######## mem_arbiter ########
**src/rtl/mem_arbiter.sv**
```systemverilog
// Two-master round-robin arbiter in front of the SRAM interface. It latches the
// winning request at grant and returns NXM if the downstream never acknowledges.
module mem_arbiter #(
    parameter int unsigned ADDR_W  = 18,
    parameter int unsigned WORD_W  = 36,
    parameter int unsigned TIMEOUT = 64
) (
    input  logic              clk,
    input  logic              reset,
    input  logic [ADDR_W-1:0] cpu_addr,
    input  logic [WORD_W-1:0] cpu_write_data,
    input  logic              cpu_read,
    input  logic              cpu_write,
    input  logic              cpu_user,
    output logic [WORD_W-1:0] cpu_read_data,
    output logic              cpu_ack,
    output logic              cpu_nxm,
    input  logic [ADDR_W-1:0] dma_addr,
    input  logic [WORD_W-1:0] dma_write_data,
    input  logic              dma_read,
    input  logic              dma_write,
    output logic [WORD_W-1:0] dma_read_data,
    output logic              dma_ack,
    output logic              dma_nxm,
    output logic [ADDR_W-1:0] mem_addr,
    output logic [WORD_W-1:0] mem_write_data,
    output logic              mem_read,
    output logic              mem_write,
    output logic              mem_user,
    input  logic [WORD_W-1:0] mem_read_data,
    input  logic              mem_ack,
    output logic              grant_dma
);

    localparam int unsigned CNT_W = $clog2(TIMEOUT);

    typedef enum logic [1:0] {StIdle, StBusy, StDone} state_e;

    state_e state_q, state_d;

    logic [CNT_W-1:0]  cnt_q, cnt_d;
    logic              last_dma_q, last_dma_d;
    logic              grant_dma_d;
    logic [ADDR_W-1:0] mem_addr_d;
    logic [WORD_W-1:0] mem_write_data_d;
    logic              mem_read_d, mem_write_d, mem_user_d;
    logic [WORD_W-1:0] cpu_read_data_d, dma_read_data_d;
    logic              cpu_ack_d, cpu_nxm_d, dma_ack_d, dma_nxm_d;

    logic              cpu_req, dma_req, pick_dma, gnt_req, timeout_hit, finish, wr_sel;
    logic [WORD_W-1:0] ret_data;

    assign cpu_req     = cpu_read | cpu_write;
    assign dma_req     = dma_read | dma_write;
    // On a tie the master that was not served last wins.
    assign pick_dma    = dma_req & (~cpu_req | ~last_dma_q);
    assign gnt_req     = grant_dma ? dma_req : cpu_req;
    assign timeout_hit = (cnt_q == CNT_W'(TIMEOUT - 1));
    assign finish      = mem_ack | timeout_hit;
    assign wr_sel      = pick_dma ? dma_write : cpu_write;
    assign ret_data    = (mem_ack & mem_read) ? mem_read_data : '0;

    always_ff @(posedge clk or posedge reset) begin
        if (reset) begin
            state_q <= StIdle;
        end else begin
            state_q <= state_d;
        end
    end

    always_comb begin
        state_d = state_q;
        unique case (state_q)
            StIdle:  if (cpu_req | dma_req) state_d = StBusy;
            StBusy:  if (finish) state_d = StDone;
            StDone:  if (!gnt_req && !mem_ack) state_d = StIdle;
            default: state_d = StIdle;
        endcase
    end

    always_comb begin
        cnt_d            = cnt_q;
        last_dma_d       = last_dma_q;
        grant_dma_d      = grant_dma;
        mem_addr_d       = mem_addr;
        mem_write_data_d = mem_write_data;
        mem_read_d       = mem_read;
        mem_write_d      = mem_write;
        mem_user_d       = mem_user;
        cpu_read_data_d  = cpu_read_data;
        cpu_ack_d        = cpu_ack;
        cpu_nxm_d        = cpu_nxm;
        dma_read_data_d  = dma_read_data;
        dma_ack_d        = dma_ack;
        dma_nxm_d        = dma_nxm;
        unique case (state_q)
            StIdle: begin
                if (cpu_req | dma_req) begin
                    grant_dma_d      = pick_dma;
                    mem_addr_d       = pick_dma ? dma_addr : cpu_addr;
                    mem_write_data_d = pick_dma ? dma_write_data : cpu_write_data;
                    mem_user_d       = ~pick_dma & cpu_user;
                    mem_write_d      = wr_sel;
                    mem_read_d       = ~wr_sel;
                    cnt_d            = '0;
                end
            end
            StBusy: begin
                if (finish) begin
                    mem_read_d  = 1'b0;
                    mem_write_d = 1'b0;
                    // A master that gave up its request mid-cycle gets no ack.
                    if (gnt_req) begin
                        if (grant_dma) begin
                            dma_read_data_d = ret_data;
                            dma_ack_d       = 1'b1;
                            dma_nxm_d       = ~mem_ack;
                        end else begin
                            cpu_read_data_d = ret_data;
                            cpu_ack_d       = 1'b1;
                            cpu_nxm_d       = ~mem_ack;
                        end
                    end
                end else begin
                    cnt_d = cnt_q + 1'b1;
                end
            end
            StDone: begin
                if (!gnt_req && !mem_ack) begin
                    cpu_ack_d  = 1'b0;
                    cpu_nxm_d  = 1'b0;
                    dma_ack_d  = 1'b0;
                    dma_nxm_d  = 1'b0;
                    last_dma_d = grant_dma;
                end
            end
            default: ;
        endcase
    end

    always_ff @(posedge clk or posedge reset) begin
        if (reset) begin
            cnt_q          <= '0;
            last_dma_q     <= 1'b1;
            grant_dma      <= 1'b0;
            mem_addr       <= '0;
            mem_write_data <= '0;
            mem_read       <= 1'b0;
            mem_write      <= 1'b0;
            mem_user       <= 1'b0;
            cpu_read_data  <= '0;
            cpu_ack        <= 1'b0;
            cpu_nxm        <= 1'b0;
            dma_read_data  <= '0;
            dma_ack        <= 1'b0;
            dma_nxm        <= 1'b0;
        end else begin
            cnt_q          <= cnt_d;
            last_dma_q     <= last_dma_d;
            grant_dma      <= grant_dma_d;
            mem_addr       <= mem_addr_d;
            mem_write_data <= mem_write_data_d;
            mem_read       <= mem_read_d;
            mem_write      <= mem_write_d;
            mem_user       <= mem_user_d;
            cpu_read_data  <= cpu_read_data_d;
            cpu_ack        <= cpu_ack_d;
            cpu_nxm        <= cpu_nxm_d;
            dma_read_data  <= dma_read_data_d;
            dma_ack        <= dma_ack_d;
            dma_nxm        <= dma_nxm_d;
        end
    end

endmodule
```
**config.mk**
```make
export PLATFORM = sky130hd
export DESIGN_NAME = mem_arbiter
export DESIGN_NICKNAME = d
export VERILOG_FILES = /design/src/rtl/mem_arbiter.sv
export SDC_FILE = /design/constraint.sdc
export NUM_CORES = 1
export LEC_CHECK = 0
export CORE_AREA = 3 3 147 106
export CTS_CLUSTER_DIAMETER = 150
export DETAILED_ROUTE_END_ITERATION = 10
export DIE_AREA = 0 0 150 109
export PLACE_DENSITY = 0.85
export SLEW_MARGIN = 10
export SYNTH_ARGS = -nofsm -noshare
export SYNTH_HDL_FRONTEND = slang
export SYNTH_SLANG_ARGS = --single-unit
```
**constraint.sdc**
```tcl
create_clock -name clk -period 8.6 [get_ports clk]
set_input_delay 1.72 -clock clk [delete_from_list [all_inputs] [get_ports clk]]
set_output_delay 1.72 -clock clk [all_outputs]
set_load 0.01 [all_outputs]
```
######## multicycle_control ########
`config.mk`:
```
export PLATFORM = sky130hd
export DESIGN_NAME = multicycle_control
export DESIGN_NICKNAME = d
export VERILOG_FILES = /design/src/rtl/multicycle_control.sv
export SDC_FILE = /design/constraint.sdc
export NUM_CORES = 1
export LEC_CHECK = 0
export ABC_AREA = 1
export CAP_MARGIN = 20
export CORE_MARGIN = 2
export CORE_UTILIZATION = 30
export CTS_BUF_LIST = sky130_fd_sc_hd__clkbuf_16
export CTS_CLUSTER_SIZE = 28
export DETAILED_ROUTE_END_ITERATION = 8
export MAX_ROUTING_LAYER = met4
export PLACE_DENSITY = 0.64
export SYNTH_ARGS = -nofsm -noshare
export SYNTH_HDL_FRONTEND = slang
export SYNTH_SLANG_ARGS = --single-unit
```
`constraint.sdc`:
```
create_clock -name clk -period 1.55 [get_ports clk]
set_input_delay 0.31 -clock clk [delete_from_list [all_inputs] [get_ports clk]]
set_output_delay 0.31 -clock clk [all_outputs]
set_load 0.05 [all_outputs]
```
`src/rtl/multicycle_control.sv`:
```
// multicycle_control: Moore control FSM sequencing the multicycle RV32I-subset datapath
module multicycle_control #(
    parameter int ULA_W      = 3,
    parameter int CNT_W      = 16,
    parameter bit ENABLE_BNE = 1'b1,
    parameter bit ENABLE_JAL = 1'b1
) (
    input  logic             clk,
    input  logic             rst,
    input  logic             step_en,
    input  logic [6:0]       OP,
    input  logic [2:0]       Funct3,
    input  logic [6:0]       Funct7,
    input  logic             Zero,
    output logic             PCWrite,
    output logic             AdrSrc,
    output logic             MemWrite,
    output logic             IRWrite,
    output logic [1:0]       ResultSrc,
    output logic [1:0]       ULASrcA,
    output logic [1:0]       ULASrcB,
    output logic [1:0]       ImmSrc,
    output logic             RegWrite,
    output logic [ULA_W-1:0] ULAControl,
    output logic [3:0]       state_o,
    output logic             halted,
    output logic [CNT_W-1:0] cycle_cnt,
    output logic [CNT_W-1:0] instr_cnt
);
    localparam logic [3:0] S_FETCH    = 4'd0;
    localparam logic [3:0] S_DECODE   = 4'd1;
    localparam logic [3:0] S_MEMADR   = 4'd2;
    localparam logic [3:0] S_MEMREAD  = 4'd3;
    localparam logic [3:0] S_MEMWB    = 4'd4;
    localparam logic [3:0] S_MEMWRITE = 4'd5;
    localparam logic [3:0] S_EXECR    = 4'd6;
    localparam logic [3:0] S_ALUWB    = 4'd7;
    localparam logic [3:0] S_EXECI    = 4'd8;
    localparam logic [3:0] S_JAL      = 4'd9;
    localparam logic [3:0] S_BRANCH   = 4'd10;
    localparam logic [3:0] S_HALT     = 4'd15;

    localparam logic [6:0] OP_LW  = 7'b0000011;
    localparam logic [6:0] OP_SW  = 7'b0100011;
    localparam logic [6:0] OP_R   = 7'b0110011;
    localparam logic [6:0] OP_I   = 7'b0010011;
    localparam logic [6:0] OP_BR  = 7'b1100011;
    localparam logic [6:0] OP_JAL = 7'b1101111;

    localparam logic [1:0] ALU_ADD   = 2'd0;
    localparam logic [1:0] ALU_SUB   = 2'd1;
    localparam logic [1:0] ALU_FUNCT = 2'd2;

    localparam logic [ULA_W-1:0] ULA_ADD = ULA_W'(3'b000);
    localparam logic [ULA_W-1:0] ULA_SUB = ULA_W'(3'b001);
    localparam logic [ULA_W-1:0] ULA_AND = ULA_W'(3'b010);
    localparam logic [ULA_W-1:0] ULA_OR  = ULA_W'(3'b011);
    localparam logic [ULA_W-1:0] ULA_SLT = ULA_W'(3'b101);

    logic [3:0]       state, next_state, cur;
    logic             live, pc_update, branch, mem_write, ir_write, reg_write;
    logic             br_legal, retire;
    logic [1:0]       alu_op;
    logic [ULA_W-1:0] funct_ctl;
    logic             unused_funct7;

    assign unused_funct7 = ^{Funct7[6], Funct7[4:0]};

    // While in reset the outputs already show the FETCH view of the FSM
    assign cur      = rst ? S_FETCH : state;
    assign live     = step_en & ~rst;
    assign br_legal = (OP == OP_BR) && (Funct3 == 3'b000 || (Funct3 == 3'b001 && ENABLE_BNE));
    assign retire   = state == S_MEMWB || state == S_MEMWRITE || state == S_ALUWB || state == S_BRANCH;

    // Next-state selection
    always_comb begin
        next_state = S_HALT;
        case (state)
            S_FETCH:    next_state = S_DECODE;
            S_DECODE:   next_state = (OP == OP_LW || OP == OP_SW) ? S_MEMADR :
                                     (OP == OP_R)                 ? S_EXECR  :
                                     (OP == OP_I)                 ? S_EXECI  :
                                     br_legal                     ? S_BRANCH :
                                     (OP == OP_JAL && ENABLE_JAL) ? S_JAL    : S_HALT;
            S_MEMADR:   next_state = (OP == OP_SW) ? S_MEMWRITE : S_MEMREAD;
            S_MEMREAD:  next_state = S_MEMWB;
            S_EXECR, S_EXECI, S_JAL: next_state = S_ALUWB;
            S_MEMWB, S_MEMWRITE, S_ALUWB, S_BRANCH: next_state = S_FETCH;
            default:    next_state = S_HALT;
        endcase
    end

    // Moore output decode from the (reset-adjusted) current state
    always_comb begin
        pc_update = 1'b0;
        branch    = 1'b0;
        mem_write = 1'b0;
        ir_write  = 1'b0;
        reg_write = 1'b0;
        AdrSrc    = 1'b0;
        ResultSrc = 2'b00;
        ULASrcA   = 2'b00;
        ULASrcB   = 2'b00;
        alu_op    = ALU_ADD;
        case (cur)
            S_FETCH: begin
                ir_write  = 1'b1;
                ULASrcB   = 2'b10;
                ResultSrc = 2'b10;
                pc_update = 1'b1;
            end
            S_DECODE: begin
                ULASrcA = 2'b01;
                ULASrcB = 2'b01;
            end
            S_MEMADR: begin
                ULASrcA = 2'b10;
                ULASrcB = 2'b01;
            end
            S_MEMREAD:  AdrSrc = 1'b1;
            S_MEMWB: begin
                ResultSrc = 2'b01;
                reg_write = 1'b1;
            end
            S_MEMWRITE: begin
                AdrSrc    = 1'b1;
                mem_write = 1'b1;
            end
            S_EXECR: begin
                ULASrcA = 2'b10;
                alu_op  = ALU_FUNCT;
            end
            S_EXECI: begin
                ULASrcA = 2'b10;
                ULASrcB = 2'b01;
                alu_op  = ALU_FUNCT;
            end
            S_ALUWB:    reg_write = 1'b1;
            S_JAL: begin
                ULASrcA   = 2'b01;
                ULASrcB   = 2'b10;
                pc_update = 1'b1;
            end
            S_BRANCH: begin
                ULASrcA = 2'b10;
                alu_op  = ALU_SUB;
                branch  = 1'b1;
            end
            default: ;
        endcase
    end

    // ULA operation: fixed add/sub, or decoded from funct fields
    always_comb begin
        funct_ctl  = (Funct3 == 3'b000) ? ((OP[5] & Funct7[5]) ? ULA_SUB : ULA_ADD) :
                     (Funct3 == 3'b010) ? ULA_SLT :
                     (Funct3 == 3'b110) ? ULA_OR  :
                     (Funct3 == 3'b111) ? ULA_AND : ULA_ADD;
        ULAControl = (alu_op == ALU_SUB)   ? ULA_SUB :
                     (alu_op == ALU_FUNCT) ? funct_ctl : ULA_ADD;
    end

    // Immediate format follows the opcode regardless of state
    always_comb begin
        ImmSrc = (OP == OP_SW)  ? 2'b01 :
                 (OP == OP_BR)  ? 2'b10 :
                 (OP == OP_JAL) ? 2'b11 : 2'b00;
    end

    // Write enables are suppressed in reset and while single-step holds the FSM
    assign PCWrite  = live & (pc_update | (branch & (Zero ^ Funct3[0])));
    assign MemWrite = live & mem_write;
    assign IRWrite  = live & ir_write;
    assign RegWrite = live & reg_write;
    assign state_o  = cur;
    assign halted   = cur == S_HALT;

    // State register and cycle/instruction counters
    always_ff @(posedge clk) begin
        if (rst) begin
            state     <= S_FETCH;
            cycle_cnt <= '0;
            instr_cnt <= '0;
        end else if (step_en) begin
            state <= next_state;
            if (state != S_HALT) cycle_cnt <= cycle_cnt + CNT_W'(1);
            if (retire) instr_cnt <= instr_cnt + CNT_W'(1);
        end
    end
endmodule
```
######## resilient_issue_governor ########
**src/rtl/resilient_issue_governor.sv**
```systemverilog
// Token-issue governor for an error-detecting bundled-data stage: 2-phase lreq/lack
// handshake with a window-adaptive inter-issue gap. Define RIG_ACK_TIMEOUT_EN for the ack watchdog.
module resilient_issue_governor #(
    parameter int SYNC_STAGES    = 2,
    parameter int GAP_W          = 4,
    parameter int GAP_INIT       = 2,
    parameter int WIN_LOG2       = 4,
    parameter int UP_THRESH      = 3,
    parameter int CNT_W          = 16,
    parameter int TIMEOUT_CYCLES = 255
) (
    input  logic             clk,
    input  logic             rst,
    input  logic             in_valid,
    output logic             in_ready,
    output logic             lreq,
    input  logic             lack,
    input  logic             err_valid,
    input  logic [1:0]       err_code,
    output logic [GAP_W-1:0] gap_level,
    output logic             busy,
    output logic [CNT_W-1:0] err0_total,
    output logic [CNT_W-1:0] err1_total,
    output logic             timeout
);

    localparam logic [1:0] IDLE     = 2'd0;
    localparam logic [1:0] WAIT_ACK = 2'd1;
    localparam logic [1:0] GAP      = 2'd2;
    localparam logic [1:0] HALT     = 2'd3;
    localparam int         WE_W     = WIN_LOG2 + 2;

    logic [1:0]             state;
    logic [SYNC_STAGES-1:0] lack_sync;
    logic                   lack_s;
    logic [GAP_W-1:0]       gap_cnt;
    logic [GAP_W-1:0]       gap_next;
    logic [WIN_LOG2-1:0]    xfer_cnt;
    logic [WE_W-1:0]        win_err;
    logic [WE_W-1:0]        win_err_next;
    logic [WE_W:0]          win_sum;
    logic [1:0]             err_inc;
    logic                   issue;
    logic                   complete;
    logic                   window_end;
    logic                   wd_expire;

    assign lack_s     = lack_sync[SYNC_STAGES-1];
    assign busy       = lreq ^ lack_s;
    assign issue      = !rst && (state == IDLE) && in_valid && (gap_cnt == '0) && !busy;
    assign in_ready   = issue;
    assign complete   = (state == WAIT_ACK) && !busy;
    assign window_end = complete && (xfer_cnt == '1);

    always_ff @(posedge clk) begin
        if (rst) begin
            lack_sync <= '0;
        end else begin
            lack_sync <= {lack_sync[SYNC_STAGES-2:0], lack};
        end
    end

    // Err1 weighs double in the window score; the closing window sees a same-cycle report.
    always_comb begin
        err_inc = 2'd0;
        if (err_valid) begin
            case (err_code)
                2'b01:        err_inc = 2'd1;
                2'b10, 2'b11: err_inc = 2'd2;
                default:      err_inc = 2'd0;
            endcase
        end
        win_sum      = {1'b0, win_err} + {{(WE_W-1){1'b0}}, err_inc};
        win_err_next = win_sum[WE_W] ? '1 : win_sum[WE_W-1:0];
        gap_next     = gap_level;
        if (window_end) begin
            if (win_err_next >= WE_W'(UP_THRESH)) begin
                if (gap_level != '1) gap_next = gap_level + GAP_W'(1);
            end else if (win_err_next == '0) begin
                if (gap_level != '0) gap_next = gap_level - GAP_W'(1);
            end
        end
    end

    always_ff @(posedge clk) begin
        if (rst) begin
            state      <= IDLE;
            lreq       <= 1'b0;
            gap_cnt    <= '0;
            gap_level  <= GAP_W'(GAP_INIT);
            xfer_cnt   <= '0;
            win_err    <= '0;
            err0_total <= '0;
            err1_total <= '0;
        end else begin
            if (err_valid && (err_code == 2'b01) && (err0_total != '1))
                err0_total <= err0_total + CNT_W'(1);
            if (err_valid && err_code[1] && (err1_total != '1))
                err1_total <= err1_total + CNT_W'(1);
            win_err <= window_end ? '0 : win_err_next;

            case (state)
                IDLE: begin
                    if (issue) begin
                        lreq  <= ~lreq;
                        state <= WAIT_ACK;
                    end
                end
                WAIT_ACK: begin
                    if (complete) begin
                        xfer_cnt  <= xfer_cnt + WIN_LOG2'(1);
                        gap_level <= gap_next;
                        gap_cnt   <= gap_next;
                        state     <= (gap_next == '0) ? IDLE : GAP;
                    end else if (wd_expire) begin
                        state <= HALT;
                    end
                end
                GAP: begin
                    gap_cnt <= gap_cnt - GAP_W'(1);
                    if (gap_cnt <= GAP_W'(1)) state <= IDLE;
                end
                HALT: begin
                    state <= HALT;
                end
                default: state <= IDLE;
            endcase
        end
    end

`ifdef RIG_ACK_TIMEOUT_EN
    localparam int WD_W = $clog2(TIMEOUT_CYCLES + 1);

    logic [WD_W-1:0] wd_cnt;
    logic            timeout_q;

    // Expires on the last permitted WAIT_ACK cycle; HALT is only left through rst.
    assign wd_expire = (state == WAIT_ACK) && !complete && (wd_cnt == WD_W'(TIMEOUT_CYCLES - 1));
    assign timeout   = timeout_q;

    always_ff @(posedge clk) begin
        if (rst) begin
            wd_cnt    <= '0;
            timeout_q <= 1'b0;
        end else begin
            if ((state == WAIT_ACK) && !complete) wd_cnt <= wd_cnt + WD_W'(1);
            else                                  wd_cnt <= '0;
            if (wd_expire) timeout_q <= 1'b1;
        end
    end
`else
    assign wd_expire = 1'b0;
    assign timeout   = 1'b0;
`endif

endmodule

```
**config.mk**
```make
export PLATFORM = sky130hd
export DESIGN_NAME = resilient_issue_governor
export DESIGN_NICKNAME = d
export VERILOG_FILES = /design/src/rtl/resilient_issue_governor.sv
export SDC_FILE = /design/constraint.sdc
export NUM_CORES = 1
export LEC_CHECK = 0
export CORE_ASPECT_RATIO = 0.6
export CORE_MARGIN = 2
export CORE_UTILIZATION = 50
export CTS_CLUSTER_SIZE = 16
export DETAILED_ROUTE_END_ITERATION = 8
export GPL_ROUTABILITY_DRIVEN = 0
export GPL_TIMING_DRIVEN = 0
export HOLD_SLACK_MARGIN = 0.03
export PLACE_DENSITY = 0.78
export SLEW_MARGIN = 20
export SYNTH_ARGS = -nofsm -noshare
export SYNTH_HDL_FRONTEND = slang
export SYNTH_SLANG_ARGS = --single-unit
export TNS_END_PERCENT = 20
```
**constraint.sdc**
```tcl
create_clock -name clk -period 4.22 [get_ports clk]
set_input_delay 0.844 -clock clk [delete_from_list [all_inputs] [get_ports clk]]
set_output_delay 0.844 -clock clk [all_outputs]
set_load 0.05 [all_outputs]
```
resilient_issue_governor, gate-type map:
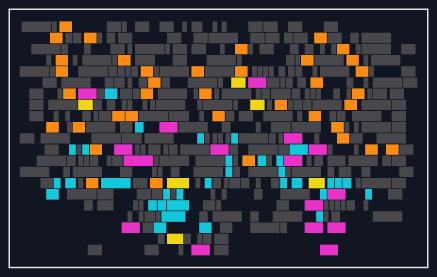
| colour | family | cells | most used |
|---|---|---|---|
| orange | XOR/XNOR gates | 37 | xor2_1 |
| cyan | inverting AOI/OAI gates | 33 | a21oi_1 |
| magenta | adder and majority cells | 16 | ha_1 |
| yellow | multiplexers | 6 | mux2i_1 |

==> job_summary.md, resilient_issue_governor <==
### Flow metrics

| Metric | Value |
|---|---|
| Run status | `complete, no violations` |
| Met1 GRT Util | `30.9%` |
| Top cell area share | `38.5%` |
| Final period util | `89.2%` |
| Reg power frac | `49.7%` |
| Die Y | `62.6 um` |
| Most instantiated logic cells after routing | `55 x dfxtp_1, 54 x nor2_1, 44 x clkdlybuf4s50_1` |
| Clk sink count | `55` |
| Post-synth EDFFs | `0` |
| Crit end category | `flip-flop` |
| Vias in the first global route | `2418` |
| Commonest Layout Cell | `dfxtp_1` |
| DRT antenna net count | `0` |
| Combinational Power | `0.000271 W` |
| CP required | `4.46 ns` |
| Post-Synthesis Cells | `331` |
| Worst path max stage delay | `0.55 ns` |
| Post-CTS setup buffers | `0` |
| Sw frac | `32.7%` |
| Worst Setup SP | `err_valid` |
| Highest routed metal layer | `met4` |
| Slowest CP cell | `or4bb_1` |
| Fin crit period | `3.76 ns` |
| Clock latency on the worst-skew pair | `0.31 ns` |
| Mapped Area | `0.00286 mm2` |
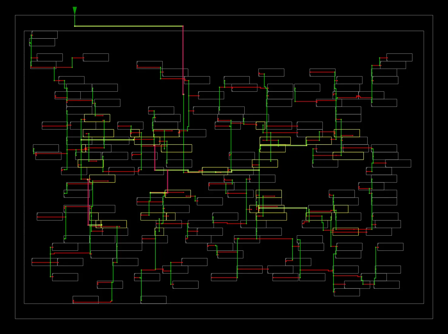
mem_arbiter: clock nets
clock-net power: 0.000802 W
Clock Skews: 0.0104 ns
Flops: 143
total CTS buffers: 17

==> job_summary.md, mem_arbiter <==
### Flow metrics

| Metric | Value |
|---|---|
| Run status | `complete, no violations` |
| Yosys adder share | `0.195%` |
| Synth area leader | `dfrtp_1` |
| I/O pins | `286` |
| Largest net degree at the start of global routing | `115` |
| VDD IR max | `0.000204 V` |
| Gpl congestion | `0.817` |
| Post-DP Area | `0.00935 mm2` |
| Htree depth | `4` |
| Fin crit period | `3.84 ns` |
| Buffers added on ports | `285` |
| Simple share | `10.5%` |
| Crit end category | `output pin` |
| Combinational Power | `0.00150 W` |
| Clk slew on worst S/H paths | `0.06 ns` |
| Largest regs | `cpu_read_data: 36 flops, dma_read_data: 36 flops, mem_write_data: 36 flops` |
| Mi-comb count | `334` |
| Hold buffers post-CTS | `0` |
| WHS | `0.477 ns` |
| Critical-path cell list | `clkdlybuf4s50_1` |
| Post-synth top cells | `142 x dfrtp_1, 65 x nand2_1, 60 x o21ai_0, 56 x mux2i_1, 41 x mux2_2` |
| Met3 wire length | `1.20 mm` |
| Worst-Margin Slew | `1.06 ns` |
| CP Max Fanout | `38` |
| Grt total ovfl | `0` |
| Clock latency on the worst-skew pair | `0.40 ns` |
| DRT antenna net count | `0` |
| Mapped Area | `0.00642 mm2` |
| Int Pwr | `0.00238 W` |
| # setup viols final | `0` |
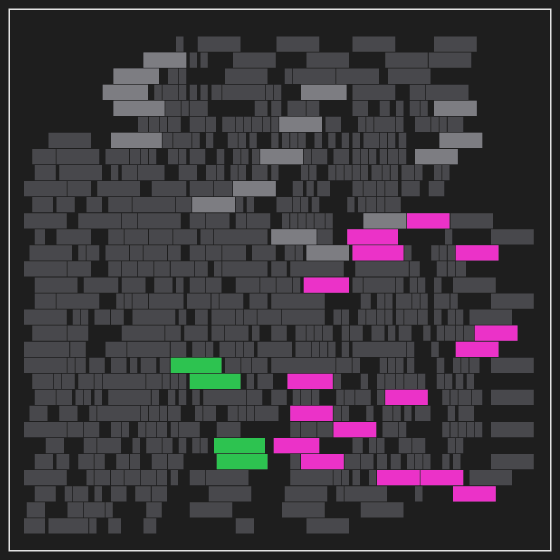
multicycle_control: sequential cells coloured by netlist name
Other sequential cells in the stronger grey, the rest of the logic in the fainter grey.
| colour | name in the netlist | sequential cells |
|---|---|---|
| green | `state` | 4 |
| magenta | `cycle_cnt` | 16 |
not coloured: 16

==> job_summary.md, multicycle_control <==
### Flow metrics

| Metric | Value |
|---|---|
| Flop area | `759 um2` |
| Average wire per standard cell | `12.6 um` |
| Synth flops | `36` |
| Met3 wire length | `295 um` |
| # setup viols final | `14` |
| Flops | `36` |
| Failing checks | `setup timing` |
| Synth top cell by count | `nand2_1` |
| Die area | `0.00836 mm2` |
| Remaining DRCs | `0` |
| Simple share | `46.0%` |
| Run status | `finished, violations left` |
| Top FF cell, synth | `dfxtp_1` |
| Highest routed metal layer | `met4` |
| Yosys cell count | `403` |
| Worst Setup SP | `state[2]$_SDFFE_PP0P_` |
| Async SR Flop Fraction | `0%` |
| Seq area share | `15.5%` |
| Grt total ovfl | `0` |
| Syn_area_per_cell | `5.69 um2` |
| Count of TritonRoute iterations in the first routing pass | `4` |
| Sw frac | `30.7%` |
| PnR worst setup slack | `-0.335 ns` |
| First-pass GRT wire length | `13.9 mm` |
| CP Max Fanout | `4` |
| Die Y | `91.5 um` |

==> screenshots <==
Cell classes on the final placement.
shot_01.png
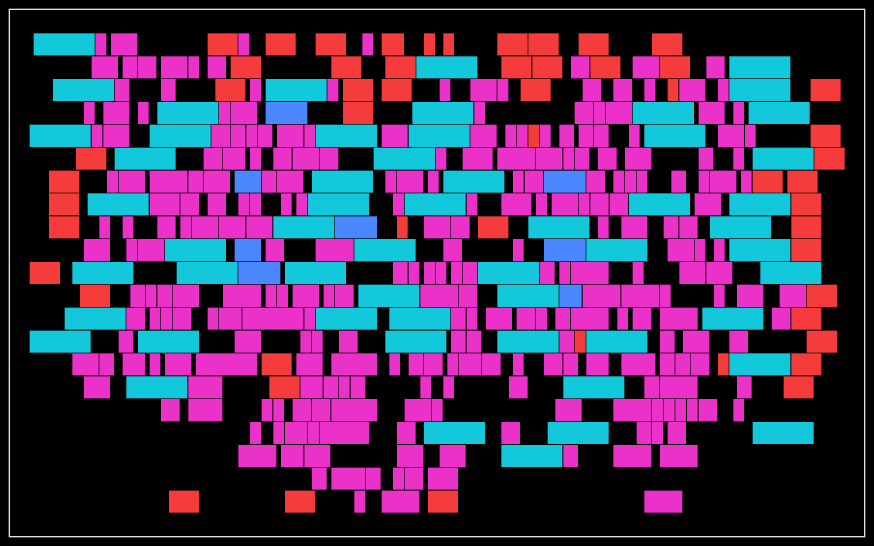
shot_02.png
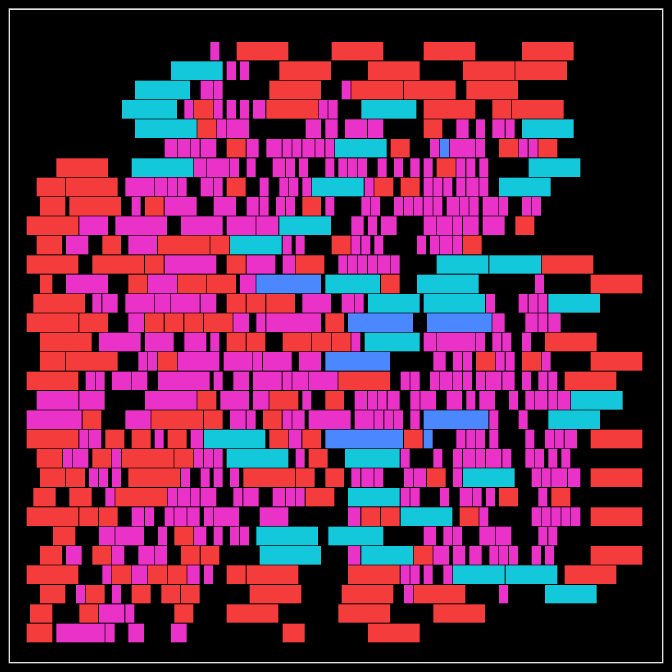
shot_03.png
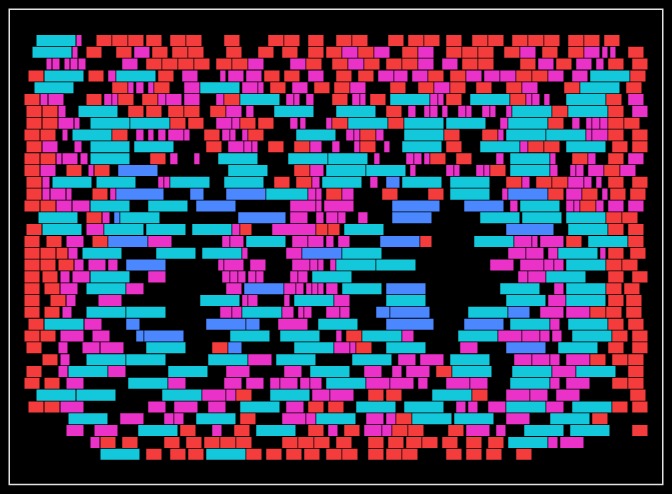
The one with the most cells is shot_03.png.
The one with the fewest sequential cells is shot_02.png.
multicycle_control: shot_02.png
mem_arbiter: shot_03.png
resilient_issue_governor: shot_01.png

Key to shot_01.png:
| colour | class | cells |
|---|---|---|
| red | other buffers and delay cells | 52 |
| magenta | all other logic | 268 |
| cyan | flip-flops | 55 |
| blue | clock drivers and dummy loads | 8 |


######## counter_ctrl_flat ########
counter_ctrl_flat, sequential cells coloured by netlist name:
Other sequential cells in the stronger grey, the rest of the logic in the fainter grey.
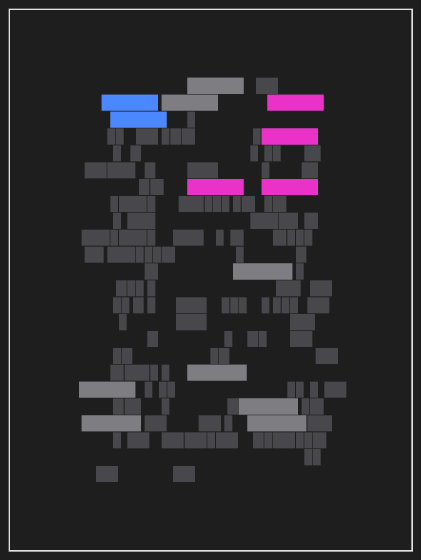

`src/rtl/counter_ctrl_pkg.sv`:
```
// Shared opcodes and state encoding for the interval-timer controller.
package counter_ctrl_pkg;

   localparam logic [1:0] OP_LOAD  = 2'd0;
   localparam logic [1:0] OP_START = 2'd1;
   localparam logic [1:0] OP_STOP  = 2'd2;
   localparam logic [1:0] OP_CLEAR = 2'd3;

   typedef enum logic [1:0] {
      ST_IDLE   = 2'd0,
      ST_RUN    = 2'd1,
      ST_PAUSED = 2'd2,
      ST_DONE   = 2'd3
   } state_t;

endpackage

```
`src/rtl/counter_ctrl_if.sv`:
```
// Command channel: valid/ready handshake carrying opcode, limit data and mode.
interface counter_ctrl_if #(parameter int WIDTH = 4);

   logic             cmd_valid;
   logic             cmd_ready;
   logic [1:0]       cmd_op;
   logic [WIDTH-1:0] cmd_data;
   logic             periodic;

   modport master (output cmd_valid, output cmd_op, output cmd_data, output periodic,
                   input  cmd_ready);
   modport slave  (input  cmd_valid, input  cmd_op, input  cmd_data, input  periodic,
                   output cmd_ready);

endinterface

```
`src/rtl/counter_ctrl_core.sv`:
```
// Up-counter with synchronous clear (dominant) and count enable.
module counter_core #(
   parameter int WIDTH = 4
) (
   input  logic             clk,
   input  logic             reset,
   input  logic             clr,
   input  logic             en,
   output logic [WIDTH-1:0] q
);

   always_ff @(posedge clk or posedge reset) begin
      if (reset)
         q <= '0;
      else if (clr)
         q <= '0;
      else if (en)
         q <= q + WIDTH'(1);
   end

endmodule

```
`src/rtl/counter_ctrl.sv`:
```
// Interval-timer controller: command FSM, limit/mode registers and handshake
// sequencing a counter_core; emits a registered tick at terminal count.
module counter_ctrl
   import counter_ctrl_pkg::*;
#(
   parameter int WIDTH = 4
) (
   input  logic             clk,
   input  logic             reset,
   counter_ctrl_if.slave    cmd,
   output logic [WIDTH-1:0] q,
   output logic             tick,
   output logic             busy,
   output logic             done,
   output logic             err
);

   state_t           state, state_nx;
   logic [WIDTH-1:0] limit, limit_nx;
   logic             mode, mode_nx;
   logic             err_nx, tick_nx;
   logic             clr, en, step, acc;

   assign acc  = cmd.cmd_valid && cmd.cmd_ready;
   assign busy = (state == ST_RUN);
   assign done = (state == ST_DONE);

   counter_core #(.WIDTH(WIDTH)) u_core (
      .clk   (clk),
      .reset (reset),
      .clr   (clr),
      .en    (en),
      .q     (q)
   );

   always_ff @(posedge clk or posedge reset) begin
      if (reset) begin
         state         <= ST_IDLE;
         limit         <= '1;
         mode          <= 1'b0;
         tick          <= 1'b0;
         err           <= 1'b0;
         cmd.cmd_ready <= 1'b1;
      end else begin
         state         <= state_nx;
         limit         <= limit_nx;
         mode          <= mode_nx;
         tick          <= tick_nx;
         err           <= err_nx;
         cmd.cmd_ready <= !acc;
      end
   end

   // Commands that act pre-empt the count step; ignored ones (LOAD/START in RUN) let it run.
   always_comb begin
      state_nx = state;
      limit_nx = limit;
      mode_nx  = mode;
      err_nx   = err;
      tick_nx  = 1'b0;
      clr      = 1'b0;
      en       = 1'b0;
      step     = (state == ST_RUN);

      if (acc) begin
         unique case (cmd.cmd_op)
            OP_LOAD: begin
               if (state == ST_IDLE || state == ST_DONE) begin
                  limit_nx = cmd.cmd_data;
                  clr      = 1'b1;
                  state_nx = ST_IDLE;
               end else begin
                  err_nx = 1'b1;
               end
            end
            OP_START: begin
               case (state)
                  ST_IDLE, ST_DONE: begin
                     clr      = 1'b1;
                     mode_nx  = cmd.periodic;
                     state_nx = ST_RUN;
                  end
                  ST_PAUSED: begin
                     mode_nx  = cmd.periodic;
                     state_nx = ST_RUN;
                  end
                  default: ;
               endcase
            end
            OP_STOP: begin
               case (state)
                  ST_RUN: begin
                     step     = 1'b0;
                     state_nx = ST_PAUSED;
                  end
                  ST_PAUSED: begin
                     clr      = 1'b1;
                     state_nx = ST_IDLE;
                  end
                  default: ;
               endcase
            end
            OP_CLEAR: begin
               step     = 1'b0;
               clr      = 1'b1;
               err_nx   = 1'b0;
               state_nx = ST_IDLE;
            end
         endcase
      end

      if (step) begin
         if (q == limit) begin
            clr     = 1'b1;
            tick_nx = 1'b1;
            if (!mode)
               state_nx = ST_DONE;
         end else begin
            en = 1'b1;
         end
      end
   end

endmodule

```
`src/flat_wrapper.sv`:
```
// flat-port wrapper written by rule: the top's interface ports become plain ports
module counter_ctrl_flat import counter_ctrl_pkg::*;
#(
   parameter int WIDTH = 4
)
  (clk, reset, q, tick, busy, done, err, cmd_cmd_valid, cmd_cmd_op, cmd_cmd_data, cmd_periodic, cmd_cmd_ready);
  counter_ctrl_if #(.WIDTH(WIDTH)) cmd_i ();
  input  logic clk;
  input  logic reset;
  output logic [WIDTH-1:0] q;
  output logic tick;
  output logic busy;
  output logic done;
  output logic err;
  input wire logic [$bits(cmd_i.cmd_valid)-1:0] cmd_cmd_valid;
  input wire logic [$bits(cmd_i.cmd_op)-1:0] cmd_cmd_op;
  input wire logic [$bits(cmd_i.cmd_data)-1:0] cmd_cmd_data;
  input wire logic [$bits(cmd_i.periodic)-1:0] cmd_periodic;
  output wire logic [$bits(cmd_i.cmd_ready)-1:0] cmd_cmd_ready;
  assign cmd_i.cmd_valid = cmd_cmd_valid;
  assign cmd_i.cmd_op = cmd_cmd_op;
  assign cmd_i.cmd_data = cmd_cmd_data;
  assign cmd_i.periodic = cmd_periodic;
  assign cmd_cmd_ready = cmd_i.cmd_ready;
  counter_ctrl #(.WIDTH(WIDTH)) u_core (.clk(clk), .reset(reset), .cmd(cmd_i), .q(q), .tick(tick), .busy(busy), .done(done), .err(err));
endmodule
```
`config.mk`:
```
export PLATFORM = sky130hd
export DESIGN_NAME = counter_ctrl_flat
export DESIGN_NICKNAME = d
export VERILOG_FILES = /design/src/rtl/counter_ctrl_pkg.sv /design/src/rtl/counter_ctrl_if.sv /design/src/rtl/counter_ctrl_core.sv /design/src/rtl/counter_ctrl.sv /design/src/flat_wrapper.sv
export SDC_FILE = /design/constraint.sdc
export NUM_CORES = 1
export LEC_CHECK = 0
export ABC_AREA = 1
export CELL_PAD_IN_SITES_DETAIL_PLACEMENT = 0
export CELL_PAD_IN_SITES_GLOBAL_PLACEMENT = 2
export CORE_ASPECT_RATIO = 1.5
export CORE_MARGIN = 10
export CORE_UTILIZATION = 30
export CTS_CLUSTER_SIZE = 24
export DETAILED_ROUTE_END_ITERATION = 6
export PLACE_DENSITY_LB_ADDON = 0.1
export SYNTH_ARGS = -nofsm -noshare
export SYNTH_HDL_FRONTEND = slang
export SYNTH_SLANG_ARGS = --single-unit
```
`constraint.sdc`:
```
create_clock -name clk -period 2.1 [get_ports clk]
set_input_delay 0.525 -clock clk [delete_from_list [all_inputs] [get_ports clk]]
set_output_delay 0.525 -clock clk [all_outputs]
set_load 0.01 [all_outputs]
```
######## mem_stage_bytelane ########
==> config.mk <==
export PLATFORM = sky130hd
export DESIGN_NAME = mem_stage_bytelane
export DESIGN_NICKNAME = d
export VERILOG_FILES = /design/src/rtl/dm_pkg.sv /design/src/rtl/dm_ram.sv /design/src/rtl/mem_stage_bytelane.sv
export SDC_FILE = /design/constraint.sdc
export NUM_CORES = 2
export LEC_CHECK = 0
export CAP_MARGIN = 30
export CORE_UTILIZATION = 56
export DETAILED_ROUTE_END_ITERATION = 10
export MAX_ROUTING_LAYER = met4
export PLACE_DENSITY = 0.74
export SLEW_MARGIN = 20
export SYNTH_ARGS = -nofsm -noshare
export SYNTH_HDL_FRONTEND = slang
export SYNTH_SLANG_ARGS = --single-unit
==> constraint.sdc <==
create_clock -name clk -period 2.4 [get_ports clk]
set_input_delay 0.36 -clock clk [delete_from_list [all_inputs] [get_ports clk]]
set_output_delay 0.36 -clock clk [all_outputs]
set_load 0.03 [all_outputs]
==> src/rtl/dm_pkg.sv <==
// Shared encodings and sizing helpers for the byte-lane memory stage.
package dm_pkg;

    typedef enum logic [1:0] {
        MODE_WORD     = 2'b00,
        MODE_BYTE_U   = 2'b01,
        MODE_BYTE_S   = 2'b10,
        MODE_WORD_ALT = 2'b11
    } mode_e;

    function automatic int lane_count(input int data_w);
        return data_w / 8;
    endfunction

    // Number of byte-offset bits inside a word; zero for a single-lane word.
    function automatic int lane_bits(input int lanes);
        return (lanes > 1) ? $clog2(lanes) : 0;
    endfunction

    function automatic logic is_byte_mode(input logic [1:0] mode);
        return (mode == MODE_BYTE_U) || (mode == MODE_BYTE_S);
    endfunction

endpackage

==> src/rtl/dm_ram.sv <==
// Single-port synchronous data RAM with per-byte-lane write enables.
// The read register only updates on a read; contents are never reset.
module dm_ram
    import dm_pkg::*;
#(
    parameter int DATA_W  = 16,
    parameter int WORDS_W = 7
) (
    input  logic                  clk,
    input  logic                  rd_en_i,
    input  logic [DATA_W/8-1:0]   we_i,
    input  logic [WORDS_W-1:0]    addr_i,
    input  logic [DATA_W-1:0]     wdata_i,
    output logic [DATA_W-1:0]     rdata_o
);

    localparam int LANES = lane_count(DATA_W);

    logic [DATA_W-1:0] mem_q [2**WORDS_W];
    logic [DATA_W-1:0] rdata_q;

    always_ff @(posedge clk) begin
        for (int l = 0; l < LANES; l++) begin
            if (we_i[l]) begin
                mem_q[addr_i][l*8 +: 8] <= wdata_i[l*8 +: 8];
            end
        end
        if (rd_en_i) begin
            rdata_q <= mem_q[addr_i];
        end
    end

    assign rdata_o = rdata_q;

endmodule

==> src/rtl/mem_stage_bytelane.sv <==
// Pipeline memory (DM) stage: word/byte loads and stores against a local RAM,
// misalignment detection with a sticky error flag, and saturating op counters.
module mem_stage_bytelane
    import dm_pkg::*;
#(
    parameter int DATA_W = 16,
    parameter int ADDR_W = 8,
    parameter int RW_W   = 5,
    parameter int CNT_W  = 16
) (
    input  logic              clk,
    input  logic              reset,
    input  logic              valid_ex,
    input  logic [DATA_W-1:0] ans_ex,
    input  logic [DATA_W-1:0] b_bypass,
    input  logic [RW_W-1:0]   rw_ex,
    input  logic              mem_en_ex,
    input  logic              mem_rw_ex,
    input  logic              mem_mux_sel_ex,
    input  logic [1:0]        mode_ex,
    input  logic              stall,
    input  logic              err_clr,
    output logic [DATA_W-1:0] mux_ans_dm,
    output logic [RW_W-1:0]   rw_dm,
    output logic              valid_dm,
    output logic              wb_en_dm,
    output logic              err_dm,
    output logic              err_flag,
    output logic [CNT_W-1:0]  load_cnt,
    output logic [CNT_W-1:0]  store_cnt
);

    localparam int LANES   = lane_count(DATA_W);
    localparam int LB      = lane_bits(LANES);
    localparam int OFF_W   = (LB > 0) ? LB : 1;
    localparam int WORDS_W = ADDR_W - LB;

    // ---------------- EX side: decode and RAM request ----------------
    logic              accept;
    logic              word_mode;
    logic [OFF_W-1:0]  off;
    logic              misaligned;
    logic              is_store;
    logic              do_store;
    logic              do_load;
    logic [WORDS_W-1:0] word_addr;
    logic [LANES-1:0]  lane_we;
    logic [DATA_W-1:0] wdata;
    logic [DATA_W-1:0] ram_rdata;

    // Holding reset low also blocks RAM writes, so nothing lands while in reset.
    assign accept     = valid_ex & ~stall & reset;
    assign word_mode  = ~is_byte_mode(mode_ex);
    assign off        = ans_ex[OFF_W-1:0] & OFF_W'(LANES - 1);
    assign misaligned = mem_en_ex & word_mode & (off != '0);
    assign is_store   = mem_en_ex & mem_rw_ex;
    assign do_store   = accept & is_store & ~misaligned;
    assign do_load    = accept & mem_en_ex & ~mem_rw_ex & ~misaligned;
    assign word_addr  = ans_ex[ADDR_W-1:LB];
    assign wdata      = word_mode ? b_bypass : {LANES{b_bypass[7:0]}};

    always_comb begin
        lane_we = '0;
        if (do_store) begin
            if (word_mode) begin
                lane_we = '1;
            end else begin
                lane_we[off] = 1'b1;
            end
        end
    end

    dm_ram #(
        .DATA_W  (DATA_W),
        .WORDS_W (WORDS_W)
    ) u_ram (
        .clk     (clk),
        .rd_en_i (do_load),
        .we_i    (lane_we),
        .addr_i  (word_addr),
        .wdata_i (wdata),
        .rdata_o (ram_rdata)
    );

    // ---------------- EX -> DM stage registers ----------------
    logic              valid_q, valid_d;
    logic [RW_W-1:0]   rw_q, rw_d;
    logic              sel_q, sel_d;
    logic [DATA_W-1:0] ans_q, ans_d;
    logic [1:0]        mode_q, mode_d;
    logic [OFF_W-1:0]  off_q, off_d;
    logic              mis_q, mis_d;
    logic              store_q, store_d;
    logic              err_flag_q, err_flag_d;
    logic [CNT_W-1:0]  load_cnt_q, load_cnt_d;
    logic [CNT_W-1:0]  store_cnt_q, store_cnt_d;

    always_comb begin
        valid_d     = valid_q;
        rw_d        = rw_q;
        sel_d       = sel_q;
        ans_d       = ans_q;
        mode_d      = mode_q;
        off_d       = off_q;
        mis_d       = mis_q;
        store_d     = store_q;
        err_flag_d  = err_flag_q;
        load_cnt_d  = load_cnt_q;
        store_cnt_d = store_cnt_q;

        // An unstalled cycle without an instruction leaves a bubble behind.
        if (!stall) begin
            valid_d = valid_ex;
        end
        if (accept) begin
            rw_d    = rw_ex;
            sel_d   = mem_mux_sel_ex;
            ans_d   = ans_ex;
            mode_d  = mode_ex;
            off_d   = off;
            mis_d   = misaligned;
            store_d = is_store;
        end

        if (accept && misaligned) begin
            err_flag_d = 1'b1;
        end else if (err_clr) begin
            err_flag_d = 1'b0;
        end

        if (do_load && (load_cnt_q != '1)) begin
            load_cnt_d = load_cnt_q + 1'b1;
        end
        if (do_store && (store_cnt_q != '1)) begin
            store_cnt_d = store_cnt_q + 1'b1;
        end
    end

    always_ff @(posedge clk or negedge reset) begin
        if (!reset) begin
            valid_q     <= 1'b0;
            rw_q        <= '0;
            sel_q       <= 1'b0;
            ans_q       <= '0;
            mode_q      <= '0;
            off_q       <= '0;
            mis_q       <= 1'b0;
            store_q     <= 1'b0;
            err_flag_q  <= 1'b0;
            load_cnt_q  <= '0;
            store_cnt_q <= '0;
        end else begin
            valid_q     <= valid_d;
            rw_q        <= rw_d;
            sel_q       <= sel_d;
            ans_q       <= ans_d;
            mode_q      <= mode_d;
            off_q       <= off_d;
            mis_q       <= mis_d;
            store_q     <= store_d;
            err_flag_q  <= err_flag_d;
            load_cnt_q  <= load_cnt_d;
            store_cnt_q <= store_cnt_d;
        end
    end

    // ---------------- DM side: lane extraction and result mux ----------------
    logic [7:0]        lane;
    logic signed [7:0] lane_s;

    assign lane   = ram_rdata[{off_q, 3'b000} +: 8];
    assign lane_s = lane;

    always_comb begin
        mux_ans_dm = ans_q;
        if (sel_q) begin
            case (mode_q)
                MODE_BYTE_U: mux_ans_dm = DATA_W'(lane);
                MODE_BYTE_S: mux_ans_dm = DATA_W'(lane_s);
                default:     mux_ans_dm = ram_rdata;
            endcase
        end
    end

    assign rw_dm     = rw_q;
    assign valid_dm  = valid_q;
    assign wb_en_dm  = valid_q & ~store_q & ~mis_q;
    assign err_dm    = valid_q & mis_q;
    assign err_flag  = err_flag_q;
    assign load_cnt  = load_cnt_q;
    assign store_cnt = store_cnt_q;

endmodule
######## alu_share_arbiter ########
===== src/rtl/alu_share_arbiter.sv =====
// alu_share_arbiter: arbitrates two requesters onto one shared ALU and returns each captured result.
module alu_share_arbiter #(
    parameter bit PRIO_FIX = 1'b0
) (
    input  logic        clk,
    input  logic        resetn,
    input  logic        req0_valid,
    output logic        req0_ready,
    input  logic [3:0]  req0_func,
    input  logic [31:0] req0_a,
    input  logic [31:0] req0_b,
    input  logic        req1_valid,
    output logic        req1_ready,
    input  logic [3:0]  req1_func,
    input  logic [31:0] req1_a,
    input  logic [31:0] req1_b,
    output logic        rsp0_valid,
    input  logic        rsp0_ready,
    output logic [31:0] rsp0_result,
    output logic        rsp0_ovf,
    output logic        rsp1_valid,
    input  logic        rsp1_ready,
    output logic [31:0] rsp1_result,
    output logic        rsp1_ovf,
    output logic [31:0] alu_a,
    output logic [31:0] alu_b,
    output logic [3:0]  alu_func,
    input  logic [31:0] alu_result,
    input  logic        alu_ovf,
    output logic        busy
);
    typedef enum logic [1:0] {IDLE, EXEC, RESP} state_t;
    state_t      state;
    logic        ptr;
    logic        op_id;
    logic [3:0]  op_func;
    logic [31:0] op_a;
    logic [31:0] op_b;
    logic        gnt1;
    logic        grant;
    logic        ovf_ok;
    logic        rsp_done;
    // pick a winner in IDLE; requester 1 wins alone, or on contention when round-robin says its turn
    always_comb begin
        gnt1     = req1_valid & (~req0_valid | (!PRIO_FIX & ~ptr));
        grant    = resetn & (state == IDLE) & (req0_valid | req1_valid);
        ovf_ok   = op_func[3:1] == 3'b000;
        rsp_done = op_id ? rsp1_ready : rsp0_ready;
    end
    assign req0_ready = grant & ~gnt1;
    assign req1_ready = grant & gnt1;
    assign busy       = state != IDLE;
    assign alu_a      = (state == EXEC) ? op_a : 32'h0;
    assign alu_b      = (state == EXEC) ? op_b : 32'h0;
    assign alu_func   = (state == EXEC) ? op_func : 4'b1111;
    // issue, execute one cycle on the shared ALU, then hold the response until consumed
    always_ff @(posedge clk or negedge resetn) begin
        if (!resetn) begin
            state       <= IDLE;
            ptr         <= 1'b1;
            op_id       <= 1'b0;
            op_func     <= 4'h0;
            op_a        <= 32'h0;
            op_b        <= 32'h0;
            rsp0_valid  <= 1'b0;
            rsp0_result <= 32'h0;
            rsp0_ovf    <= 1'b0;
            rsp1_valid  <= 1'b0;
            rsp1_result <= 32'h0;
            rsp1_ovf    <= 1'b0;
        end else begin
            case (state)
                IDLE: if (grant) begin
                    state   <= EXEC;
                    ptr     <= gnt1;
                    op_id   <= gnt1;
                    op_func <= gnt1 ? req1_func : req0_func;
                    op_a    <= gnt1 ? req1_a : req0_a;
                    op_b    <= gnt1 ? req1_b : req0_b;
                end
                EXEC: begin
                    state       <= RESP;
                    rsp0_valid  <= ~op_id;
                    rsp0_result <= op_id ? 32'h0 : alu_result;
                    rsp0_ovf    <= ~op_id & ovf_ok & alu_ovf;
                    rsp1_valid  <= op_id;
                    rsp1_result <= op_id ? alu_result : 32'h0;
                    rsp1_ovf    <= op_id & ovf_ok & alu_ovf;
                end
                RESP: if (rsp_done) begin
                    state       <= IDLE;
                    rsp0_valid  <= 1'b0;
                    rsp0_result <= 32'h0;
                    rsp0_ovf    <= 1'b0;
                    rsp1_valid  <= 1'b0;
                    rsp1_result <= 32'h0;
                    rsp1_ovf    <= 1'b0;
                end
                default: state <= IDLE;
            endcase
        end
    end
endmodule


===== config.mk =====
export PLATFORM = sky130hd
export DESIGN_NAME = alu_share_arbiter
export DESIGN_NICKNAME = d
export VERILOG_FILES = /design/src/rtl/alu_share_arbiter.sv
export SDC_FILE = /design/constraint.sdc
export NUM_CORES = 1
export LEC_CHECK = 0
export ABC_CLOCK_PERIOD_IN_PS = 5200
export CAP_MARGIN = 20
export CELL_PAD_IN_SITES_DETAIL_PLACEMENT = 1
export CELL_PAD_IN_SITES_GLOBAL_PLACEMENT = 2
export CORE_ASPECT_RATIO = 1.75
export CORE_MARGIN = 10
export CORE_UTILIZATION = 26
export DETAILED_ROUTE_END_ITERATION = 8
export PLACE_DENSITY = 0.95
export SETUP_SLACK_MARGIN = 0.3
export SLEW_MARGIN = 20
export SYNTH_ARGS = -nofsm -noshare
export SYNTH_HDL_FRONTEND = slang
export SYNTH_SLANG_ARGS = --single-unit

===== constraint.sdc =====
create_clock -name clk -period 5.2 [get_ports clk]
set_clock_uncertainty 0.05 [all_clocks]
set_input_delay 1.56 -clock clk [delete_from_list [all_inputs] [get_ports clk]]
set_output_delay 1.56 -clock clk [all_outputs]
set_load 0.03 [all_outputs]

######## fifo_xfer_ctrl ########
$ cat config.mk
export PLATFORM = sky130hd
export DESIGN_NAME = fifo_xfer_ctrl
export DESIGN_NICKNAME = d
export VERILOG_FILES = /design/src/rtl/fifo_xfer_ctrl.sv
export SDC_FILE = /design/constraint.sdc
export NUM_CORES = 1
export LEC_CHECK = 0
export ABC_AREA = 1
export CAP_MARGIN = 25
export CORE_ASPECT_RATIO = 0.5
export CORE_MARGIN = 4
export CORE_UTILIZATION = 52
export CTS_BUF_LIST = sky130_fd_sc_hd__clkbuf_8
export DETAILED_ROUTE_END_ITERATION = 8
export GPL_TIMING_DRIVEN = 0
export MAX_ROUTING_LAYER = met4
export PLACE_DENSITY = 0.79
export SLEW_MARGIN = 40
export SYNTH_ARGS = -nofsm -noshare
export SYNTH_HDL_FRONTEND = slang
export SYNTH_SLANG_ARGS = --single-unit
export TNS_END_PERCENT = 50
$ cat constraint.sdc
create_clock -name clock -period 1.8 [get_ports clock]
set_input_delay 0.54 -clock clock [delete_from_list [all_inputs] [get_ports clock]]
set_output_delay 0.54 -clock clock [all_outputs]
set_load 0.05 [all_outputs]
$ cat src/rtl/fifo_xfer_ctrl.sv
`default_nettype none
// ============================================================================
//  Module   : fifo_xfer_ctrl
//  Purpose  : Sequences F0 -> A0 -> F1 byte moves for one UDB datapath and
//             raises the DMA requests that keep F0 fed and F1 drained.
//  Revision : 1.0  initial release
// ============================================================================
module fifo_xfer_ctrl #(
    parameter int         LEN_W    = 16,
    parameter logic [2:0] CS_NOP   = 3'd0,
    parameter logic [2:0] CS_LOAD  = 3'd1,
    parameter logic [2:0] CS_STORE = 3'd2
) (
    input  logic             clock,
    input  logic             reset,
    input  logic             start,
    input  logic [LEN_W-1:0] len,
    input  logic             abort,
    input  logic             f0_not_empty,
    input  logic             f0_not_full,
    input  logic             f1_not_full,
    input  logic             f1_not_empty,
    input  logic             f0_wr,
    output logic [2:0]       cs_addr,
    output logic             drq_f0_in,
    output logic             drq_f1_out,
    output logic             busy,
    output logic             done,
    output logic [LEN_W-1:0] count
);

    localparam logic [2:0] c_ST_IDLE  = 3'd0;
    localparam logic [2:0] c_ST_WAIT  = 3'd1;
    localparam logic [2:0] c_ST_LOAD  = 3'd2;
    localparam logic [2:0] c_ST_STORE = 3'd3;
    localparam logic [2:0] c_ST_DRAIN = 3'd4;
    localparam logic [2:0] c_ST_DONE  = 3'd5;

    logic [2:0]       r_state;
    logic [2:0]       w_next_state;
    logic [2:0]       r_cs_addr;
    logic [2:0]       w_next_cs;
    logic             r_busy;
    logic             r_done;
    logic [LEN_W-1:0] r_len;
    logic [LEN_W-1:0] r_count;
    logic [LEN_W-1:0] r_req_cnt;
    logic [LEN_W-1:0] w_count_inc;
    logic             w_req_open;
    logic             w_accept_start;

    assign w_count_inc    = r_count + LEN_W'(1);
    assign w_req_open     = (r_req_cnt < r_len);
    assign w_accept_start = (r_state == c_ST_IDLE) && start;

    // Next-state logic; abort overrides everything except an idle FSM.
    always_comb begin
        w_next_state = r_state;
        case (r_state)
            c_ST_IDLE: begin
                if (start) begin
                    w_next_state = (len == '0) ? c_ST_DONE : c_ST_WAIT;
                end
            end
            c_ST_WAIT: begin
                if (f0_not_empty && f1_not_full) begin
                    w_next_state = c_ST_LOAD;
                end
            end
            c_ST_LOAD: begin
                w_next_state = c_ST_STORE;
            end
            c_ST_STORE: begin
                w_next_state = (w_count_inc == r_len) ? c_ST_DRAIN : c_ST_WAIT;
            end
            c_ST_DRAIN: begin
                if (!f1_not_empty) begin
                    w_next_state = c_ST_DONE;
                end
            end
            c_ST_DONE: begin
                w_next_state = c_ST_IDLE;
            end
            default: begin
                w_next_state = c_ST_IDLE;
            end
        endcase
        if (abort && (r_state != c_ST_IDLE)) begin
            w_next_state = c_ST_IDLE;
        end
    end

    always_comb begin
        w_next_cs = CS_NOP;
        case (w_next_state)
            c_ST_LOAD:  w_next_cs = CS_LOAD;
            c_ST_STORE: w_next_cs = CS_STORE;
            default:    w_next_cs = CS_NOP;
        endcase
    end

    // Outputs are registered alongside the state so they follow it exactly.
    always_ff @(posedge clock or posedge reset) begin
        if (reset) begin
            r_state   <= c_ST_IDLE;
            r_cs_addr <= CS_NOP;
            r_busy    <= 1'b0;
            r_done    <= 1'b0;
        end else begin
            r_state   <= w_next_state;
            r_cs_addr <= w_next_cs;
            r_busy    <= (w_next_state != c_ST_IDLE);
            r_done    <= (w_next_state == c_ST_DONE);
        end
    end

    always_ff @(posedge clock or posedge reset) begin
        if (reset) begin
            r_len     <= '0;
            r_count   <= '0;
            r_req_cnt <= '0;
        end else if (w_accept_start) begin
            r_len     <= len;
            r_count   <= '0;
            r_req_cnt <= '0;
        end else begin
            if ((r_state == c_ST_STORE) && !abort) begin
                r_count <= w_count_inc;
            end
            // Surplus bus writes beyond the programmed length are ignored.
            if (r_busy && f0_wr && w_req_open) begin
                r_req_cnt <= r_req_cnt + LEN_W'(1);
            end
        end
    end

    assign cs_addr    = r_cs_addr;
    assign busy       = r_busy;
    assign done       = r_done;
    assign count      = r_count;
    assign drq_f0_in  = r_busy && w_req_open && f0_not_full;
    assign drq_f1_out = r_busy && f1_not_empty;

endmodule
`default_nettype wire

mem_stage_bytelane, clock nets:
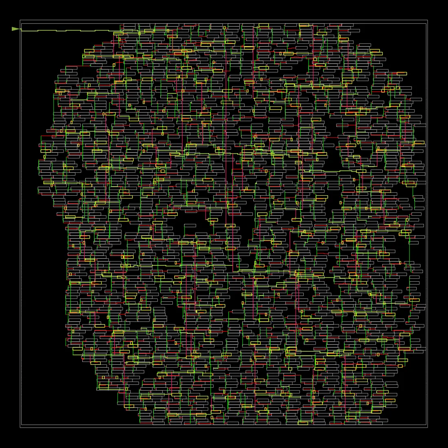
Clock Buffer Count: 247
Clock Skews: 0.0408 ns
Flops: 2124

==> job_summary.md, mem_stage_bytelane <==
### Flow metrics

| Metric | Value |
|---|---|
| Run status | `finished, violations left` |
| Failing checks | `setup timing` |
| WP data arrival | `2.53 ns` |
| Dominant combinational family | `AND-OR/OR-AND gates` |
| Worst path depth | `7` |
| PnR worst setup slack | `-0.492 ns` |
| Hold path cells | `3` |
| # setup viols final | `23` |
| Hold WC Path Type | `in -> reg` |
| Tot Pwr | `0.0795 W` |
| Met2 wire len | `121 mm` |
| Top cell area share | `74.7%` |
| Die Span X | `387 um` |
| Leak | `34.2 nW` |
| Clk slew on worst S/H paths | `0.06 ns` |
| Die Y | `387 um` |
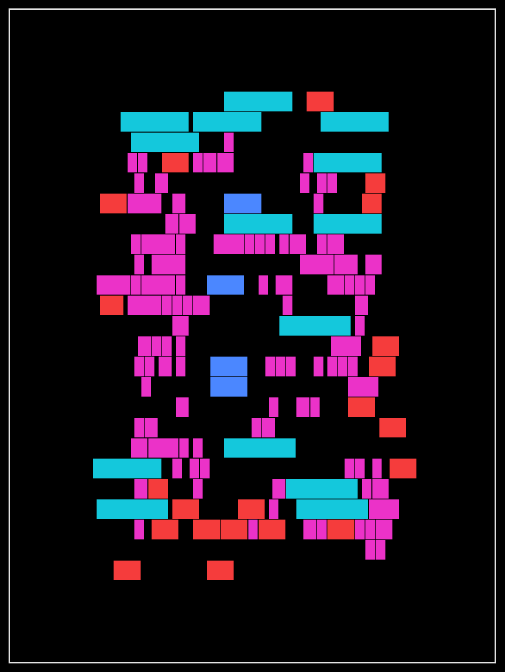
counter_ctrl_flat: cell classes on the final placement
| colour | class | cells |
|---|---|---|
| cyan | flip-flops | 14 |
| blue | clock drivers and dummy loads | 4 |
| magenta | all other logic | 104 |
| red | other buffers and delay cells | 21 |
final core utilization: 41.8%
CORE AREA: 0.00288 mm2
Seq area share: 29.6%
final instance area: 0.00120 mm2

About 'sequential cells coloured by netlist name' of counter_ctrl_flat:
| colour | name in the netlist | sequential cells |
|---|---|---|
| blue | `u_core.state` | 2 |
| magenta | `u_core.u_core.q` | 4 |
Flop area: 357 um2
P_seq: 0.000451 W

==> job_summary.md, counter_ctrl_flat <==
### Flow metrics

| Metric | Value |
|---|---|
| OpenROAD warning count | `31` |
| Run status | `complete, no violations` |
| Clock root cell | `clkbuf_8` |
| Layout Area Growth over Synthesis | `34.0%` |
| Vias in the first global route | `830` |
| Yosys adder share | `9.75%` |
| Most instantiated logic cells after routing | `36 x nand2_1, 18 x inv_1, 17 x clkdlybuf4s50_1` |
| Chip area estimate from yosys synthesis | `898 um2` |
| Max Slew Vio Count | `0` |
| Critical Path Start Type | `flip-flop` |
| Average wire per standard cell | `12.0 um` |
| Worst path depth | `2` |
| Critical path capture point | `done` |
| Synthesized net count | `135` |
| Clk sink count | `14` |
| Final cell count without fillers | `182` |
| Slowest CP cell | `clkdlybuf4s50_1` |
| Gpl congestion | `0.770` |
| Sw frac | `38.1%` |
| Worst path bufs/invs | `1` |
| # setup viols final | `0` |
| Synth flops | `14` |
| Top Family by Delay on Critical Path | `buffers and inverters` |
| Leak | `0.632 nW` |
| Dominant combinational family | `simple AND/OR/NAND/NOR gates` |
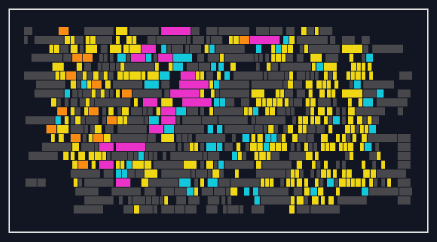
fifo_xfer_ctrl: gate-type map
| colour | family | cells | most used |
|---|---|---|---|
| magenta | adder and majority cells | 17 | ha_1 |
| orange | XOR/XNOR gates | 14 | xor2_1 |
| cyan | inverting AOI/OAI gates | 55 | o21ai_0 |
| yellow | NAND gates | 242 | nand2_1 |

==> job_summary.md, fifo_xfer_ctrl <==
### Flow metrics

| Metric | Value |
|---|---|
| Post-synth top cells | `152 x nand2_1, 79 x nand3_1, 75 x inv_1, 55 x dfrtp_1, 47 x nor2_1` |
| Share of layout cells above drive strength 1 | `24.0%` |
| # setup viols final | `24` |
| Top FF cell, synth | `dfrtp_1` |
| Run status | `finished, violations left` |
| Reg power frac | `29.7%` |
| Top cell area share | `37.2%` |
| Busiest grt layer | `met2` |
| # fillers | `474` |
| Flop area | `0.00139 mm2` |
| WHS | `0.527 ns` |
| Final period util | `150%` |
| Inverters | `75` |
| Synth top area cells | `dfrtp_1 37%, nand2_1 15%, nand3_1 11%` |
| Crit end category | `output pin` |
| Failing checks | `setup timing` |
| Critical-path cell list | `ha_4, a21oi_2, o21ai_2, o211ai_1, nand3_1, nor2_4, buf_6` |
| PnR worst setup slack | `-0.898 ns` |
| Pwr/cell area | `1200 mW/mm2` |
| Hold WC Path Type | `in -> async` |
| Floorplan core density | `54.5%` |
| Worst R2R Path Depth | `10` |
| Critical path capture point | `drq_f0_in` |
| Async SR Flop Fraction | `100%` |
| TAP cells | `92` |
| Die area | `0.00861 mm2` |
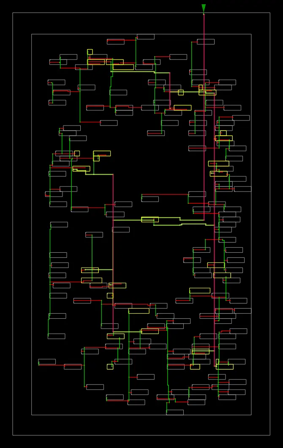
alu_share_arbiter: clock nets
clk sink count: 140
Clock Buffer Count: 19
clock-net power: 0.00138 W

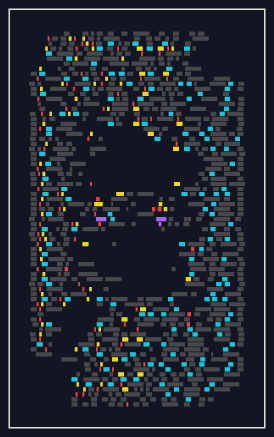
alu_share_arbiter: gate-type map
| colour | family | cells |
|---|---|---|
| yellow | NOR gates | 73 |
| purple | inverting AOI/OAI gates | 3 |
| red | NAND gates | 77 |
| cyan | AND-OR and OR-AND gates | 138 |
Comb/total area: 24.9%
final cell count without fillers: 1172
Commonest Layout Cell: clkdlybuf4s50_1

==> job_summary.md, alu_share_arbiter <==
### Flow metrics

| Metric | Value |
|---|---|
| Run status | `complete, no violations` |
| Hold buffers post-CTS | `0` |
| Yosys cell count | `563` |
| Max-cap viol count | `0` |
| Synth area leader | `dfrtp_1` |
| WP data arrival | `2.79 ns` |
| Nets | `1022` |
| Worst hold start | `rsp1_valid$_DFFE_PN0P_` |
| Post-CTS setup buffers | `0` |
| Hold path cells | `1` |
| Mapped Area | `0.00633 mm2` |
| GRT met3 Usage | `4.39%` |
| Clock latency on the worst-skew pair | `0.44 ns` |
| Post-Synthesis Cells | `563` |
| OpenROAD warning count | `26` |
| RSZ-0062 raised after global routing | `false` |
| Worst path max stage delay | `0.73 ns` |
| Count of TritonRoute iterations in the first routing pass | `4` |
| Tot Pwr | `0.00590 W` |
| ANT cells | `4` |
| Post-synth top cells | `139 x dfrtp_1, 69 x nand2_1, 68 x a221o_1, 66 x a22o_1, 65 x and2_1` |
| Leak | `4.33 nW` |
| Top cell area share | `55.0%` |
| Final core utilization | `43.1%` |
| TNS Setup | `0 ns` |
| Max frequency | `227 MHz` |
| Crit end category | `output pin` |

==> gallery <==
Clock distribution.
Plate I
Bar = 20 um.
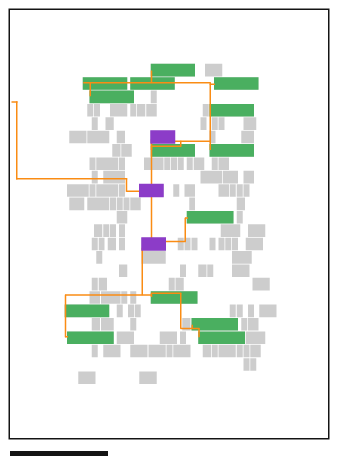
Plate II
Bar = 50 um.
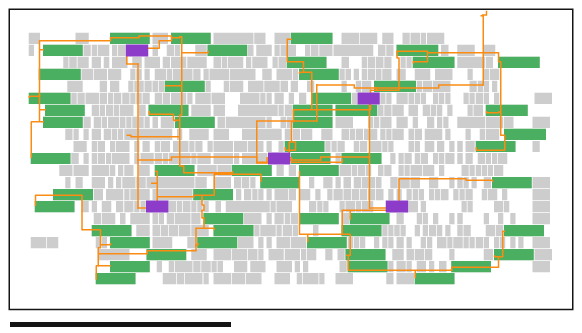
Plate III
Bar = 100 um.
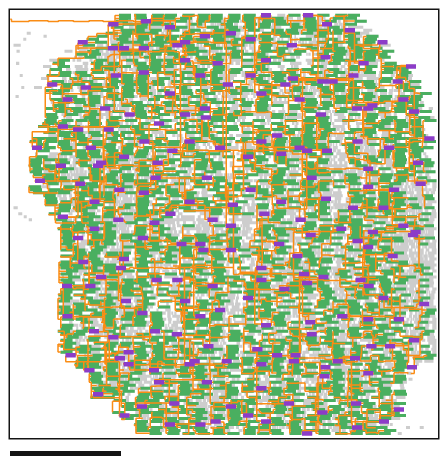
Plate IV
Bar = 50 um.
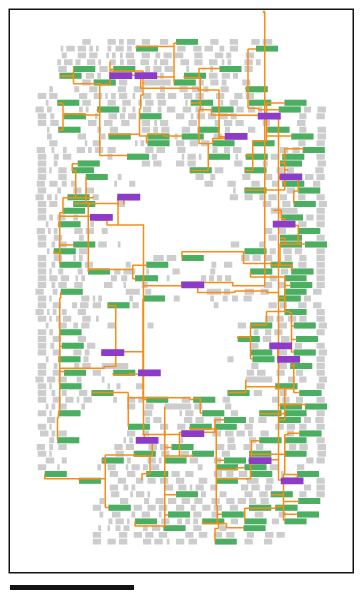
Plate III: mem_stage_bytelane
Plate I: counter_ctrl_flat
Plate IV: alu_share_arbiter
Plate II: fifo_xfer_ctrl
Of these, largest die: Plate III
Of these, smallest die: Plate I


######## fifo_uart_tx_flat ########
fifo_uart_tx_flat, cell classes on the final placement:
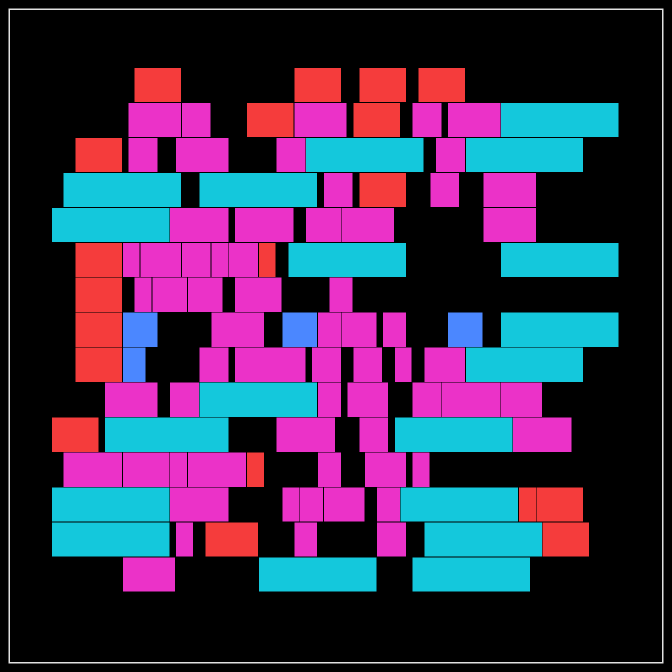

[src/rtl/uart_pkg.sv]
// uart_pkg: shared definitions for the FIFO-fed UART transmitter.
//   state_e     - transmitter FSM states
//   DBIT_DEF    - default data bits per frame
//   CPB_DEF     - default clk cycles per serial bit
//   cnt_w()     - counter width for a counter running 0..n-1 (never below 1)
package uart_pkg;

  typedef enum logic [1:0] {
    IDLE  = 2'd0,
    START = 2'd1,
    DATA  = 2'd2,
    STOP  = 2'd3
  } state_e;

  localparam int DBIT_DEF = 8;
  localparam int CPB_DEF  = 16;

  function automatic int cnt_w(input int n);
    return (n < 2) ? 1 : $clog2(n);
  endfunction

  localparam int TICK_W_DEF = cnt_w(CPB_DEF);
  localparam int BIT_W_DEF  = cnt_w(DBIT_DEF);

endpackage

[src/rtl/fifo_uart_tx_if.sv]
// fifo_uart_tx_if: first-word-fall-through FIFO read port.
//   fifo_empty  - FIFO holds no words
//   fifo_r_data - head word, valid whenever fifo_empty=0
//   fifo_rd     - one-cycle pop strobe from the consumer
// master = FIFO side, slave = consumer side.
interface fifo_uart_tx_if #(
  parameter int DBIT = 8
);
  logic            fifo_empty;
  logic [DBIT-1:0] fifo_r_data;
  logic            fifo_rd;

  modport master (
    output fifo_empty,
    output fifo_r_data,
    input  fifo_rd
  );

  modport slave (
    input  fifo_empty,
    input  fifo_r_data,
    output fifo_rd
  );
endinterface

[src/rtl/uart_bit_timer.sv]
// uart_bit_timer: tick counter that paces serial bit periods.
//   clk, reset_n - clock, asynchronous active-low reset
//   clear        - hold the count at 0 (used while idle)
//   last         - final count of the current period (period length - 1)
//   bit_end      - high on the last cycle of a period; the count wraps to 0
module uart_bit_timer #(
  parameter int W = 4
) (
  input  logic         clk,
  input  logic         reset_n,
  input  logic         clear,
  input  logic [W-1:0] last,
  output logic         bit_end
);

  logic [W-1:0] count_q, count_d;

  assign bit_end = (count_q == last);

  always_comb begin
    count_d = count_q + W'(1);
    if (clear || bit_end) begin
      count_d = '0;
    end
  end

  always_ff @(posedge clk or negedge reset_n) begin
    if (!reset_n) begin
      count_q <= '0;
    end else begin
      count_q <= count_d;
    end
  end

endmodule

[src/rtl/fifo_uart_tx.sv]
// fifo_uart_tx: drains a FWFT FIFO and serialises each byte as a UART frame
// (1 start bit, DBIT data bits LSB first, STOP_BITS stop bits).
//   clk, reset_n  - clock, asynchronous active-low reset
//   tx_en         - permission to start a new frame
//   fifo          - FIFO read port (slave modport: empty, r_data in; rd out)
//   tx            - registered serial line, idles high
//   tx_busy       - frame in progress
//   tx_done_tick  - one-cycle pulse after the last stop bit ends
module fifo_uart_tx
  import uart_pkg::*;
#(
  parameter int DBIT         = DBIT_DEF,
  parameter int CLKS_PER_BIT = CPB_DEF,
  parameter int STOP_BITS    = 1
) (
  input  logic           clk,
  input  logic           reset_n,
  input  logic           tx_en,
  fifo_uart_tx_if.slave  fifo,
  output logic           tx,
  output logic           tx_busy,
  output logic           tx_done_tick
);

  localparam int TICK_W = cnt_w(STOP_BITS * CLKS_PER_BIT);
  localparam int BIT_W  = cnt_w(DBIT);

  localparam logic [TICK_W-1:0] BIT_LAST  = TICK_W'(CLKS_PER_BIT - 1);
  localparam logic [TICK_W-1:0] STOP_LAST = TICK_W'(STOP_BITS * CLKS_PER_BIT - 1);
  localparam logic [BIT_W-1:0]  DATA_LAST = BIT_W'(DBIT - 1);

  generate
    if (CLKS_PER_BIT < 2 || !(STOP_BITS == 1 || STOP_BITS == 2) || DBIT < 2) begin : g_bad_param
      $error("fifo_uart_tx: illegal parameters (CLKS_PER_BIT>=2, STOP_BITS in {1,2}, DBIT>=2)");
    end
  endgenerate

  state_e            state_q, state_d;
  logic [DBIT-1:0]   shreg_q, shreg_d;
  logic [BIT_W-1:0]  bit_cnt_q, bit_cnt_d;
  logic              tx_q, tx_d;
  logic              done_q, done_d;

  logic              pop;
  logic              timer_clr;
  logic [TICK_W-1:0] timer_last;
  logic              bit_end;

  // Mealy pop: the head word is captured on the same edge that advances the
  // FIFO pointer. Gated by reset_n so a held reset can never pop.
  assign pop          = (state_q == IDLE) && tx_en && !fifo.fifo_empty && reset_n;
  assign fifo.fifo_rd = pop;

  // Counter is held at 0 while idle so START always begins a full period.
  assign timer_clr  = (state_q == IDLE);
  assign timer_last = (state_q == STOP) ? STOP_LAST : BIT_LAST;

  uart_bit_timer #(
    .W (TICK_W)
  ) u_timer (
    .clk     (clk),
    .reset_n (reset_n),
    .clear   (timer_clr),
    .last    (timer_last),
    .bit_end (bit_end)
  );

  assign tx           = tx_q;
  assign tx_busy      = (state_q != IDLE);
  assign tx_done_tick = done_q;

  // tx_d is the level of the bit period being entered, so tx changes on the
  // edge that starts each period.
  always_comb begin
    state_d   = state_q;
    shreg_d   = shreg_q;
    bit_cnt_d = bit_cnt_q;
    tx_d      = tx_q;
    done_d    = 1'b0;
    unique case (state_q)
      IDLE: begin
        tx_d = 1'b1;
        if (pop) begin
          shreg_d = fifo.fifo_r_data;
          state_d = START;
          tx_d    = 1'b0;
        end
      end
      START: begin
        if (bit_end) begin
          state_d   = DATA;
          bit_cnt_d = '0;
          tx_d      = shreg_q[0];
        end
      end
      DATA: begin
        if (bit_end) begin
          shreg_d   = shreg_q >> 1;
          bit_cnt_d = bit_cnt_q + BIT_W'(1);
          if (bit_cnt_q == DATA_LAST) begin
            state_d = STOP;
            tx_d    = 1'b1;
          end else begin
            tx_d = shreg_q[1];
          end
        end
      end
      STOP: begin
        if (bit_end) begin
          state_d = IDLE;
          done_d  = 1'b1;
          tx_d    = 1'b1;
        end
      end
      default: begin
        state_d = IDLE;
        tx_d    = 1'b1;
      end
    endcase
  end

  always_ff @(posedge clk or negedge reset_n) begin
    if (!reset_n) begin
      state_q   <= IDLE;
      shreg_q   <= '0;
      bit_cnt_q <= '0;
      tx_q      <= 1'b1;
      done_q    <= 1'b0;
    end else begin
      state_q   <= state_d;
      shreg_q   <= shreg_d;
      bit_cnt_q <= bit_cnt_d;
      tx_q      <= tx_d;
      done_q    <= done_d;
    end
  end

endmodule

[src/flat_wrapper.sv]
// flat-port wrapper written by rule: the top's interface ports become plain ports
module fifo_uart_tx_flat import uart_pkg::*;
#(
  parameter int DBIT         = DBIT_DEF,
  parameter int CLKS_PER_BIT = CPB_DEF,
  parameter int STOP_BITS    = 1
)
  (clk, reset_n, tx_en, tx, tx_busy, tx_done_tick, fifo_fifo_empty, fifo_fifo_r_data, fifo_fifo_rd);
  fifo_uart_tx_if #(.DBIT(DBIT)) fifo_i ();
  input  logic clk;
  input  logic reset_n;
  input  logic tx_en;
  output logic tx;
  output logic tx_busy;
  output logic tx_done_tick;
  input wire logic [$bits(fifo_i.fifo_empty)-1:0] fifo_fifo_empty;
  input wire logic [$bits(fifo_i.fifo_r_data)-1:0] fifo_fifo_r_data;
  output wire logic [$bits(fifo_i.fifo_rd)-1:0] fifo_fifo_rd;
  assign fifo_i.fifo_empty = fifo_fifo_empty;
  assign fifo_i.fifo_r_data = fifo_fifo_r_data;
  assign fifo_fifo_rd = fifo_i.fifo_rd;
  fifo_uart_tx #(.DBIT(DBIT), .CLKS_PER_BIT(CLKS_PER_BIT), .STOP_BITS(STOP_BITS)) u_core (.clk(clk), .reset_n(reset_n), .tx_en(tx_en), .fifo(fifo_i), .tx(tx), .tx_busy(tx_busy), .tx_done_tick(tx_done_tick));
endmodule
[config.mk]
export PLATFORM = sky130hd
export DESIGN_NAME = fifo_uart_tx_flat
export DESIGN_NICKNAME = d
export VERILOG_FILES = /design/src/rtl/uart_pkg.sv /design/src/rtl/fifo_uart_tx_if.sv /design/src/rtl/uart_bit_timer.sv /design/src/rtl/fifo_uart_tx.sv /design/src/flat_wrapper.sv
export SDC_FILE = /design/constraint.sdc
export NUM_CORES = 1
export LEC_CHECK = 0
export ABC_CLOCK_PERIOD_IN_PS = 3600
export CORE_MARGIN = 3
export CORE_UTILIZATION = 50
export DETAILED_ROUTE_END_ITERATION = 6
export GPL_TIMING_DRIVEN = 0
export PLACE_DENSITY_LB_ADDON = 0.08
export SYNTH_ARGS = -nofsm -noshare
export SYNTH_HDL_FRONTEND = slang
export SYNTH_SLANG_ARGS = --single-unit
export TNS_END_PERCENT = 5
[constraint.sdc]
create_clock -name clk -period 3.6 [get_ports clk]
set_clock_uncertainty 0.1 [all_clocks]
set_input_delay 0.36 -clock clk [delete_from_list [all_inputs] [get_ports clk]]
set_output_delay 0.36 -clock clk [all_outputs]
set_load 0.02 [all_outputs]
######## uart_transceiver ########
File: src/rtl/uart_pkg.sv
// Shared definitions for the 8N1 UART: frame width, FSM state encodings and
// the baud-divider computation used by both directions.
package uart_pkg;

  localparam int DATA_BITS = 8;

  typedef enum logic [1:0] {
    TX_IDLE  = 2'd0,
    TX_START = 2'd1,
    TX_DATA  = 2'd2,
    TX_STOP  = 2'd3
  } tx_state_t;

  typedef enum logic [2:0] {
    RX_IDLE      = 3'd0,
    RX_START     = 3'd1,
    RX_DATA      = 3'd2,
    RX_STOP      = 3'd3,
    RX_WAIT_HIGH = 3'd4
  } rx_state_t;

  // Clock cycles per serial bit, rounded to nearest.
  function automatic int calc_bit_cycles(input int clk_khz, input int baud);
    return (clk_khz * 1000 + baud / 2) / baud;
  endfunction

endpackage

File: src/rtl/uart_rx.sv
// UART receiver: two-flop synchroniser on the serial line, then a centre-sampling
// 8N1 FSM that reports each good byte with a one-cycle ready pulse.
module uart_rx
  import uart_pkg::*;
#(
  parameter int BIT_CYCLES = 868,
  parameter int HALF_BIT   = 434
) (
  input  logic                 i_clk,
  input  logic                 i_rst_n,
  input  logic                 i_rx,
  output logic                 o_data_rdy,
  output logic [DATA_BITS-1:0] o_data
);

  localparam int CNT_W = $clog2(BIT_CYCLES + 1);
  localparam int IDX_W = $clog2(DATA_BITS);
  localparam logic [CNT_W-1:0] BIT_LAST  = CNT_W'(BIT_CYCLES - 1);
  localparam logic [CNT_W-1:0] HALF_LAST = CNT_W'(HALF_BIT - 1);
  localparam logic [IDX_W-1:0] IDX_LAST  = IDX_W'(DATA_BITS - 1);

  logic                 r_rx_meta, r_rx_sync;
  rx_state_t            r_state, w_state_next;
  logic [CNT_W-1:0]     r_cnt, w_cnt_next;
  logic [IDX_W-1:0]     r_idx, w_idx_next;
  logic [DATA_BITS-1:0] r_shift, w_shift_next;
  logic [DATA_BITS-1:0] r_data, w_data_next;
  logic                 r_rdy, w_rdy_next;

  // Synchroniser idles high so reset never looks like a start bit.
  always_ff @(posedge i_clk or negedge i_rst_n) begin
    if (!i_rst_n) begin
      r_rx_meta <= 1'b1;
      r_rx_sync <= 1'b1;
    end else begin
      r_rx_meta <= i_rx;
      r_rx_sync <= r_rx_meta;
    end
  end

  // Receiver state and datapath registers.
  always_ff @(posedge i_clk or negedge i_rst_n) begin
    if (!i_rst_n) begin
      r_state <= RX_IDLE;
      r_cnt   <= {CNT_W{1'b0}};
      r_idx   <= {IDX_W{1'b0}};
      r_shift <= {DATA_BITS{1'b0}};
      r_data  <= {DATA_BITS{1'b0}};
      r_rdy   <= 1'b0;
    end else begin
      r_state <= w_state_next;
      r_cnt   <= w_cnt_next;
      r_idx   <= w_idx_next;
      r_shift <= w_shift_next;
      r_data  <= w_data_next;
      r_rdy   <= w_rdy_next;
    end
  end

  // Next-state logic; the start bit is re-checked at its centre to reject glitches.
  always_comb begin
    w_state_next = r_state;
    w_cnt_next   = r_cnt;
    w_idx_next   = r_idx;
    w_shift_next = r_shift;
    w_data_next  = r_data;
    w_rdy_next   = 1'b0;
    case (r_state)
      RX_IDLE: begin
        if (!r_rx_sync) begin
          w_state_next = RX_START;
          w_cnt_next   = {CNT_W{1'b0}};
        end else begin
          w_state_next = RX_IDLE;
        end
      end
      RX_START: begin
        if (r_cnt == HALF_LAST) begin
          w_cnt_next   = {CNT_W{1'b0}};
          w_idx_next   = {IDX_W{1'b0}};
          w_state_next = r_rx_sync ? RX_IDLE : RX_DATA;
        end else begin
          w_cnt_next = r_cnt + CNT_W'(1);
        end
      end
      RX_DATA: begin
        if (r_cnt == BIT_LAST) begin
          w_cnt_next   = {CNT_W{1'b0}};
          w_shift_next = {r_rx_sync, r_shift[DATA_BITS-1:1]};
          if (r_idx == IDX_LAST) begin
            w_state_next = RX_STOP;
          end else begin
            w_idx_next = r_idx + IDX_W'(1);
          end
        end else begin
          w_cnt_next = r_cnt + CNT_W'(1);
        end
      end
      RX_STOP: begin
        if (r_cnt == BIT_LAST) begin
          w_cnt_next = {CNT_W{1'b0}};
          if (r_rx_sync) begin
            w_data_next  = r_shift;
            w_rdy_next   = 1'b1;
            w_state_next = RX_IDLE;
          end else begin
            w_state_next = RX_WAIT_HIGH;
          end
        end else begin
          w_cnt_next = r_cnt + CNT_W'(1);
        end
      end
      RX_WAIT_HIGH: begin
        if (r_rx_sync) begin
          w_state_next = RX_IDLE;
        end else begin
          w_state_next = RX_WAIT_HIGH;
        end
      end
      default: begin
        w_state_next = RX_IDLE;
        w_cnt_next   = {CNT_W{1'b0}};
      end
    endcase
  end

  assign o_data_rdy = r_rdy;
  assign o_data     = r_data;

endmodule

File: src/rtl/uart_transceiver.sv
// Full-duplex 8N1 UART: transmit FSM with its baud counter here, receiver in uart_rx.
// Tx and tx_busy are registered and move together on frame start and end.
module uart_transceiver
  import uart_pkg::*;
#(
  parameter int INPUT_CLK_KHZ = 100_000,
  parameter int BAUD_RATE     = 115200
) (
  input  logic       input_clk,
  input  logic       reset_n,
  input  logic       trans_en,
  input  logic [7:0] data_out,
  output logic       Tx,
  output logic       tx_busy,
  input  logic       Rx,
  output logic       data_rdy,
  output logic [7:0] data_received
);

  localparam int BIT_CYCLES = calc_bit_cycles(INPUT_CLK_KHZ, BAUD_RATE);
  localparam int HALF_BIT   = BIT_CYCLES / 2;
  localparam int CNT_W      = $clog2(BIT_CYCLES + 1);
  localparam int IDX_W      = $clog2(DATA_BITS);
  localparam logic [CNT_W-1:0] BIT_LAST = CNT_W'(BIT_CYCLES - 1);
  localparam logic [IDX_W-1:0] IDX_LAST = IDX_W'(DATA_BITS - 1);

  tx_state_t            r_tx_state, w_tx_state_next;
  logic [CNT_W-1:0]     r_tx_cnt, w_tx_cnt_next;
  logic [IDX_W-1:0]     r_tx_idx, w_tx_idx_next;
  logic [DATA_BITS-1:0] r_tx_shift, w_tx_shift_next;
  logic                 r_tx, w_tx_next;
  logic                 r_tx_busy, w_tx_busy_next;
  logic                 w_tx_bit_done;

  assign w_tx_bit_done = (r_tx_cnt == BIT_LAST);

  // Transmitter state and registered line outputs.
  always_ff @(posedge input_clk or negedge reset_n) begin
    if (!reset_n) begin
      r_tx_state <= TX_IDLE;
      r_tx_cnt   <= {CNT_W{1'b0}};
      r_tx_idx   <= {IDX_W{1'b0}};
      r_tx_shift <= {DATA_BITS{1'b0}};
      r_tx       <= 1'b1;
      r_tx_busy  <= 1'b0;
    end else begin
      r_tx_state <= w_tx_state_next;
      r_tx_cnt   <= w_tx_cnt_next;
      r_tx_idx   <= w_tx_idx_next;
      r_tx_shift <= w_tx_shift_next;
      r_tx       <= w_tx_next;
      r_tx_busy  <= w_tx_busy_next;
    end
  end

  // Next-state logic; the line value is computed for the bit about to start.
  always_comb begin
    w_tx_state_next = r_tx_state;
    w_tx_cnt_next   = r_tx_cnt;
    w_tx_idx_next   = r_tx_idx;
    w_tx_shift_next = r_tx_shift;
    w_tx_next       = r_tx;
    w_tx_busy_next  = r_tx_busy;
    case (r_tx_state)
      TX_IDLE: begin
        w_tx_next      = 1'b1;
        w_tx_busy_next = 1'b0;
        if (trans_en) begin
          w_tx_shift_next = data_out;
          w_tx_cnt_next   = {CNT_W{1'b0}};
          w_tx_state_next = TX_START;
          w_tx_next       = 1'b0;
          w_tx_busy_next  = 1'b1;
        end else begin
          w_tx_state_next = TX_IDLE;
        end
      end
      TX_START: begin
        if (w_tx_bit_done) begin
          w_tx_cnt_next   = {CNT_W{1'b0}};
          w_tx_idx_next   = {IDX_W{1'b0}};
          w_tx_state_next = TX_DATA;
          w_tx_next       = r_tx_shift[0];
        end else begin
          w_tx_cnt_next = r_tx_cnt + CNT_W'(1);
        end
      end
      TX_DATA: begin
        if (w_tx_bit_done) begin
          w_tx_cnt_next = {CNT_W{1'b0}};
          if (r_tx_idx == IDX_LAST) begin
            w_tx_state_next = TX_STOP;
            w_tx_next       = 1'b1;
          end else begin
            w_tx_idx_next   = r_tx_idx + IDX_W'(1);
            w_tx_shift_next = {1'b0, r_tx_shift[DATA_BITS-1:1]};
            w_tx_next       = r_tx_shift[1];
          end
        end else begin
          w_tx_cnt_next = r_tx_cnt + CNT_W'(1);
        end
      end
      TX_STOP: begin
        if (w_tx_bit_done) begin
          w_tx_cnt_next   = {CNT_W{1'b0}};
          w_tx_state_next = TX_IDLE;
          w_tx_next       = 1'b1;
          w_tx_busy_next  = 1'b0;
        end else begin
          w_tx_cnt_next = r_tx_cnt + CNT_W'(1);
        end
      end
      default: begin
        w_tx_state_next = TX_IDLE;
        w_tx_next       = 1'b1;
        w_tx_busy_next  = 1'b0;
      end
    endcase
  end

  assign Tx      = r_tx;
  assign tx_busy = r_tx_busy;

  uart_rx #(
    .BIT_CYCLES(BIT_CYCLES),
    .HALF_BIT  (HALF_BIT)
  ) u_rx (
    .i_clk     (input_clk),
    .i_rst_n   (reset_n),
    .i_rx      (Rx),
    .o_data_rdy(data_rdy),
    .o_data    (data_received)
  );

endmodule

File: config.mk
export PLATFORM = sky130hd
export DESIGN_NAME = uart_transceiver
export DESIGN_NICKNAME = d
export VERILOG_FILES = /design/src/rtl/uart_pkg.sv /design/src/rtl/uart_rx.sv /design/src/rtl/uart_transceiver.sv
export SDC_FILE = /design/constraint.sdc
export NUM_CORES = 1
export LEC_CHECK = 0
export ABC_AREA = 1
export CAP_MARGIN = 20
export CORE_MARGIN = 2
export CORE_UTILIZATION = 55
export CTS_CLUSTER_SIZE = 10
export DETAILED_ROUTE_END_ITERATION = 10
export PLACE_DENSITY = 0.75
export RECOVER_POWER = 25
export SETUP_SLACK_MARGIN = 0.02
export SLEW_MARGIN = 15
export SYNTH_ARGS = -nofsm -noshare
export SYNTH_HDL_FRONTEND = slang
export SYNTH_SLANG_ARGS = --single-unit
File: constraint.sdc
create_clock -name input_clk -period 3.4 [get_ports input_clk]
set_input_delay 0.85 -clock input_clk [delete_from_list [all_inputs] [get_ports input_clk]]
set_output_delay 0.85 -clock input_clk [all_outputs]
set_load 0.01 [all_outputs]
fifo_uart_tx_flat, clock distribution:
Bar = 20 um.
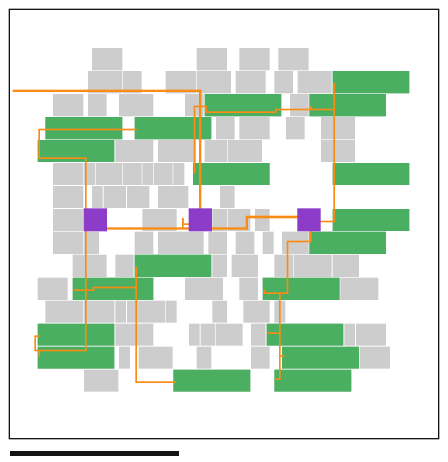
[purple] cells driving clock nets | count: 3
[orange] clock wires | length: 221 um
[green] flip-flops | count: 19
flops lie: widely spread
routed clock nets: 4
clock-net power: 0.000106 W
Clk pwr share: 12.0%
clock latency on the worst-skew pair: 0.29 ns

About 'cell classes on the final placement' of fifo_uart_tx_flat:
| colour | class | cells |
|---|---|---|
| cyan | flip-flops | 19 |
| red | other buffers and delay cells | 19 |
| blue | clock drivers and dummy loads | 4 |
| magenta | all other logic | 63 |
final instance area: 0.00121 mm2
final core utilization: 67.1%
Seq area share: 39.4%
CORE AREA: 0.00180 mm2

==> job_summary.md, fifo_uart_tx_flat <==
### Flow metrics

| Metric | Value |
|---|---|
| # setup viols final | `0` |
| Clock Network Area Fraction | `2.28%` |
| Slew headroom | `41.0%` |
| # fillers | `139` |
| Synth cell types | `36` |
| CTS Buffer Depth | `2` |
| Post-synth top cells | `18 x dfrtp_1, 7 x ha_1, 7 x o221a_2, 7 x or3_1, 5 x inv_1` |
| GRT met3 Usage | `7.42%` |
| Max power group | `combinational cells` |
| Clk sink count | `19` |
| Repair and plain buffers | `19` |
| Worst Hold Path EP | `u_core.u_timer.count_q[0]$_DFF_PN0_` |
| Worst path bufs/invs | `2` |
| Comb pwr share | `47.7%` |
| Worst path max stage delay | `1.05 ns` |
| Pwr/cell area | `728 mW/mm2` |
| P_seq | `0.000355 W` |
| Leak | `0.492 nW` |
| Run status | `complete, no violations` |
| Top cell area share | `45.1%` |
| Final hold violation count | `0` |
| Final WL | `1.92 mm` |
| I/O pins | `16` |
| Floorplan core density | `55.5%` |
| Total CTS buffers | `3` |
| Vias in the first global route | `736` |
| Max-cap viol count | `0` |
| Reg2reg end | `u_core.state_q[1]$_DFFE_PN0P_` |
| RSZ-0062 raised after global routing | `false` |
| Critical-path cell list | `clkdlybuf4s50_1, and4b_1, clkdlybuf4s50_1` |
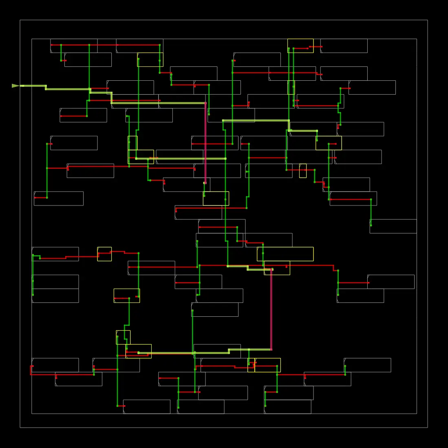
uart_transceiver: clock nets
total CTS buffers: 9
Flops: 60
Clock Buffer Count: 12
clock-net power: 0.000614 W

==> job_summary.md, uart_transceiver <==
### Flow metrics

| Metric | Value |
|---|---|
| WS Path Type | `in -> async` |
| Max frequency | `444 MHz` |
| CP required | `3.75 ns` |
| Comb pwr share | `2.2%` |
| Signal buf overhead | `6.30%` |
| # fillers | `482` |
| Critical Path Start Type | `input pin` |
| Nets | `432` |
| # placed instances | `469` |
| VDD IR max | `0.000215 V` |
| Worst reg2reg startpoint | `r_tx_state[0]$_DFFE_PN0P_` |
| Register share after synthesis | `47.5%` |
| Wire length on met1 | `2.69 mm` |
| Initial antenna violation count | `0` |
| Synth flops | `60` |
| Die Span X | `79.9 um` |
| Gpl congestion | `0.838` |
| Busiest grt layer | `met2` |
| Run status | `complete, no violations` |
| Grt total ovfl | `0` |
| Seq area share | `41.9%` |
| Worst Setup SP | `reset_n` |
| Post-synth EDFFs | `0` |

######## snoop_initiator ########
snoop_initiator, gate-type map:
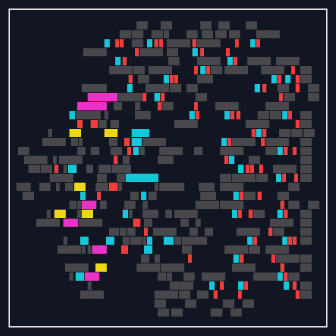

$ cat config.mk
export PLATFORM = sky130hd
export DESIGN_NAME = snoop_initiator
export DESIGN_NICKNAME = d
export VERILOG_FILES = /design/src/rtl/snoop_initiator.sv
export SDC_FILE = /design/constraint.sdc
export NUM_CORES = 1
export LEC_CHECK = 0
export CORE_MARGIN = 1.5
export CORE_UTILIZATION = 25
export CTS_CLUSTER_DIAMETER = 40
export DETAILED_ROUTE_END_ITERATION = 16
export PLACE_DENSITY_LB_ADDON = 0.15
export RECOVER_POWER = 25
export SYNTH_ARGS = -nofsm -noshare
export SYNTH_HDL_FRONTEND = slang
export SYNTH_SLANG_ARGS = --single-unit
$ cat constraint.sdc
create_clock -name clk -period 2 [get_ports clk]
set_clock_uncertainty 0.15 [all_clocks]
set_input_delay 0.2 -clock clk [delete_from_list [all_inputs] [get_ports clk]]
set_output_delay 0.2 -clock clk [all_outputs]
set_load 0.02 [all_outputs]
$ cat src/rtl/snoop_initiator.sv
// Bus-side snoop initiator: snoops the cache on a read request, forwards any
// modified-line writeback beats to memory, then fetches the line and signals done.
module snoop_initiator #(
    parameter int AW         = 32,
    parameter int HIT_WIN    = 4,
    parameter int WB_BEATS   = 4,
    parameter int WB_TIMEOUT = 16
) (
    input  logic          clk,
    input  logic          reset,
    input  logic          req_valid,
    input  logic [AW-1:0] req_addr,
    output logic          req_ready,
    output logic          snoop,
    output logic [AW-1:0] snoop_addr,
    input  logic          hit_modified,
    input  logic          writeback,
    output logic          fetch,
    output logic          rd,
    output logic          wr,
    input  logic          mem_ready,
    output logic          done,
    output logic          wb_err,
    output logic [2:0]    dbg_state
);

    // Handshake: a request is taken on a clock edge where req_valid && req_ready;
    // req_ready is only high in IDLE, and the requester holds req_valid until then.

    localparam int WIN_W  = $clog2(HIT_WIN) + 1;
    localparam int BEAT_W = $clog2(WB_BEATS) + 1;
    localparam int TMO_W  = $clog2(WB_TIMEOUT) + 1;

    localparam logic [WIN_W-1:0]  WIN_LAST  = WIN_W'(HIT_WIN - 1);
    localparam logic [BEAT_W-1:0] BEAT_LAST = BEAT_W'(WB_BEATS - 1);
    localparam logic [BEAT_W-1:0] BEAT_END  = BEAT_W'(WB_BEATS);
    localparam logic [TMO_W-1:0]  TMO_LAST  = TMO_W'(WB_TIMEOUT - 1);
    localparam logic [TMO_W-1:0]  TMO_END   = TMO_W'(WB_TIMEOUT);

    typedef enum logic [2:0] {
        IDLE     = 3'd0,
        SNOOP    = 3'd1,
        WAIT_HIT = 3'd2,
        WB       = 3'd3,
        FETCH    = 3'd4,
        DONE     = 3'd5
    } state_t;

    state_t              r_state;
    state_t              w_next;
    logic [WIN_W-1:0]    r_win_cnt;
    logic [WIN_W-1:0]    w_win_nxt;
    logic [BEAT_W-1:0]   r_beat_cnt;
    logic [BEAT_W-1:0]   w_beat_nxt;
    logic [TMO_W-1:0]    r_tmo_cnt;
    logic [TMO_W-1:0]    w_tmo_nxt;
    logic                w_accept;
    logic                w_tmo_err;
    logic                w_spurious;

    logic                r_req_ready;
    logic                r_snoop;
    logic [AW-1:0]       r_snoop_addr;
    logic                r_fetch;
    logic                r_wr;
    logic                r_done;
    logic                r_wb_err;

    always_comb begin
        w_next     = r_state;
        w_win_nxt  = r_win_cnt;
        w_beat_nxt = r_beat_cnt;
        w_tmo_nxt  = r_tmo_cnt;
        w_accept   = 1'b0;
        w_tmo_err  = 1'b0;
        w_spurious = writeback && (r_state != WB);
        case (r_state)
            IDLE: begin
                if (req_valid && r_req_ready) begin
                    w_accept = 1'b1;
                    w_next   = SNOOP;
                end
            end
            SNOOP: begin
                w_next    = WAIT_HIT;
                w_win_nxt = '0;
            end
            WAIT_HIT: begin
                // A hit in the final window cycle still wins over the miss path.
                if (hit_modified) begin
                    w_next     = WB;
                    w_beat_nxt = '0;
                    w_tmo_nxt  = '0;
                end else if (r_win_cnt == WIN_LAST) begin
                    w_next = FETCH;
                end else begin
                    w_win_nxt = r_win_cnt + 1'b1;
                end
            end
            WB: begin
                if (writeback && (r_beat_cnt == BEAT_LAST)) begin
                    w_next     = FETCH;
                    w_beat_nxt = BEAT_END;
                end else if (r_tmo_cnt == TMO_LAST) begin
                    w_next    = IDLE;
                    w_tmo_nxt = TMO_END;
                    w_tmo_err = 1'b1;
                    if (writeback) begin
                        w_beat_nxt = r_beat_cnt + 1'b1;
                    end
                end else begin
                    w_tmo_nxt = r_tmo_cnt + 1'b1;
                    if (writeback) begin
                        w_beat_nxt = r_beat_cnt + 1'b1;
                    end
                end
            end
            FETCH: begin
                if (mem_ready) begin
                    w_next = DONE;
                end
            end
            DONE: begin
                w_next = IDLE;
            end
            default: begin
                w_next = IDLE;
            end
        endcase
    end

    // Strobes are registered from the next state so they line up with r_state.
    always_ff @(posedge clk) begin
        if (reset) begin
            r_state      <= IDLE;
            r_win_cnt    <= '0;
            r_beat_cnt   <= '0;
            r_tmo_cnt    <= '0;
            r_req_ready  <= 1'b0;
            r_snoop      <= 1'b0;
            r_snoop_addr <= '0;
            r_fetch      <= 1'b0;
            r_wr         <= 1'b0;
            r_done       <= 1'b0;
            r_wb_err     <= 1'b0;
        end else begin
            r_state     <= w_next;
            r_win_cnt   <= w_win_nxt;
            r_beat_cnt  <= w_beat_nxt;
            r_tmo_cnt   <= w_tmo_nxt;
            r_req_ready <= (w_next == IDLE);
            r_snoop     <= (w_next == SNOOP);
            r_fetch     <= (w_next == FETCH);
            r_done      <= (w_next == DONE);
            r_wr        <= (r_state == WB) && writeback;
            r_wb_err    <= r_wb_err | w_tmo_err | w_spurious;
            if (w_accept) begin
                r_snoop_addr <= req_addr;
            end
        end
    end

    assign req_ready  = r_req_ready;
    assign snoop      = r_snoop;
    assign snoop_addr = r_snoop_addr;
    assign fetch      = r_fetch;
    assign rd         = r_fetch;
    assign wr         = r_wr;
    assign done       = r_done;
    assign wb_err     = r_wb_err;
    assign dbg_state  = r_state;

endmodule

######## sw_debounce ########
$ cat config.mk
export PLATFORM = sky130hd
export DESIGN_NAME = sw_debounce
export DESIGN_NICKNAME = d
export VERILOG_FILES = /design/src/rtl/sw_debounce.sv
export SDC_FILE = /design/constraint.sdc
export NUM_CORES = 1
export LEC_CHECK = 0
export CORE_ASPECT_RATIO = 1.5
export CORE_MARGIN = 2
export CORE_UTILIZATION = 43
export CTS_CLUSTER_DIAMETER = 40
export DETAILED_ROUTE_END_ITERATION = 7
export GPL_TIMING_DRIVEN = 0
export HOLD_SLACK_MARGIN = 0.05
export PLACE_DENSITY_LB_ADDON = 0.08
export SYNTH_ARGS = -nofsm -noshare
export SYNTH_HDL_FRONTEND = slang
export SYNTH_SLANG_ARGS = --single-unit
$ cat constraint.sdc
create_clock -name CLOCK_50 -period 2.3 [get_ports CLOCK_50]
set_input_delay 0.345 -clock CLOCK_50 [delete_from_list [all_inputs] [get_ports CLOCK_50]]
set_output_delay 0.345 -clock CLOCK_50 [all_outputs]
set_load 0.05 [all_outputs]
$ cat src/rtl/sw_debounce.sv
// sw_debounce: per-bit slide-switch conditioner (2-flop sync + stability counter FSM).
// Latency: STABLE_CYCLES+2 cycles from a stable SW_IN change to SW_OUT and its strobe.
// Backpressure: none; free-running, every channel is evaluated every cycle.
//
// Ports:
//   CLOCK_50  system clock, rising edge
//   RST       synchronous active-high reset, priority over all updates
//   SW_IN     raw asynchronous switch levels (WIDTH bits)
//   SW_OUT    debounced levels (registered)
//   SW_RISE   one-cycle strobe when SW_OUT[i] goes 0->1 (registered)
//   SW_FALL   one-cycle strobe when SW_OUT[i] goes 1->0 (registered)
module sw_debounce #(
    parameter int WIDTH         = 2,
    parameter int STABLE_CYCLES = 1000000
) (
    input  logic             CLOCK_50,
    input  logic             RST,
    input  logic [WIDTH-1:0] SW_IN,
    output logic [WIDTH-1:0] SW_OUT,
    output logic [WIDTH-1:0] SW_RISE,
    output logic [WIDTH-1:0] SW_FALL
);

    localparam int CNT_W = $clog2(STABLE_CYCLES);
    // The counter clears when it reaches this value, so it never wraps.
    localparam logic [CNT_W-1:0] CNT_MAX = CNT_W'(STABLE_CYCLES - 1);

    typedef enum logic {
        ST_IDLE  = 1'b0,
        ST_COUNT = 1'b1
    } state_t;

    for (genvar i = 0; i < WIDTH; i++) begin : g_chan
        logic             s1_q, s1_d;
        logic             s2_q, s2_d;
        logic             out_q, out_d;
        logic             rise_q, rise_d;
        logic             fall_q, fall_d;
        logic [CNT_W-1:0] cnt_q, cnt_d;
        state_t           state_q, state_d;

        always_comb begin
            s1_d    = SW_IN[i];
            s2_d    = s1_q;
            out_d   = out_q;
            rise_d  = 1'b0;
            fall_d  = 1'b0;
            cnt_d   = cnt_q;
            state_d = state_q;
            unique case (state_q)
                ST_IDLE: begin
                    cnt_d = '0;
                    // The first disagreeing cycle already counts toward the window.
                    if (s2_q != out_q) begin
                        state_d = ST_COUNT;
                        cnt_d   = CNT_W'(1);
                    end
                end
                ST_COUNT: begin
                    if (s2_q == out_q) begin
                        // Bounced back: discard the partial window.
                        state_d = ST_IDLE;
                        cnt_d   = '0;
                    end else if (cnt_q == CNT_MAX) begin
                        state_d = ST_IDLE;
                        cnt_d   = '0;
                        out_d   = s2_q;
                        rise_d  = s2_q;
                        fall_d  = ~s2_q;
                    end else begin
                        cnt_d = cnt_q + CNT_W'(1);
                    end
                end
                default: begin
                    state_d = ST_IDLE;
                    cnt_d   = '0;
                end
            endcase
        end

        always_ff @(posedge CLOCK_50) begin
            if (RST) begin
                s1_q    <= 1'b0;
                s2_q    <= 1'b0;
                out_q   <= 1'b0;
                rise_q  <= 1'b0;
                fall_q  <= 1'b0;
                cnt_q   <= '0;
                state_q <= ST_IDLE;
            end else begin
                s1_q    <= s1_d;
                s2_q    <= s2_d;
                out_q   <= out_d;
                rise_q  <= rise_d;
                fall_q  <= fall_d;
                cnt_q   <= cnt_d;
                state_q <= state_d;
            end
        end

        assign SW_OUT[i]  = out_q;
        assign SW_RISE[i] = rise_q;
        assign SW_FALL[i] = fall_q;
    end : g_chan

endmodule

######## arb8_rr ########
<file path="src/rtl/arb8_rr.sv">
// 8-way round-robin arbiter with a bounded grant length.
// The grant is released on !req[sel], done[sel] or timeout, and every release is followed by one dead cycle.
module arb8_rr #(
  parameter int TIMEOUT = 16
) (
  input  logic       clk,
  input  logic       reset,
  input  logic [7:0] req,
  input  logic [7:0] done,
  output logic [2:0] sel,
  output logic [7:0] gnt,
  output logic       valid,
  output logic       timeout_err
);

  typedef enum logic {IDLE, GRANT} state_t;

  localparam logic [7:0] CNT_MAX = 8'(TIMEOUT - 1);

  state_t     r_state;
  logic [2:0] r_ptr;
  logic [2:0] r_sel;
  logic [7:0] r_gnt;
  logic [7:0] r_cnt;
  logic       r_valid;
  logic       r_terr;

  logic       w_found;
  logic [2:0] w_idx;
  logic       w_tmo;
  logic       w_rel;

  // The first set request found from r_ptr upward, with wrap-around.
  always_comb begin
    w_found = 1'b0;
    w_idx   = r_ptr;
    for (int i = 0; i < 8; i++) begin
      if (!w_found && req[r_ptr + 3'(i)]) begin
        w_found = 1'b1;
        w_idx   = r_ptr + 3'(i);
      end
    end
  end

  assign w_tmo = (r_cnt == CNT_MAX);
  assign w_rel = !req[r_sel] || done[r_sel] || w_tmo;

  always_ff @(posedge clk or posedge reset) begin
    if (reset) begin
      r_state <= IDLE;
      r_ptr   <= 3'd0;
      r_sel   <= 3'd0;
      r_gnt   <= 8'd0;
      r_cnt   <= 8'd0;
      r_valid <= 1'b0;
      r_terr  <= 1'b0;
    end else begin
      case (r_state)
        IDLE: begin
          r_terr <= 1'b0;
          // With no request, sel keeps its value so the datapath mux output stays stable.
          if (w_found) begin
            r_state <= GRANT;
            r_sel   <= w_idx;
            r_gnt   <= 8'd1 << w_idx;
            r_valid <= 1'b1;
            r_cnt   <= 8'd0;
          end
        end
        GRANT: begin
          if (w_rel) begin
            r_state <= IDLE;
            r_gnt   <= 8'd0;
            r_valid <= 1'b0;
            r_cnt   <= 8'd0;
            r_ptr   <= r_sel + 3'd1;
            // The error is flagged only when the release was forced by the timeout alone.
            r_terr  <= w_tmo && req[r_sel] && !done[r_sel];
          end else begin
            r_cnt   <= r_cnt + 8'd1;
          end
        end
        default: r_state <= IDLE;
      endcase
    end
  end

  assign sel         = r_sel;
  assign gnt         = r_gnt;
  assign valid       = r_valid;
  assign timeout_err = r_terr;

endmodule

</file>
<file path="config.mk">
export PLATFORM = sky130hd
export DESIGN_NAME = arb8_rr
export DESIGN_NICKNAME = d
export VERILOG_FILES = /design/src/rtl/arb8_rr.sv
export SDC_FILE = /design/constraint.sdc
export NUM_CORES = 1
export LEC_CHECK = 0
export CAP_MARGIN = 20
export CORE_MARGIN = 2
export CORE_UTILIZATION = 30
export DETAILED_ROUTE_END_ITERATION = 7
export PLACE_DENSITY_LB_ADDON = 0.2
export RECOVER_POWER = 100
export SYNTH_ARGS = -nofsm -noshare
export SYNTH_HDL_FRONTEND = slang
export SYNTH_SLANG_ARGS = --single-unit
export TNS_END_PERCENT = 30
</file>
<file path="constraint.sdc">
create_clock -name clk -period 4.15 [get_ports clk]
set_clock_uncertainty 0.2 [all_clocks]
set_input_delay 0.415 -clock clk [delete_from_list [all_inputs] [get_ports clk]]
set_output_delay 0.415 -clock clk [all_outputs]
set_load 0.1 [all_outputs]
</file>
sw_debounce, clock distribution:
Bar = 20 um.
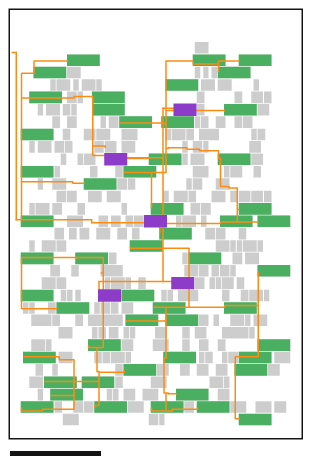
[purple] cells driving clock nets | count: 5
[green] flip-flops | count: 52
[orange] clock wires | length: 657 um
routed clock nets: 6
flops lie: widely spread
clock latency on the worst-skew pair: 0.30 ns

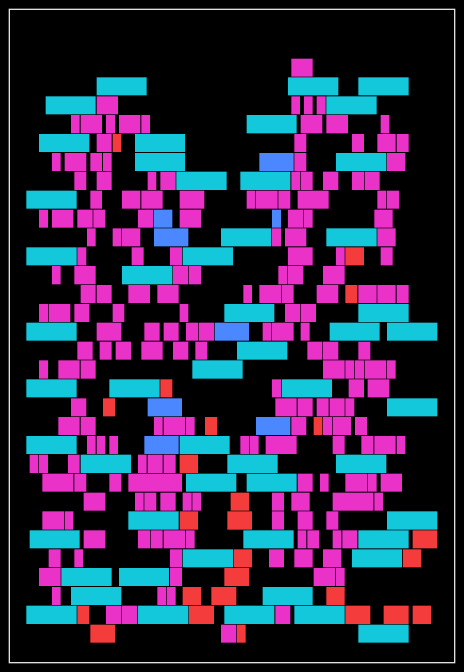
| colour | class | cells |
|---|---|---|
| magenta | all other logic | 198 |
| blue | clock drivers and dummy loads | 8 |
| red | other buffers and delay cells | 25 |
| cyan | flip-flops | 52 |
final instance area: 0.00260 mm2
Seq area share: 40.0%

==> job_summary.md, sw_debounce <==
### Flow metrics

| Metric | Value |
|---|---|
| Yosys warns | `0` |
| Met2 wire len | `2.52 mm` |
| Top FF cell, synth | `dfxtp_1` |
| CP Max Fanout | `10` |
| Worst path depth | `6` |
| Run status | `complete, no violations` |
| Vias | `1826` |
| Max frequency | `489 MHz` |
| Worst Hold Path EP | `g_chan[1].s2_q$_SDFF_PP0_` |
| Rows | `32` |
| Synth top area cells | `dfxtp_1 45%, xnor2_1 7.2%, nor2_1 6.0%` |
| Xor/xnor share | `11.3%` |
| Slew headroom | `63.0%` |
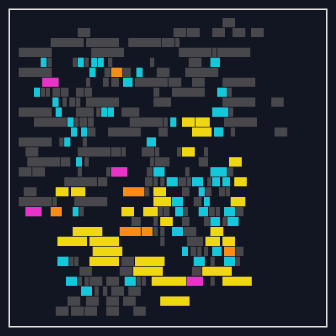
arb8_rr: gate-type map
| colour | family | cells | most used |
|---|---|---|---|
| cyan | inverting AOI/OAI gates | 47 | o21ai_0 |
| magenta | adder and majority cells | 4 | ha_1 |
| orange | XOR/XNOR gates | 6 | xnor2_1 |
| yellow | multiplexers | 28 | mux2i_1 |

==> job_summary.md, arb8_rr <==
### Flow metrics

| Metric | Value |
|---|---|
| Logic cell area | `0.00130 mm2` |
| Wire length on met1 | `2.41 mm` |
| Run status | `complete, no violations` |
| Seq area share | `25.5%` |
| Comb/total area | `53.0%` |
| Crit end category | `flip-flop` |
| Vias | `1714` |
| # setup viols final | `0` |
| Synthesized net count | `236` |
| Synth flops | `25` |
| Inverters | `13` |
| Nets | `267` |
| Buffers added on ports | `30` |
| Critical Path Start Type | `flip-flop` |
| WP data arrival | `3.65 ns` |
| RSZ-0062 raised after global routing | `false` |
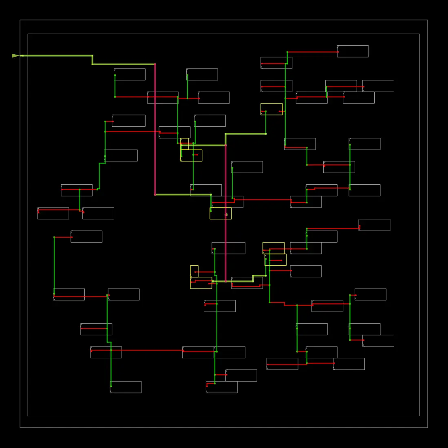
snoop_initiator: clock nets
Clock Buffer Count: 6
total CTS buffers: 5
clock latency on the worst-skew pair: 0.30 ns
Flops: 52

About 'gate-type map' of snoop_initiator:
| colour | family | cells | most used |
|---|---|---|---|
| magenta | adder and majority cells | 6 | ha_1 |
| cyan | inverting AOI/OAI gates | 47 | a21oi_1 |
| red | NAND gates | 76 | nand2_1 |
| yellow | multiplexers | 6 | mux2i_1 |
Commonest Layout Cell: clkdlybuf4s50_1
final cell count without fillers: 440

==> job_summary.md, snoop_initiator <==
### Flow metrics

| Metric | Value |
|---|---|
| ANT cells | `0` |
| Xor/xnor share | `0%` |
| CP required | `2.08 ns` |
| CTS Buffer Depth | `2` |
| Mi-comb count | `176` |
| Met2 wire len | `2.37 mm` |
| Syn_area_per_cell | `8.64 um2` |
| Count of TritonRoute iterations in the first routing pass | `4` |
| First-pass GRT wire length | `8.47 mm` |
| Synth top area cells | `dfxtp_1 48%, nand2_1 12%, a21oi_1 8.6%` |
| CORE AREA | `0.00826 mm2` |
| Register share after synthesis | `48.4%` |
| # fillers | `860` |
| Critical-path cell list | `ha_4, and3_4, ha_4, and4bb_4, buf_4, a32oi_4, o211ai_1, nor3b_1` |
| Worst hold start | `reset` |
| Post-Synthesis Cells | `249` |
| Die Span X | `95.8 um` |
| Max-cap viol count | `0` |
| Run status | `complete, no violations` |
| CTS tree | `done` |
| Synth top cell by count | `nand2_1` |
| Nets | `378` |
| Met3 wire length | `397 um` |
| Yosys warns | `0` |
| Synth flops | `52` |
| Worst-Margin Slew | `0.657 ns` |


==> screenshots <==
Sequential cells coloured by netlist name.
Other sequential cells in the stronger grey, the rest of the logic in the fainter grey.
picture 1
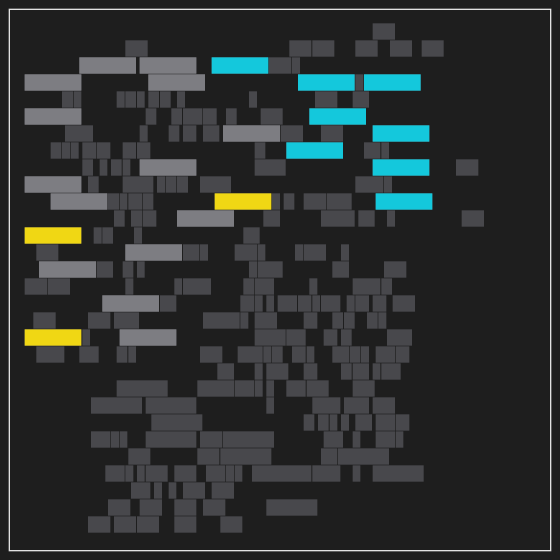
picture 2
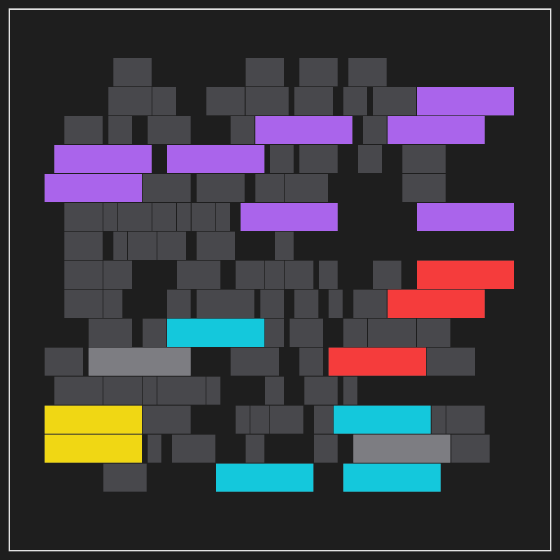
picture 3
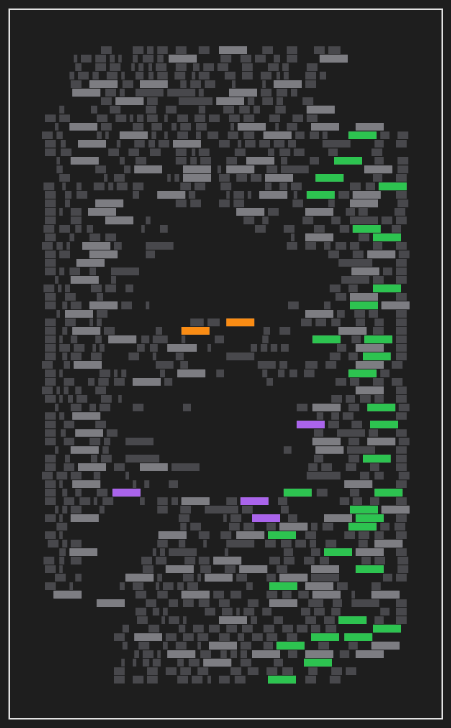
picture 4
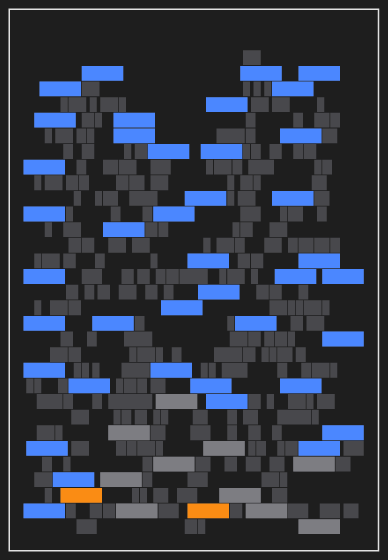
picture 5
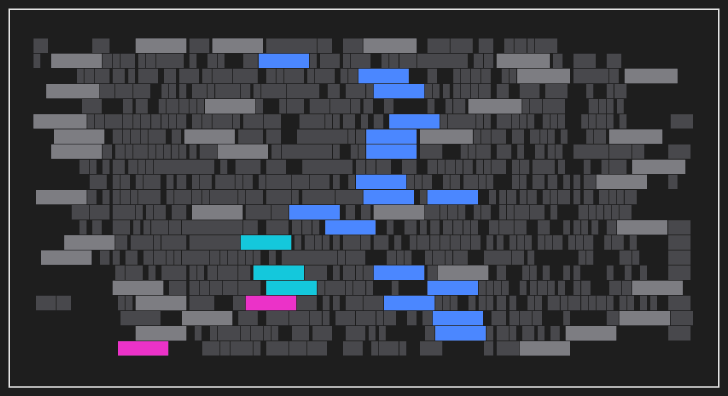
picture 6
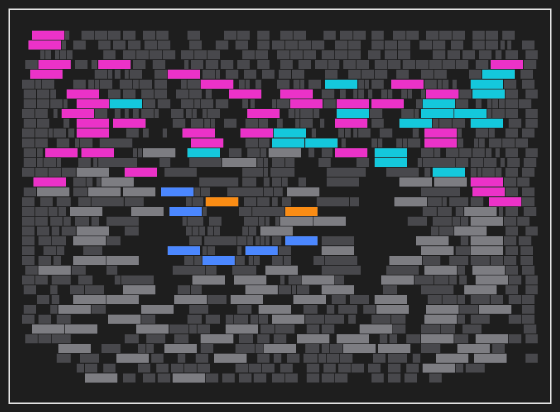
picture 5: fifo_xfer_ctrl
picture 6: mem_arbiter
picture 3: alu_share_arbiter
picture 1: arb8_rr
picture 2: fifo_uart_tx_flat
picture 4: sw_debounce
- most cells: picture 3
- fewest cells: picture 2


==> screenshots <==
Cell classes on the final placement.
image #1
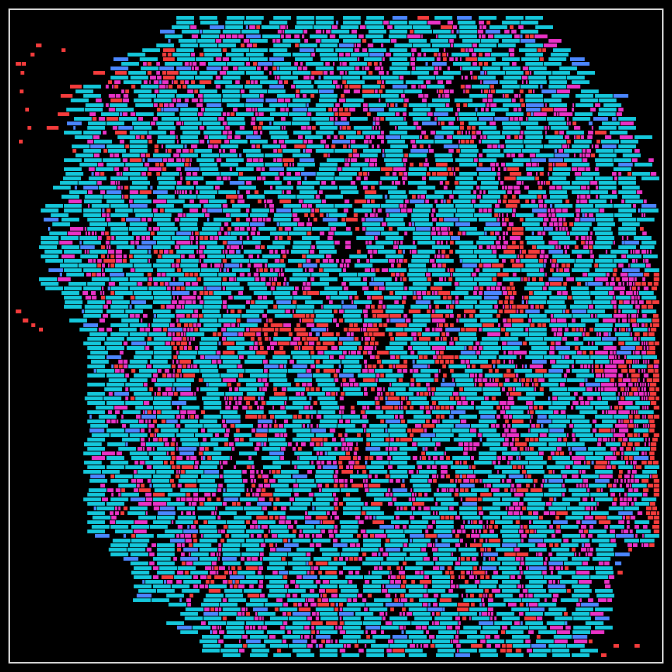
image #2
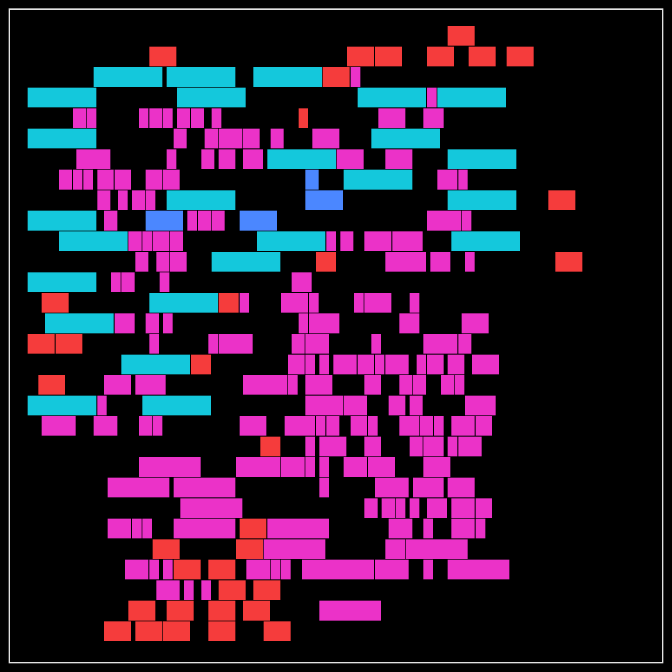
image #3
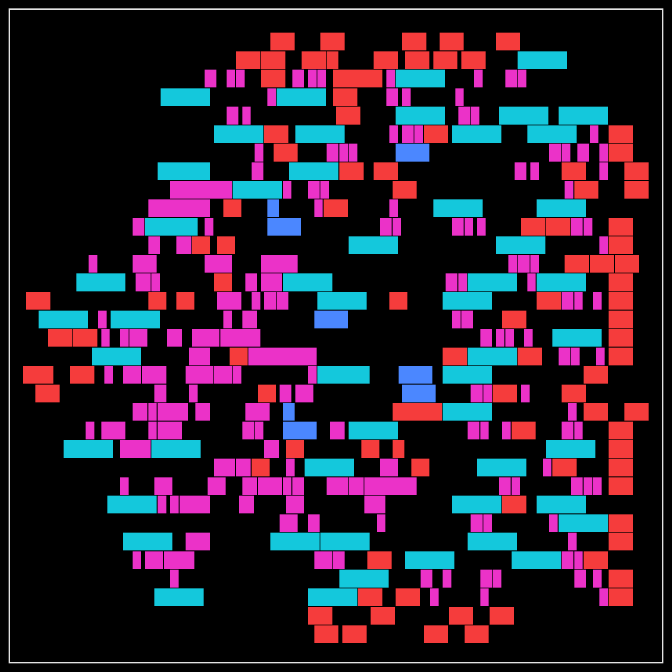
image #4
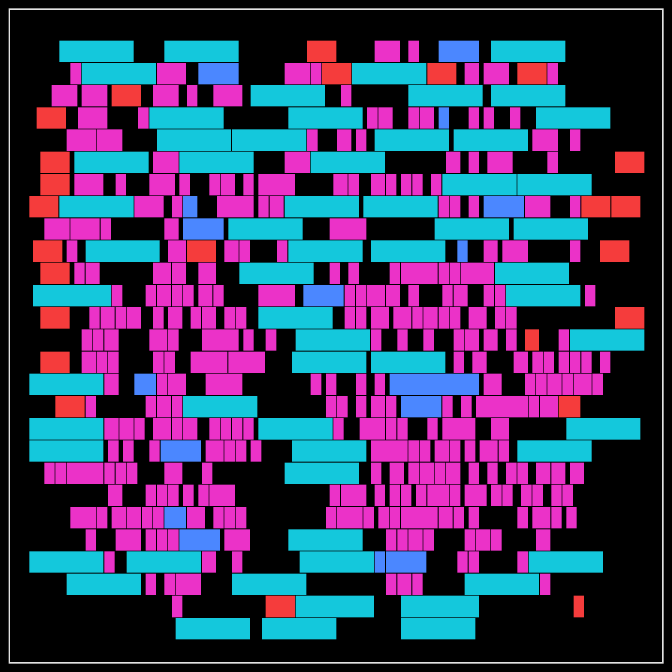
image #5
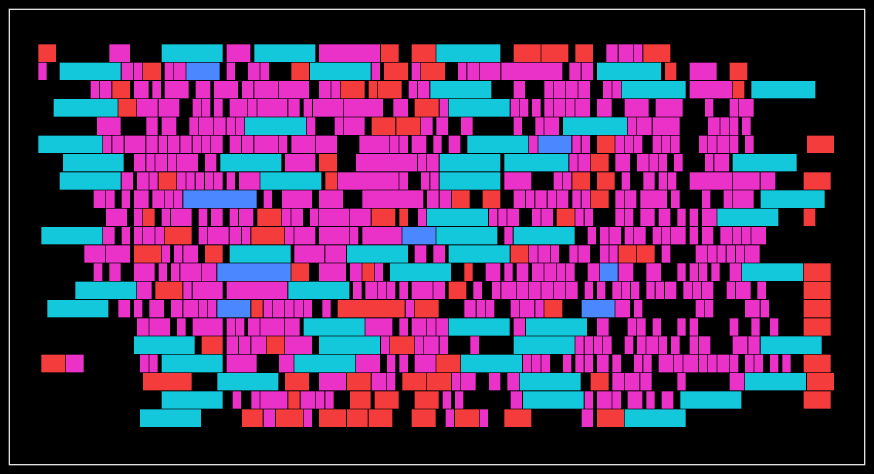
image #6
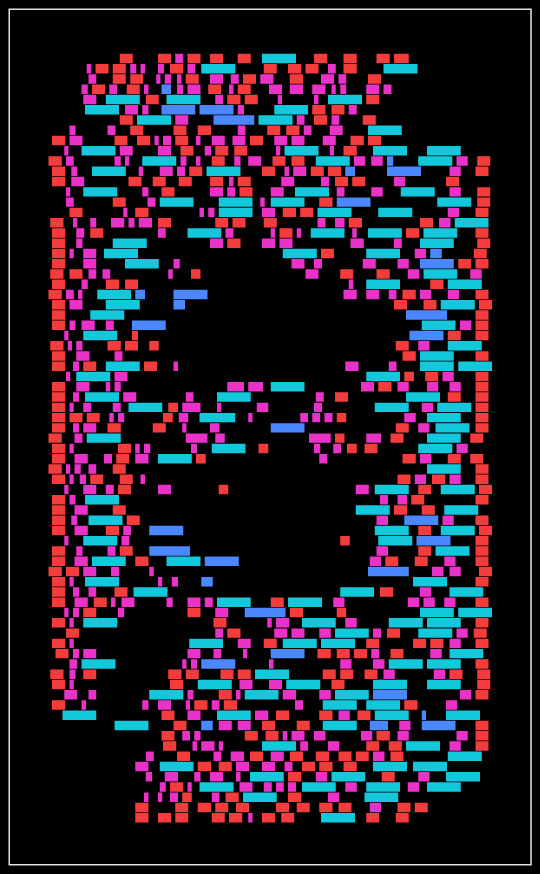
- uart_transceiver = image #4
- fifo_xfer_ctrl = image #5
- alu_share_arbiter = image #6
- mem_stage_bytelane = image #1
- arb8_rr = image #2
- snoop_initiator = image #3
Of these, most cells: image #1

Key to image #4:
| colour | class | cells |
|---|---|---|
| magenta | all other logic | 313 |
| red | other buffers and delay cells | 24 |
| blue | clock drivers and dummy loads | 16 |
| cyan | flip-flops | 60 |

Power is estimated from default activity; no workload was simulated.
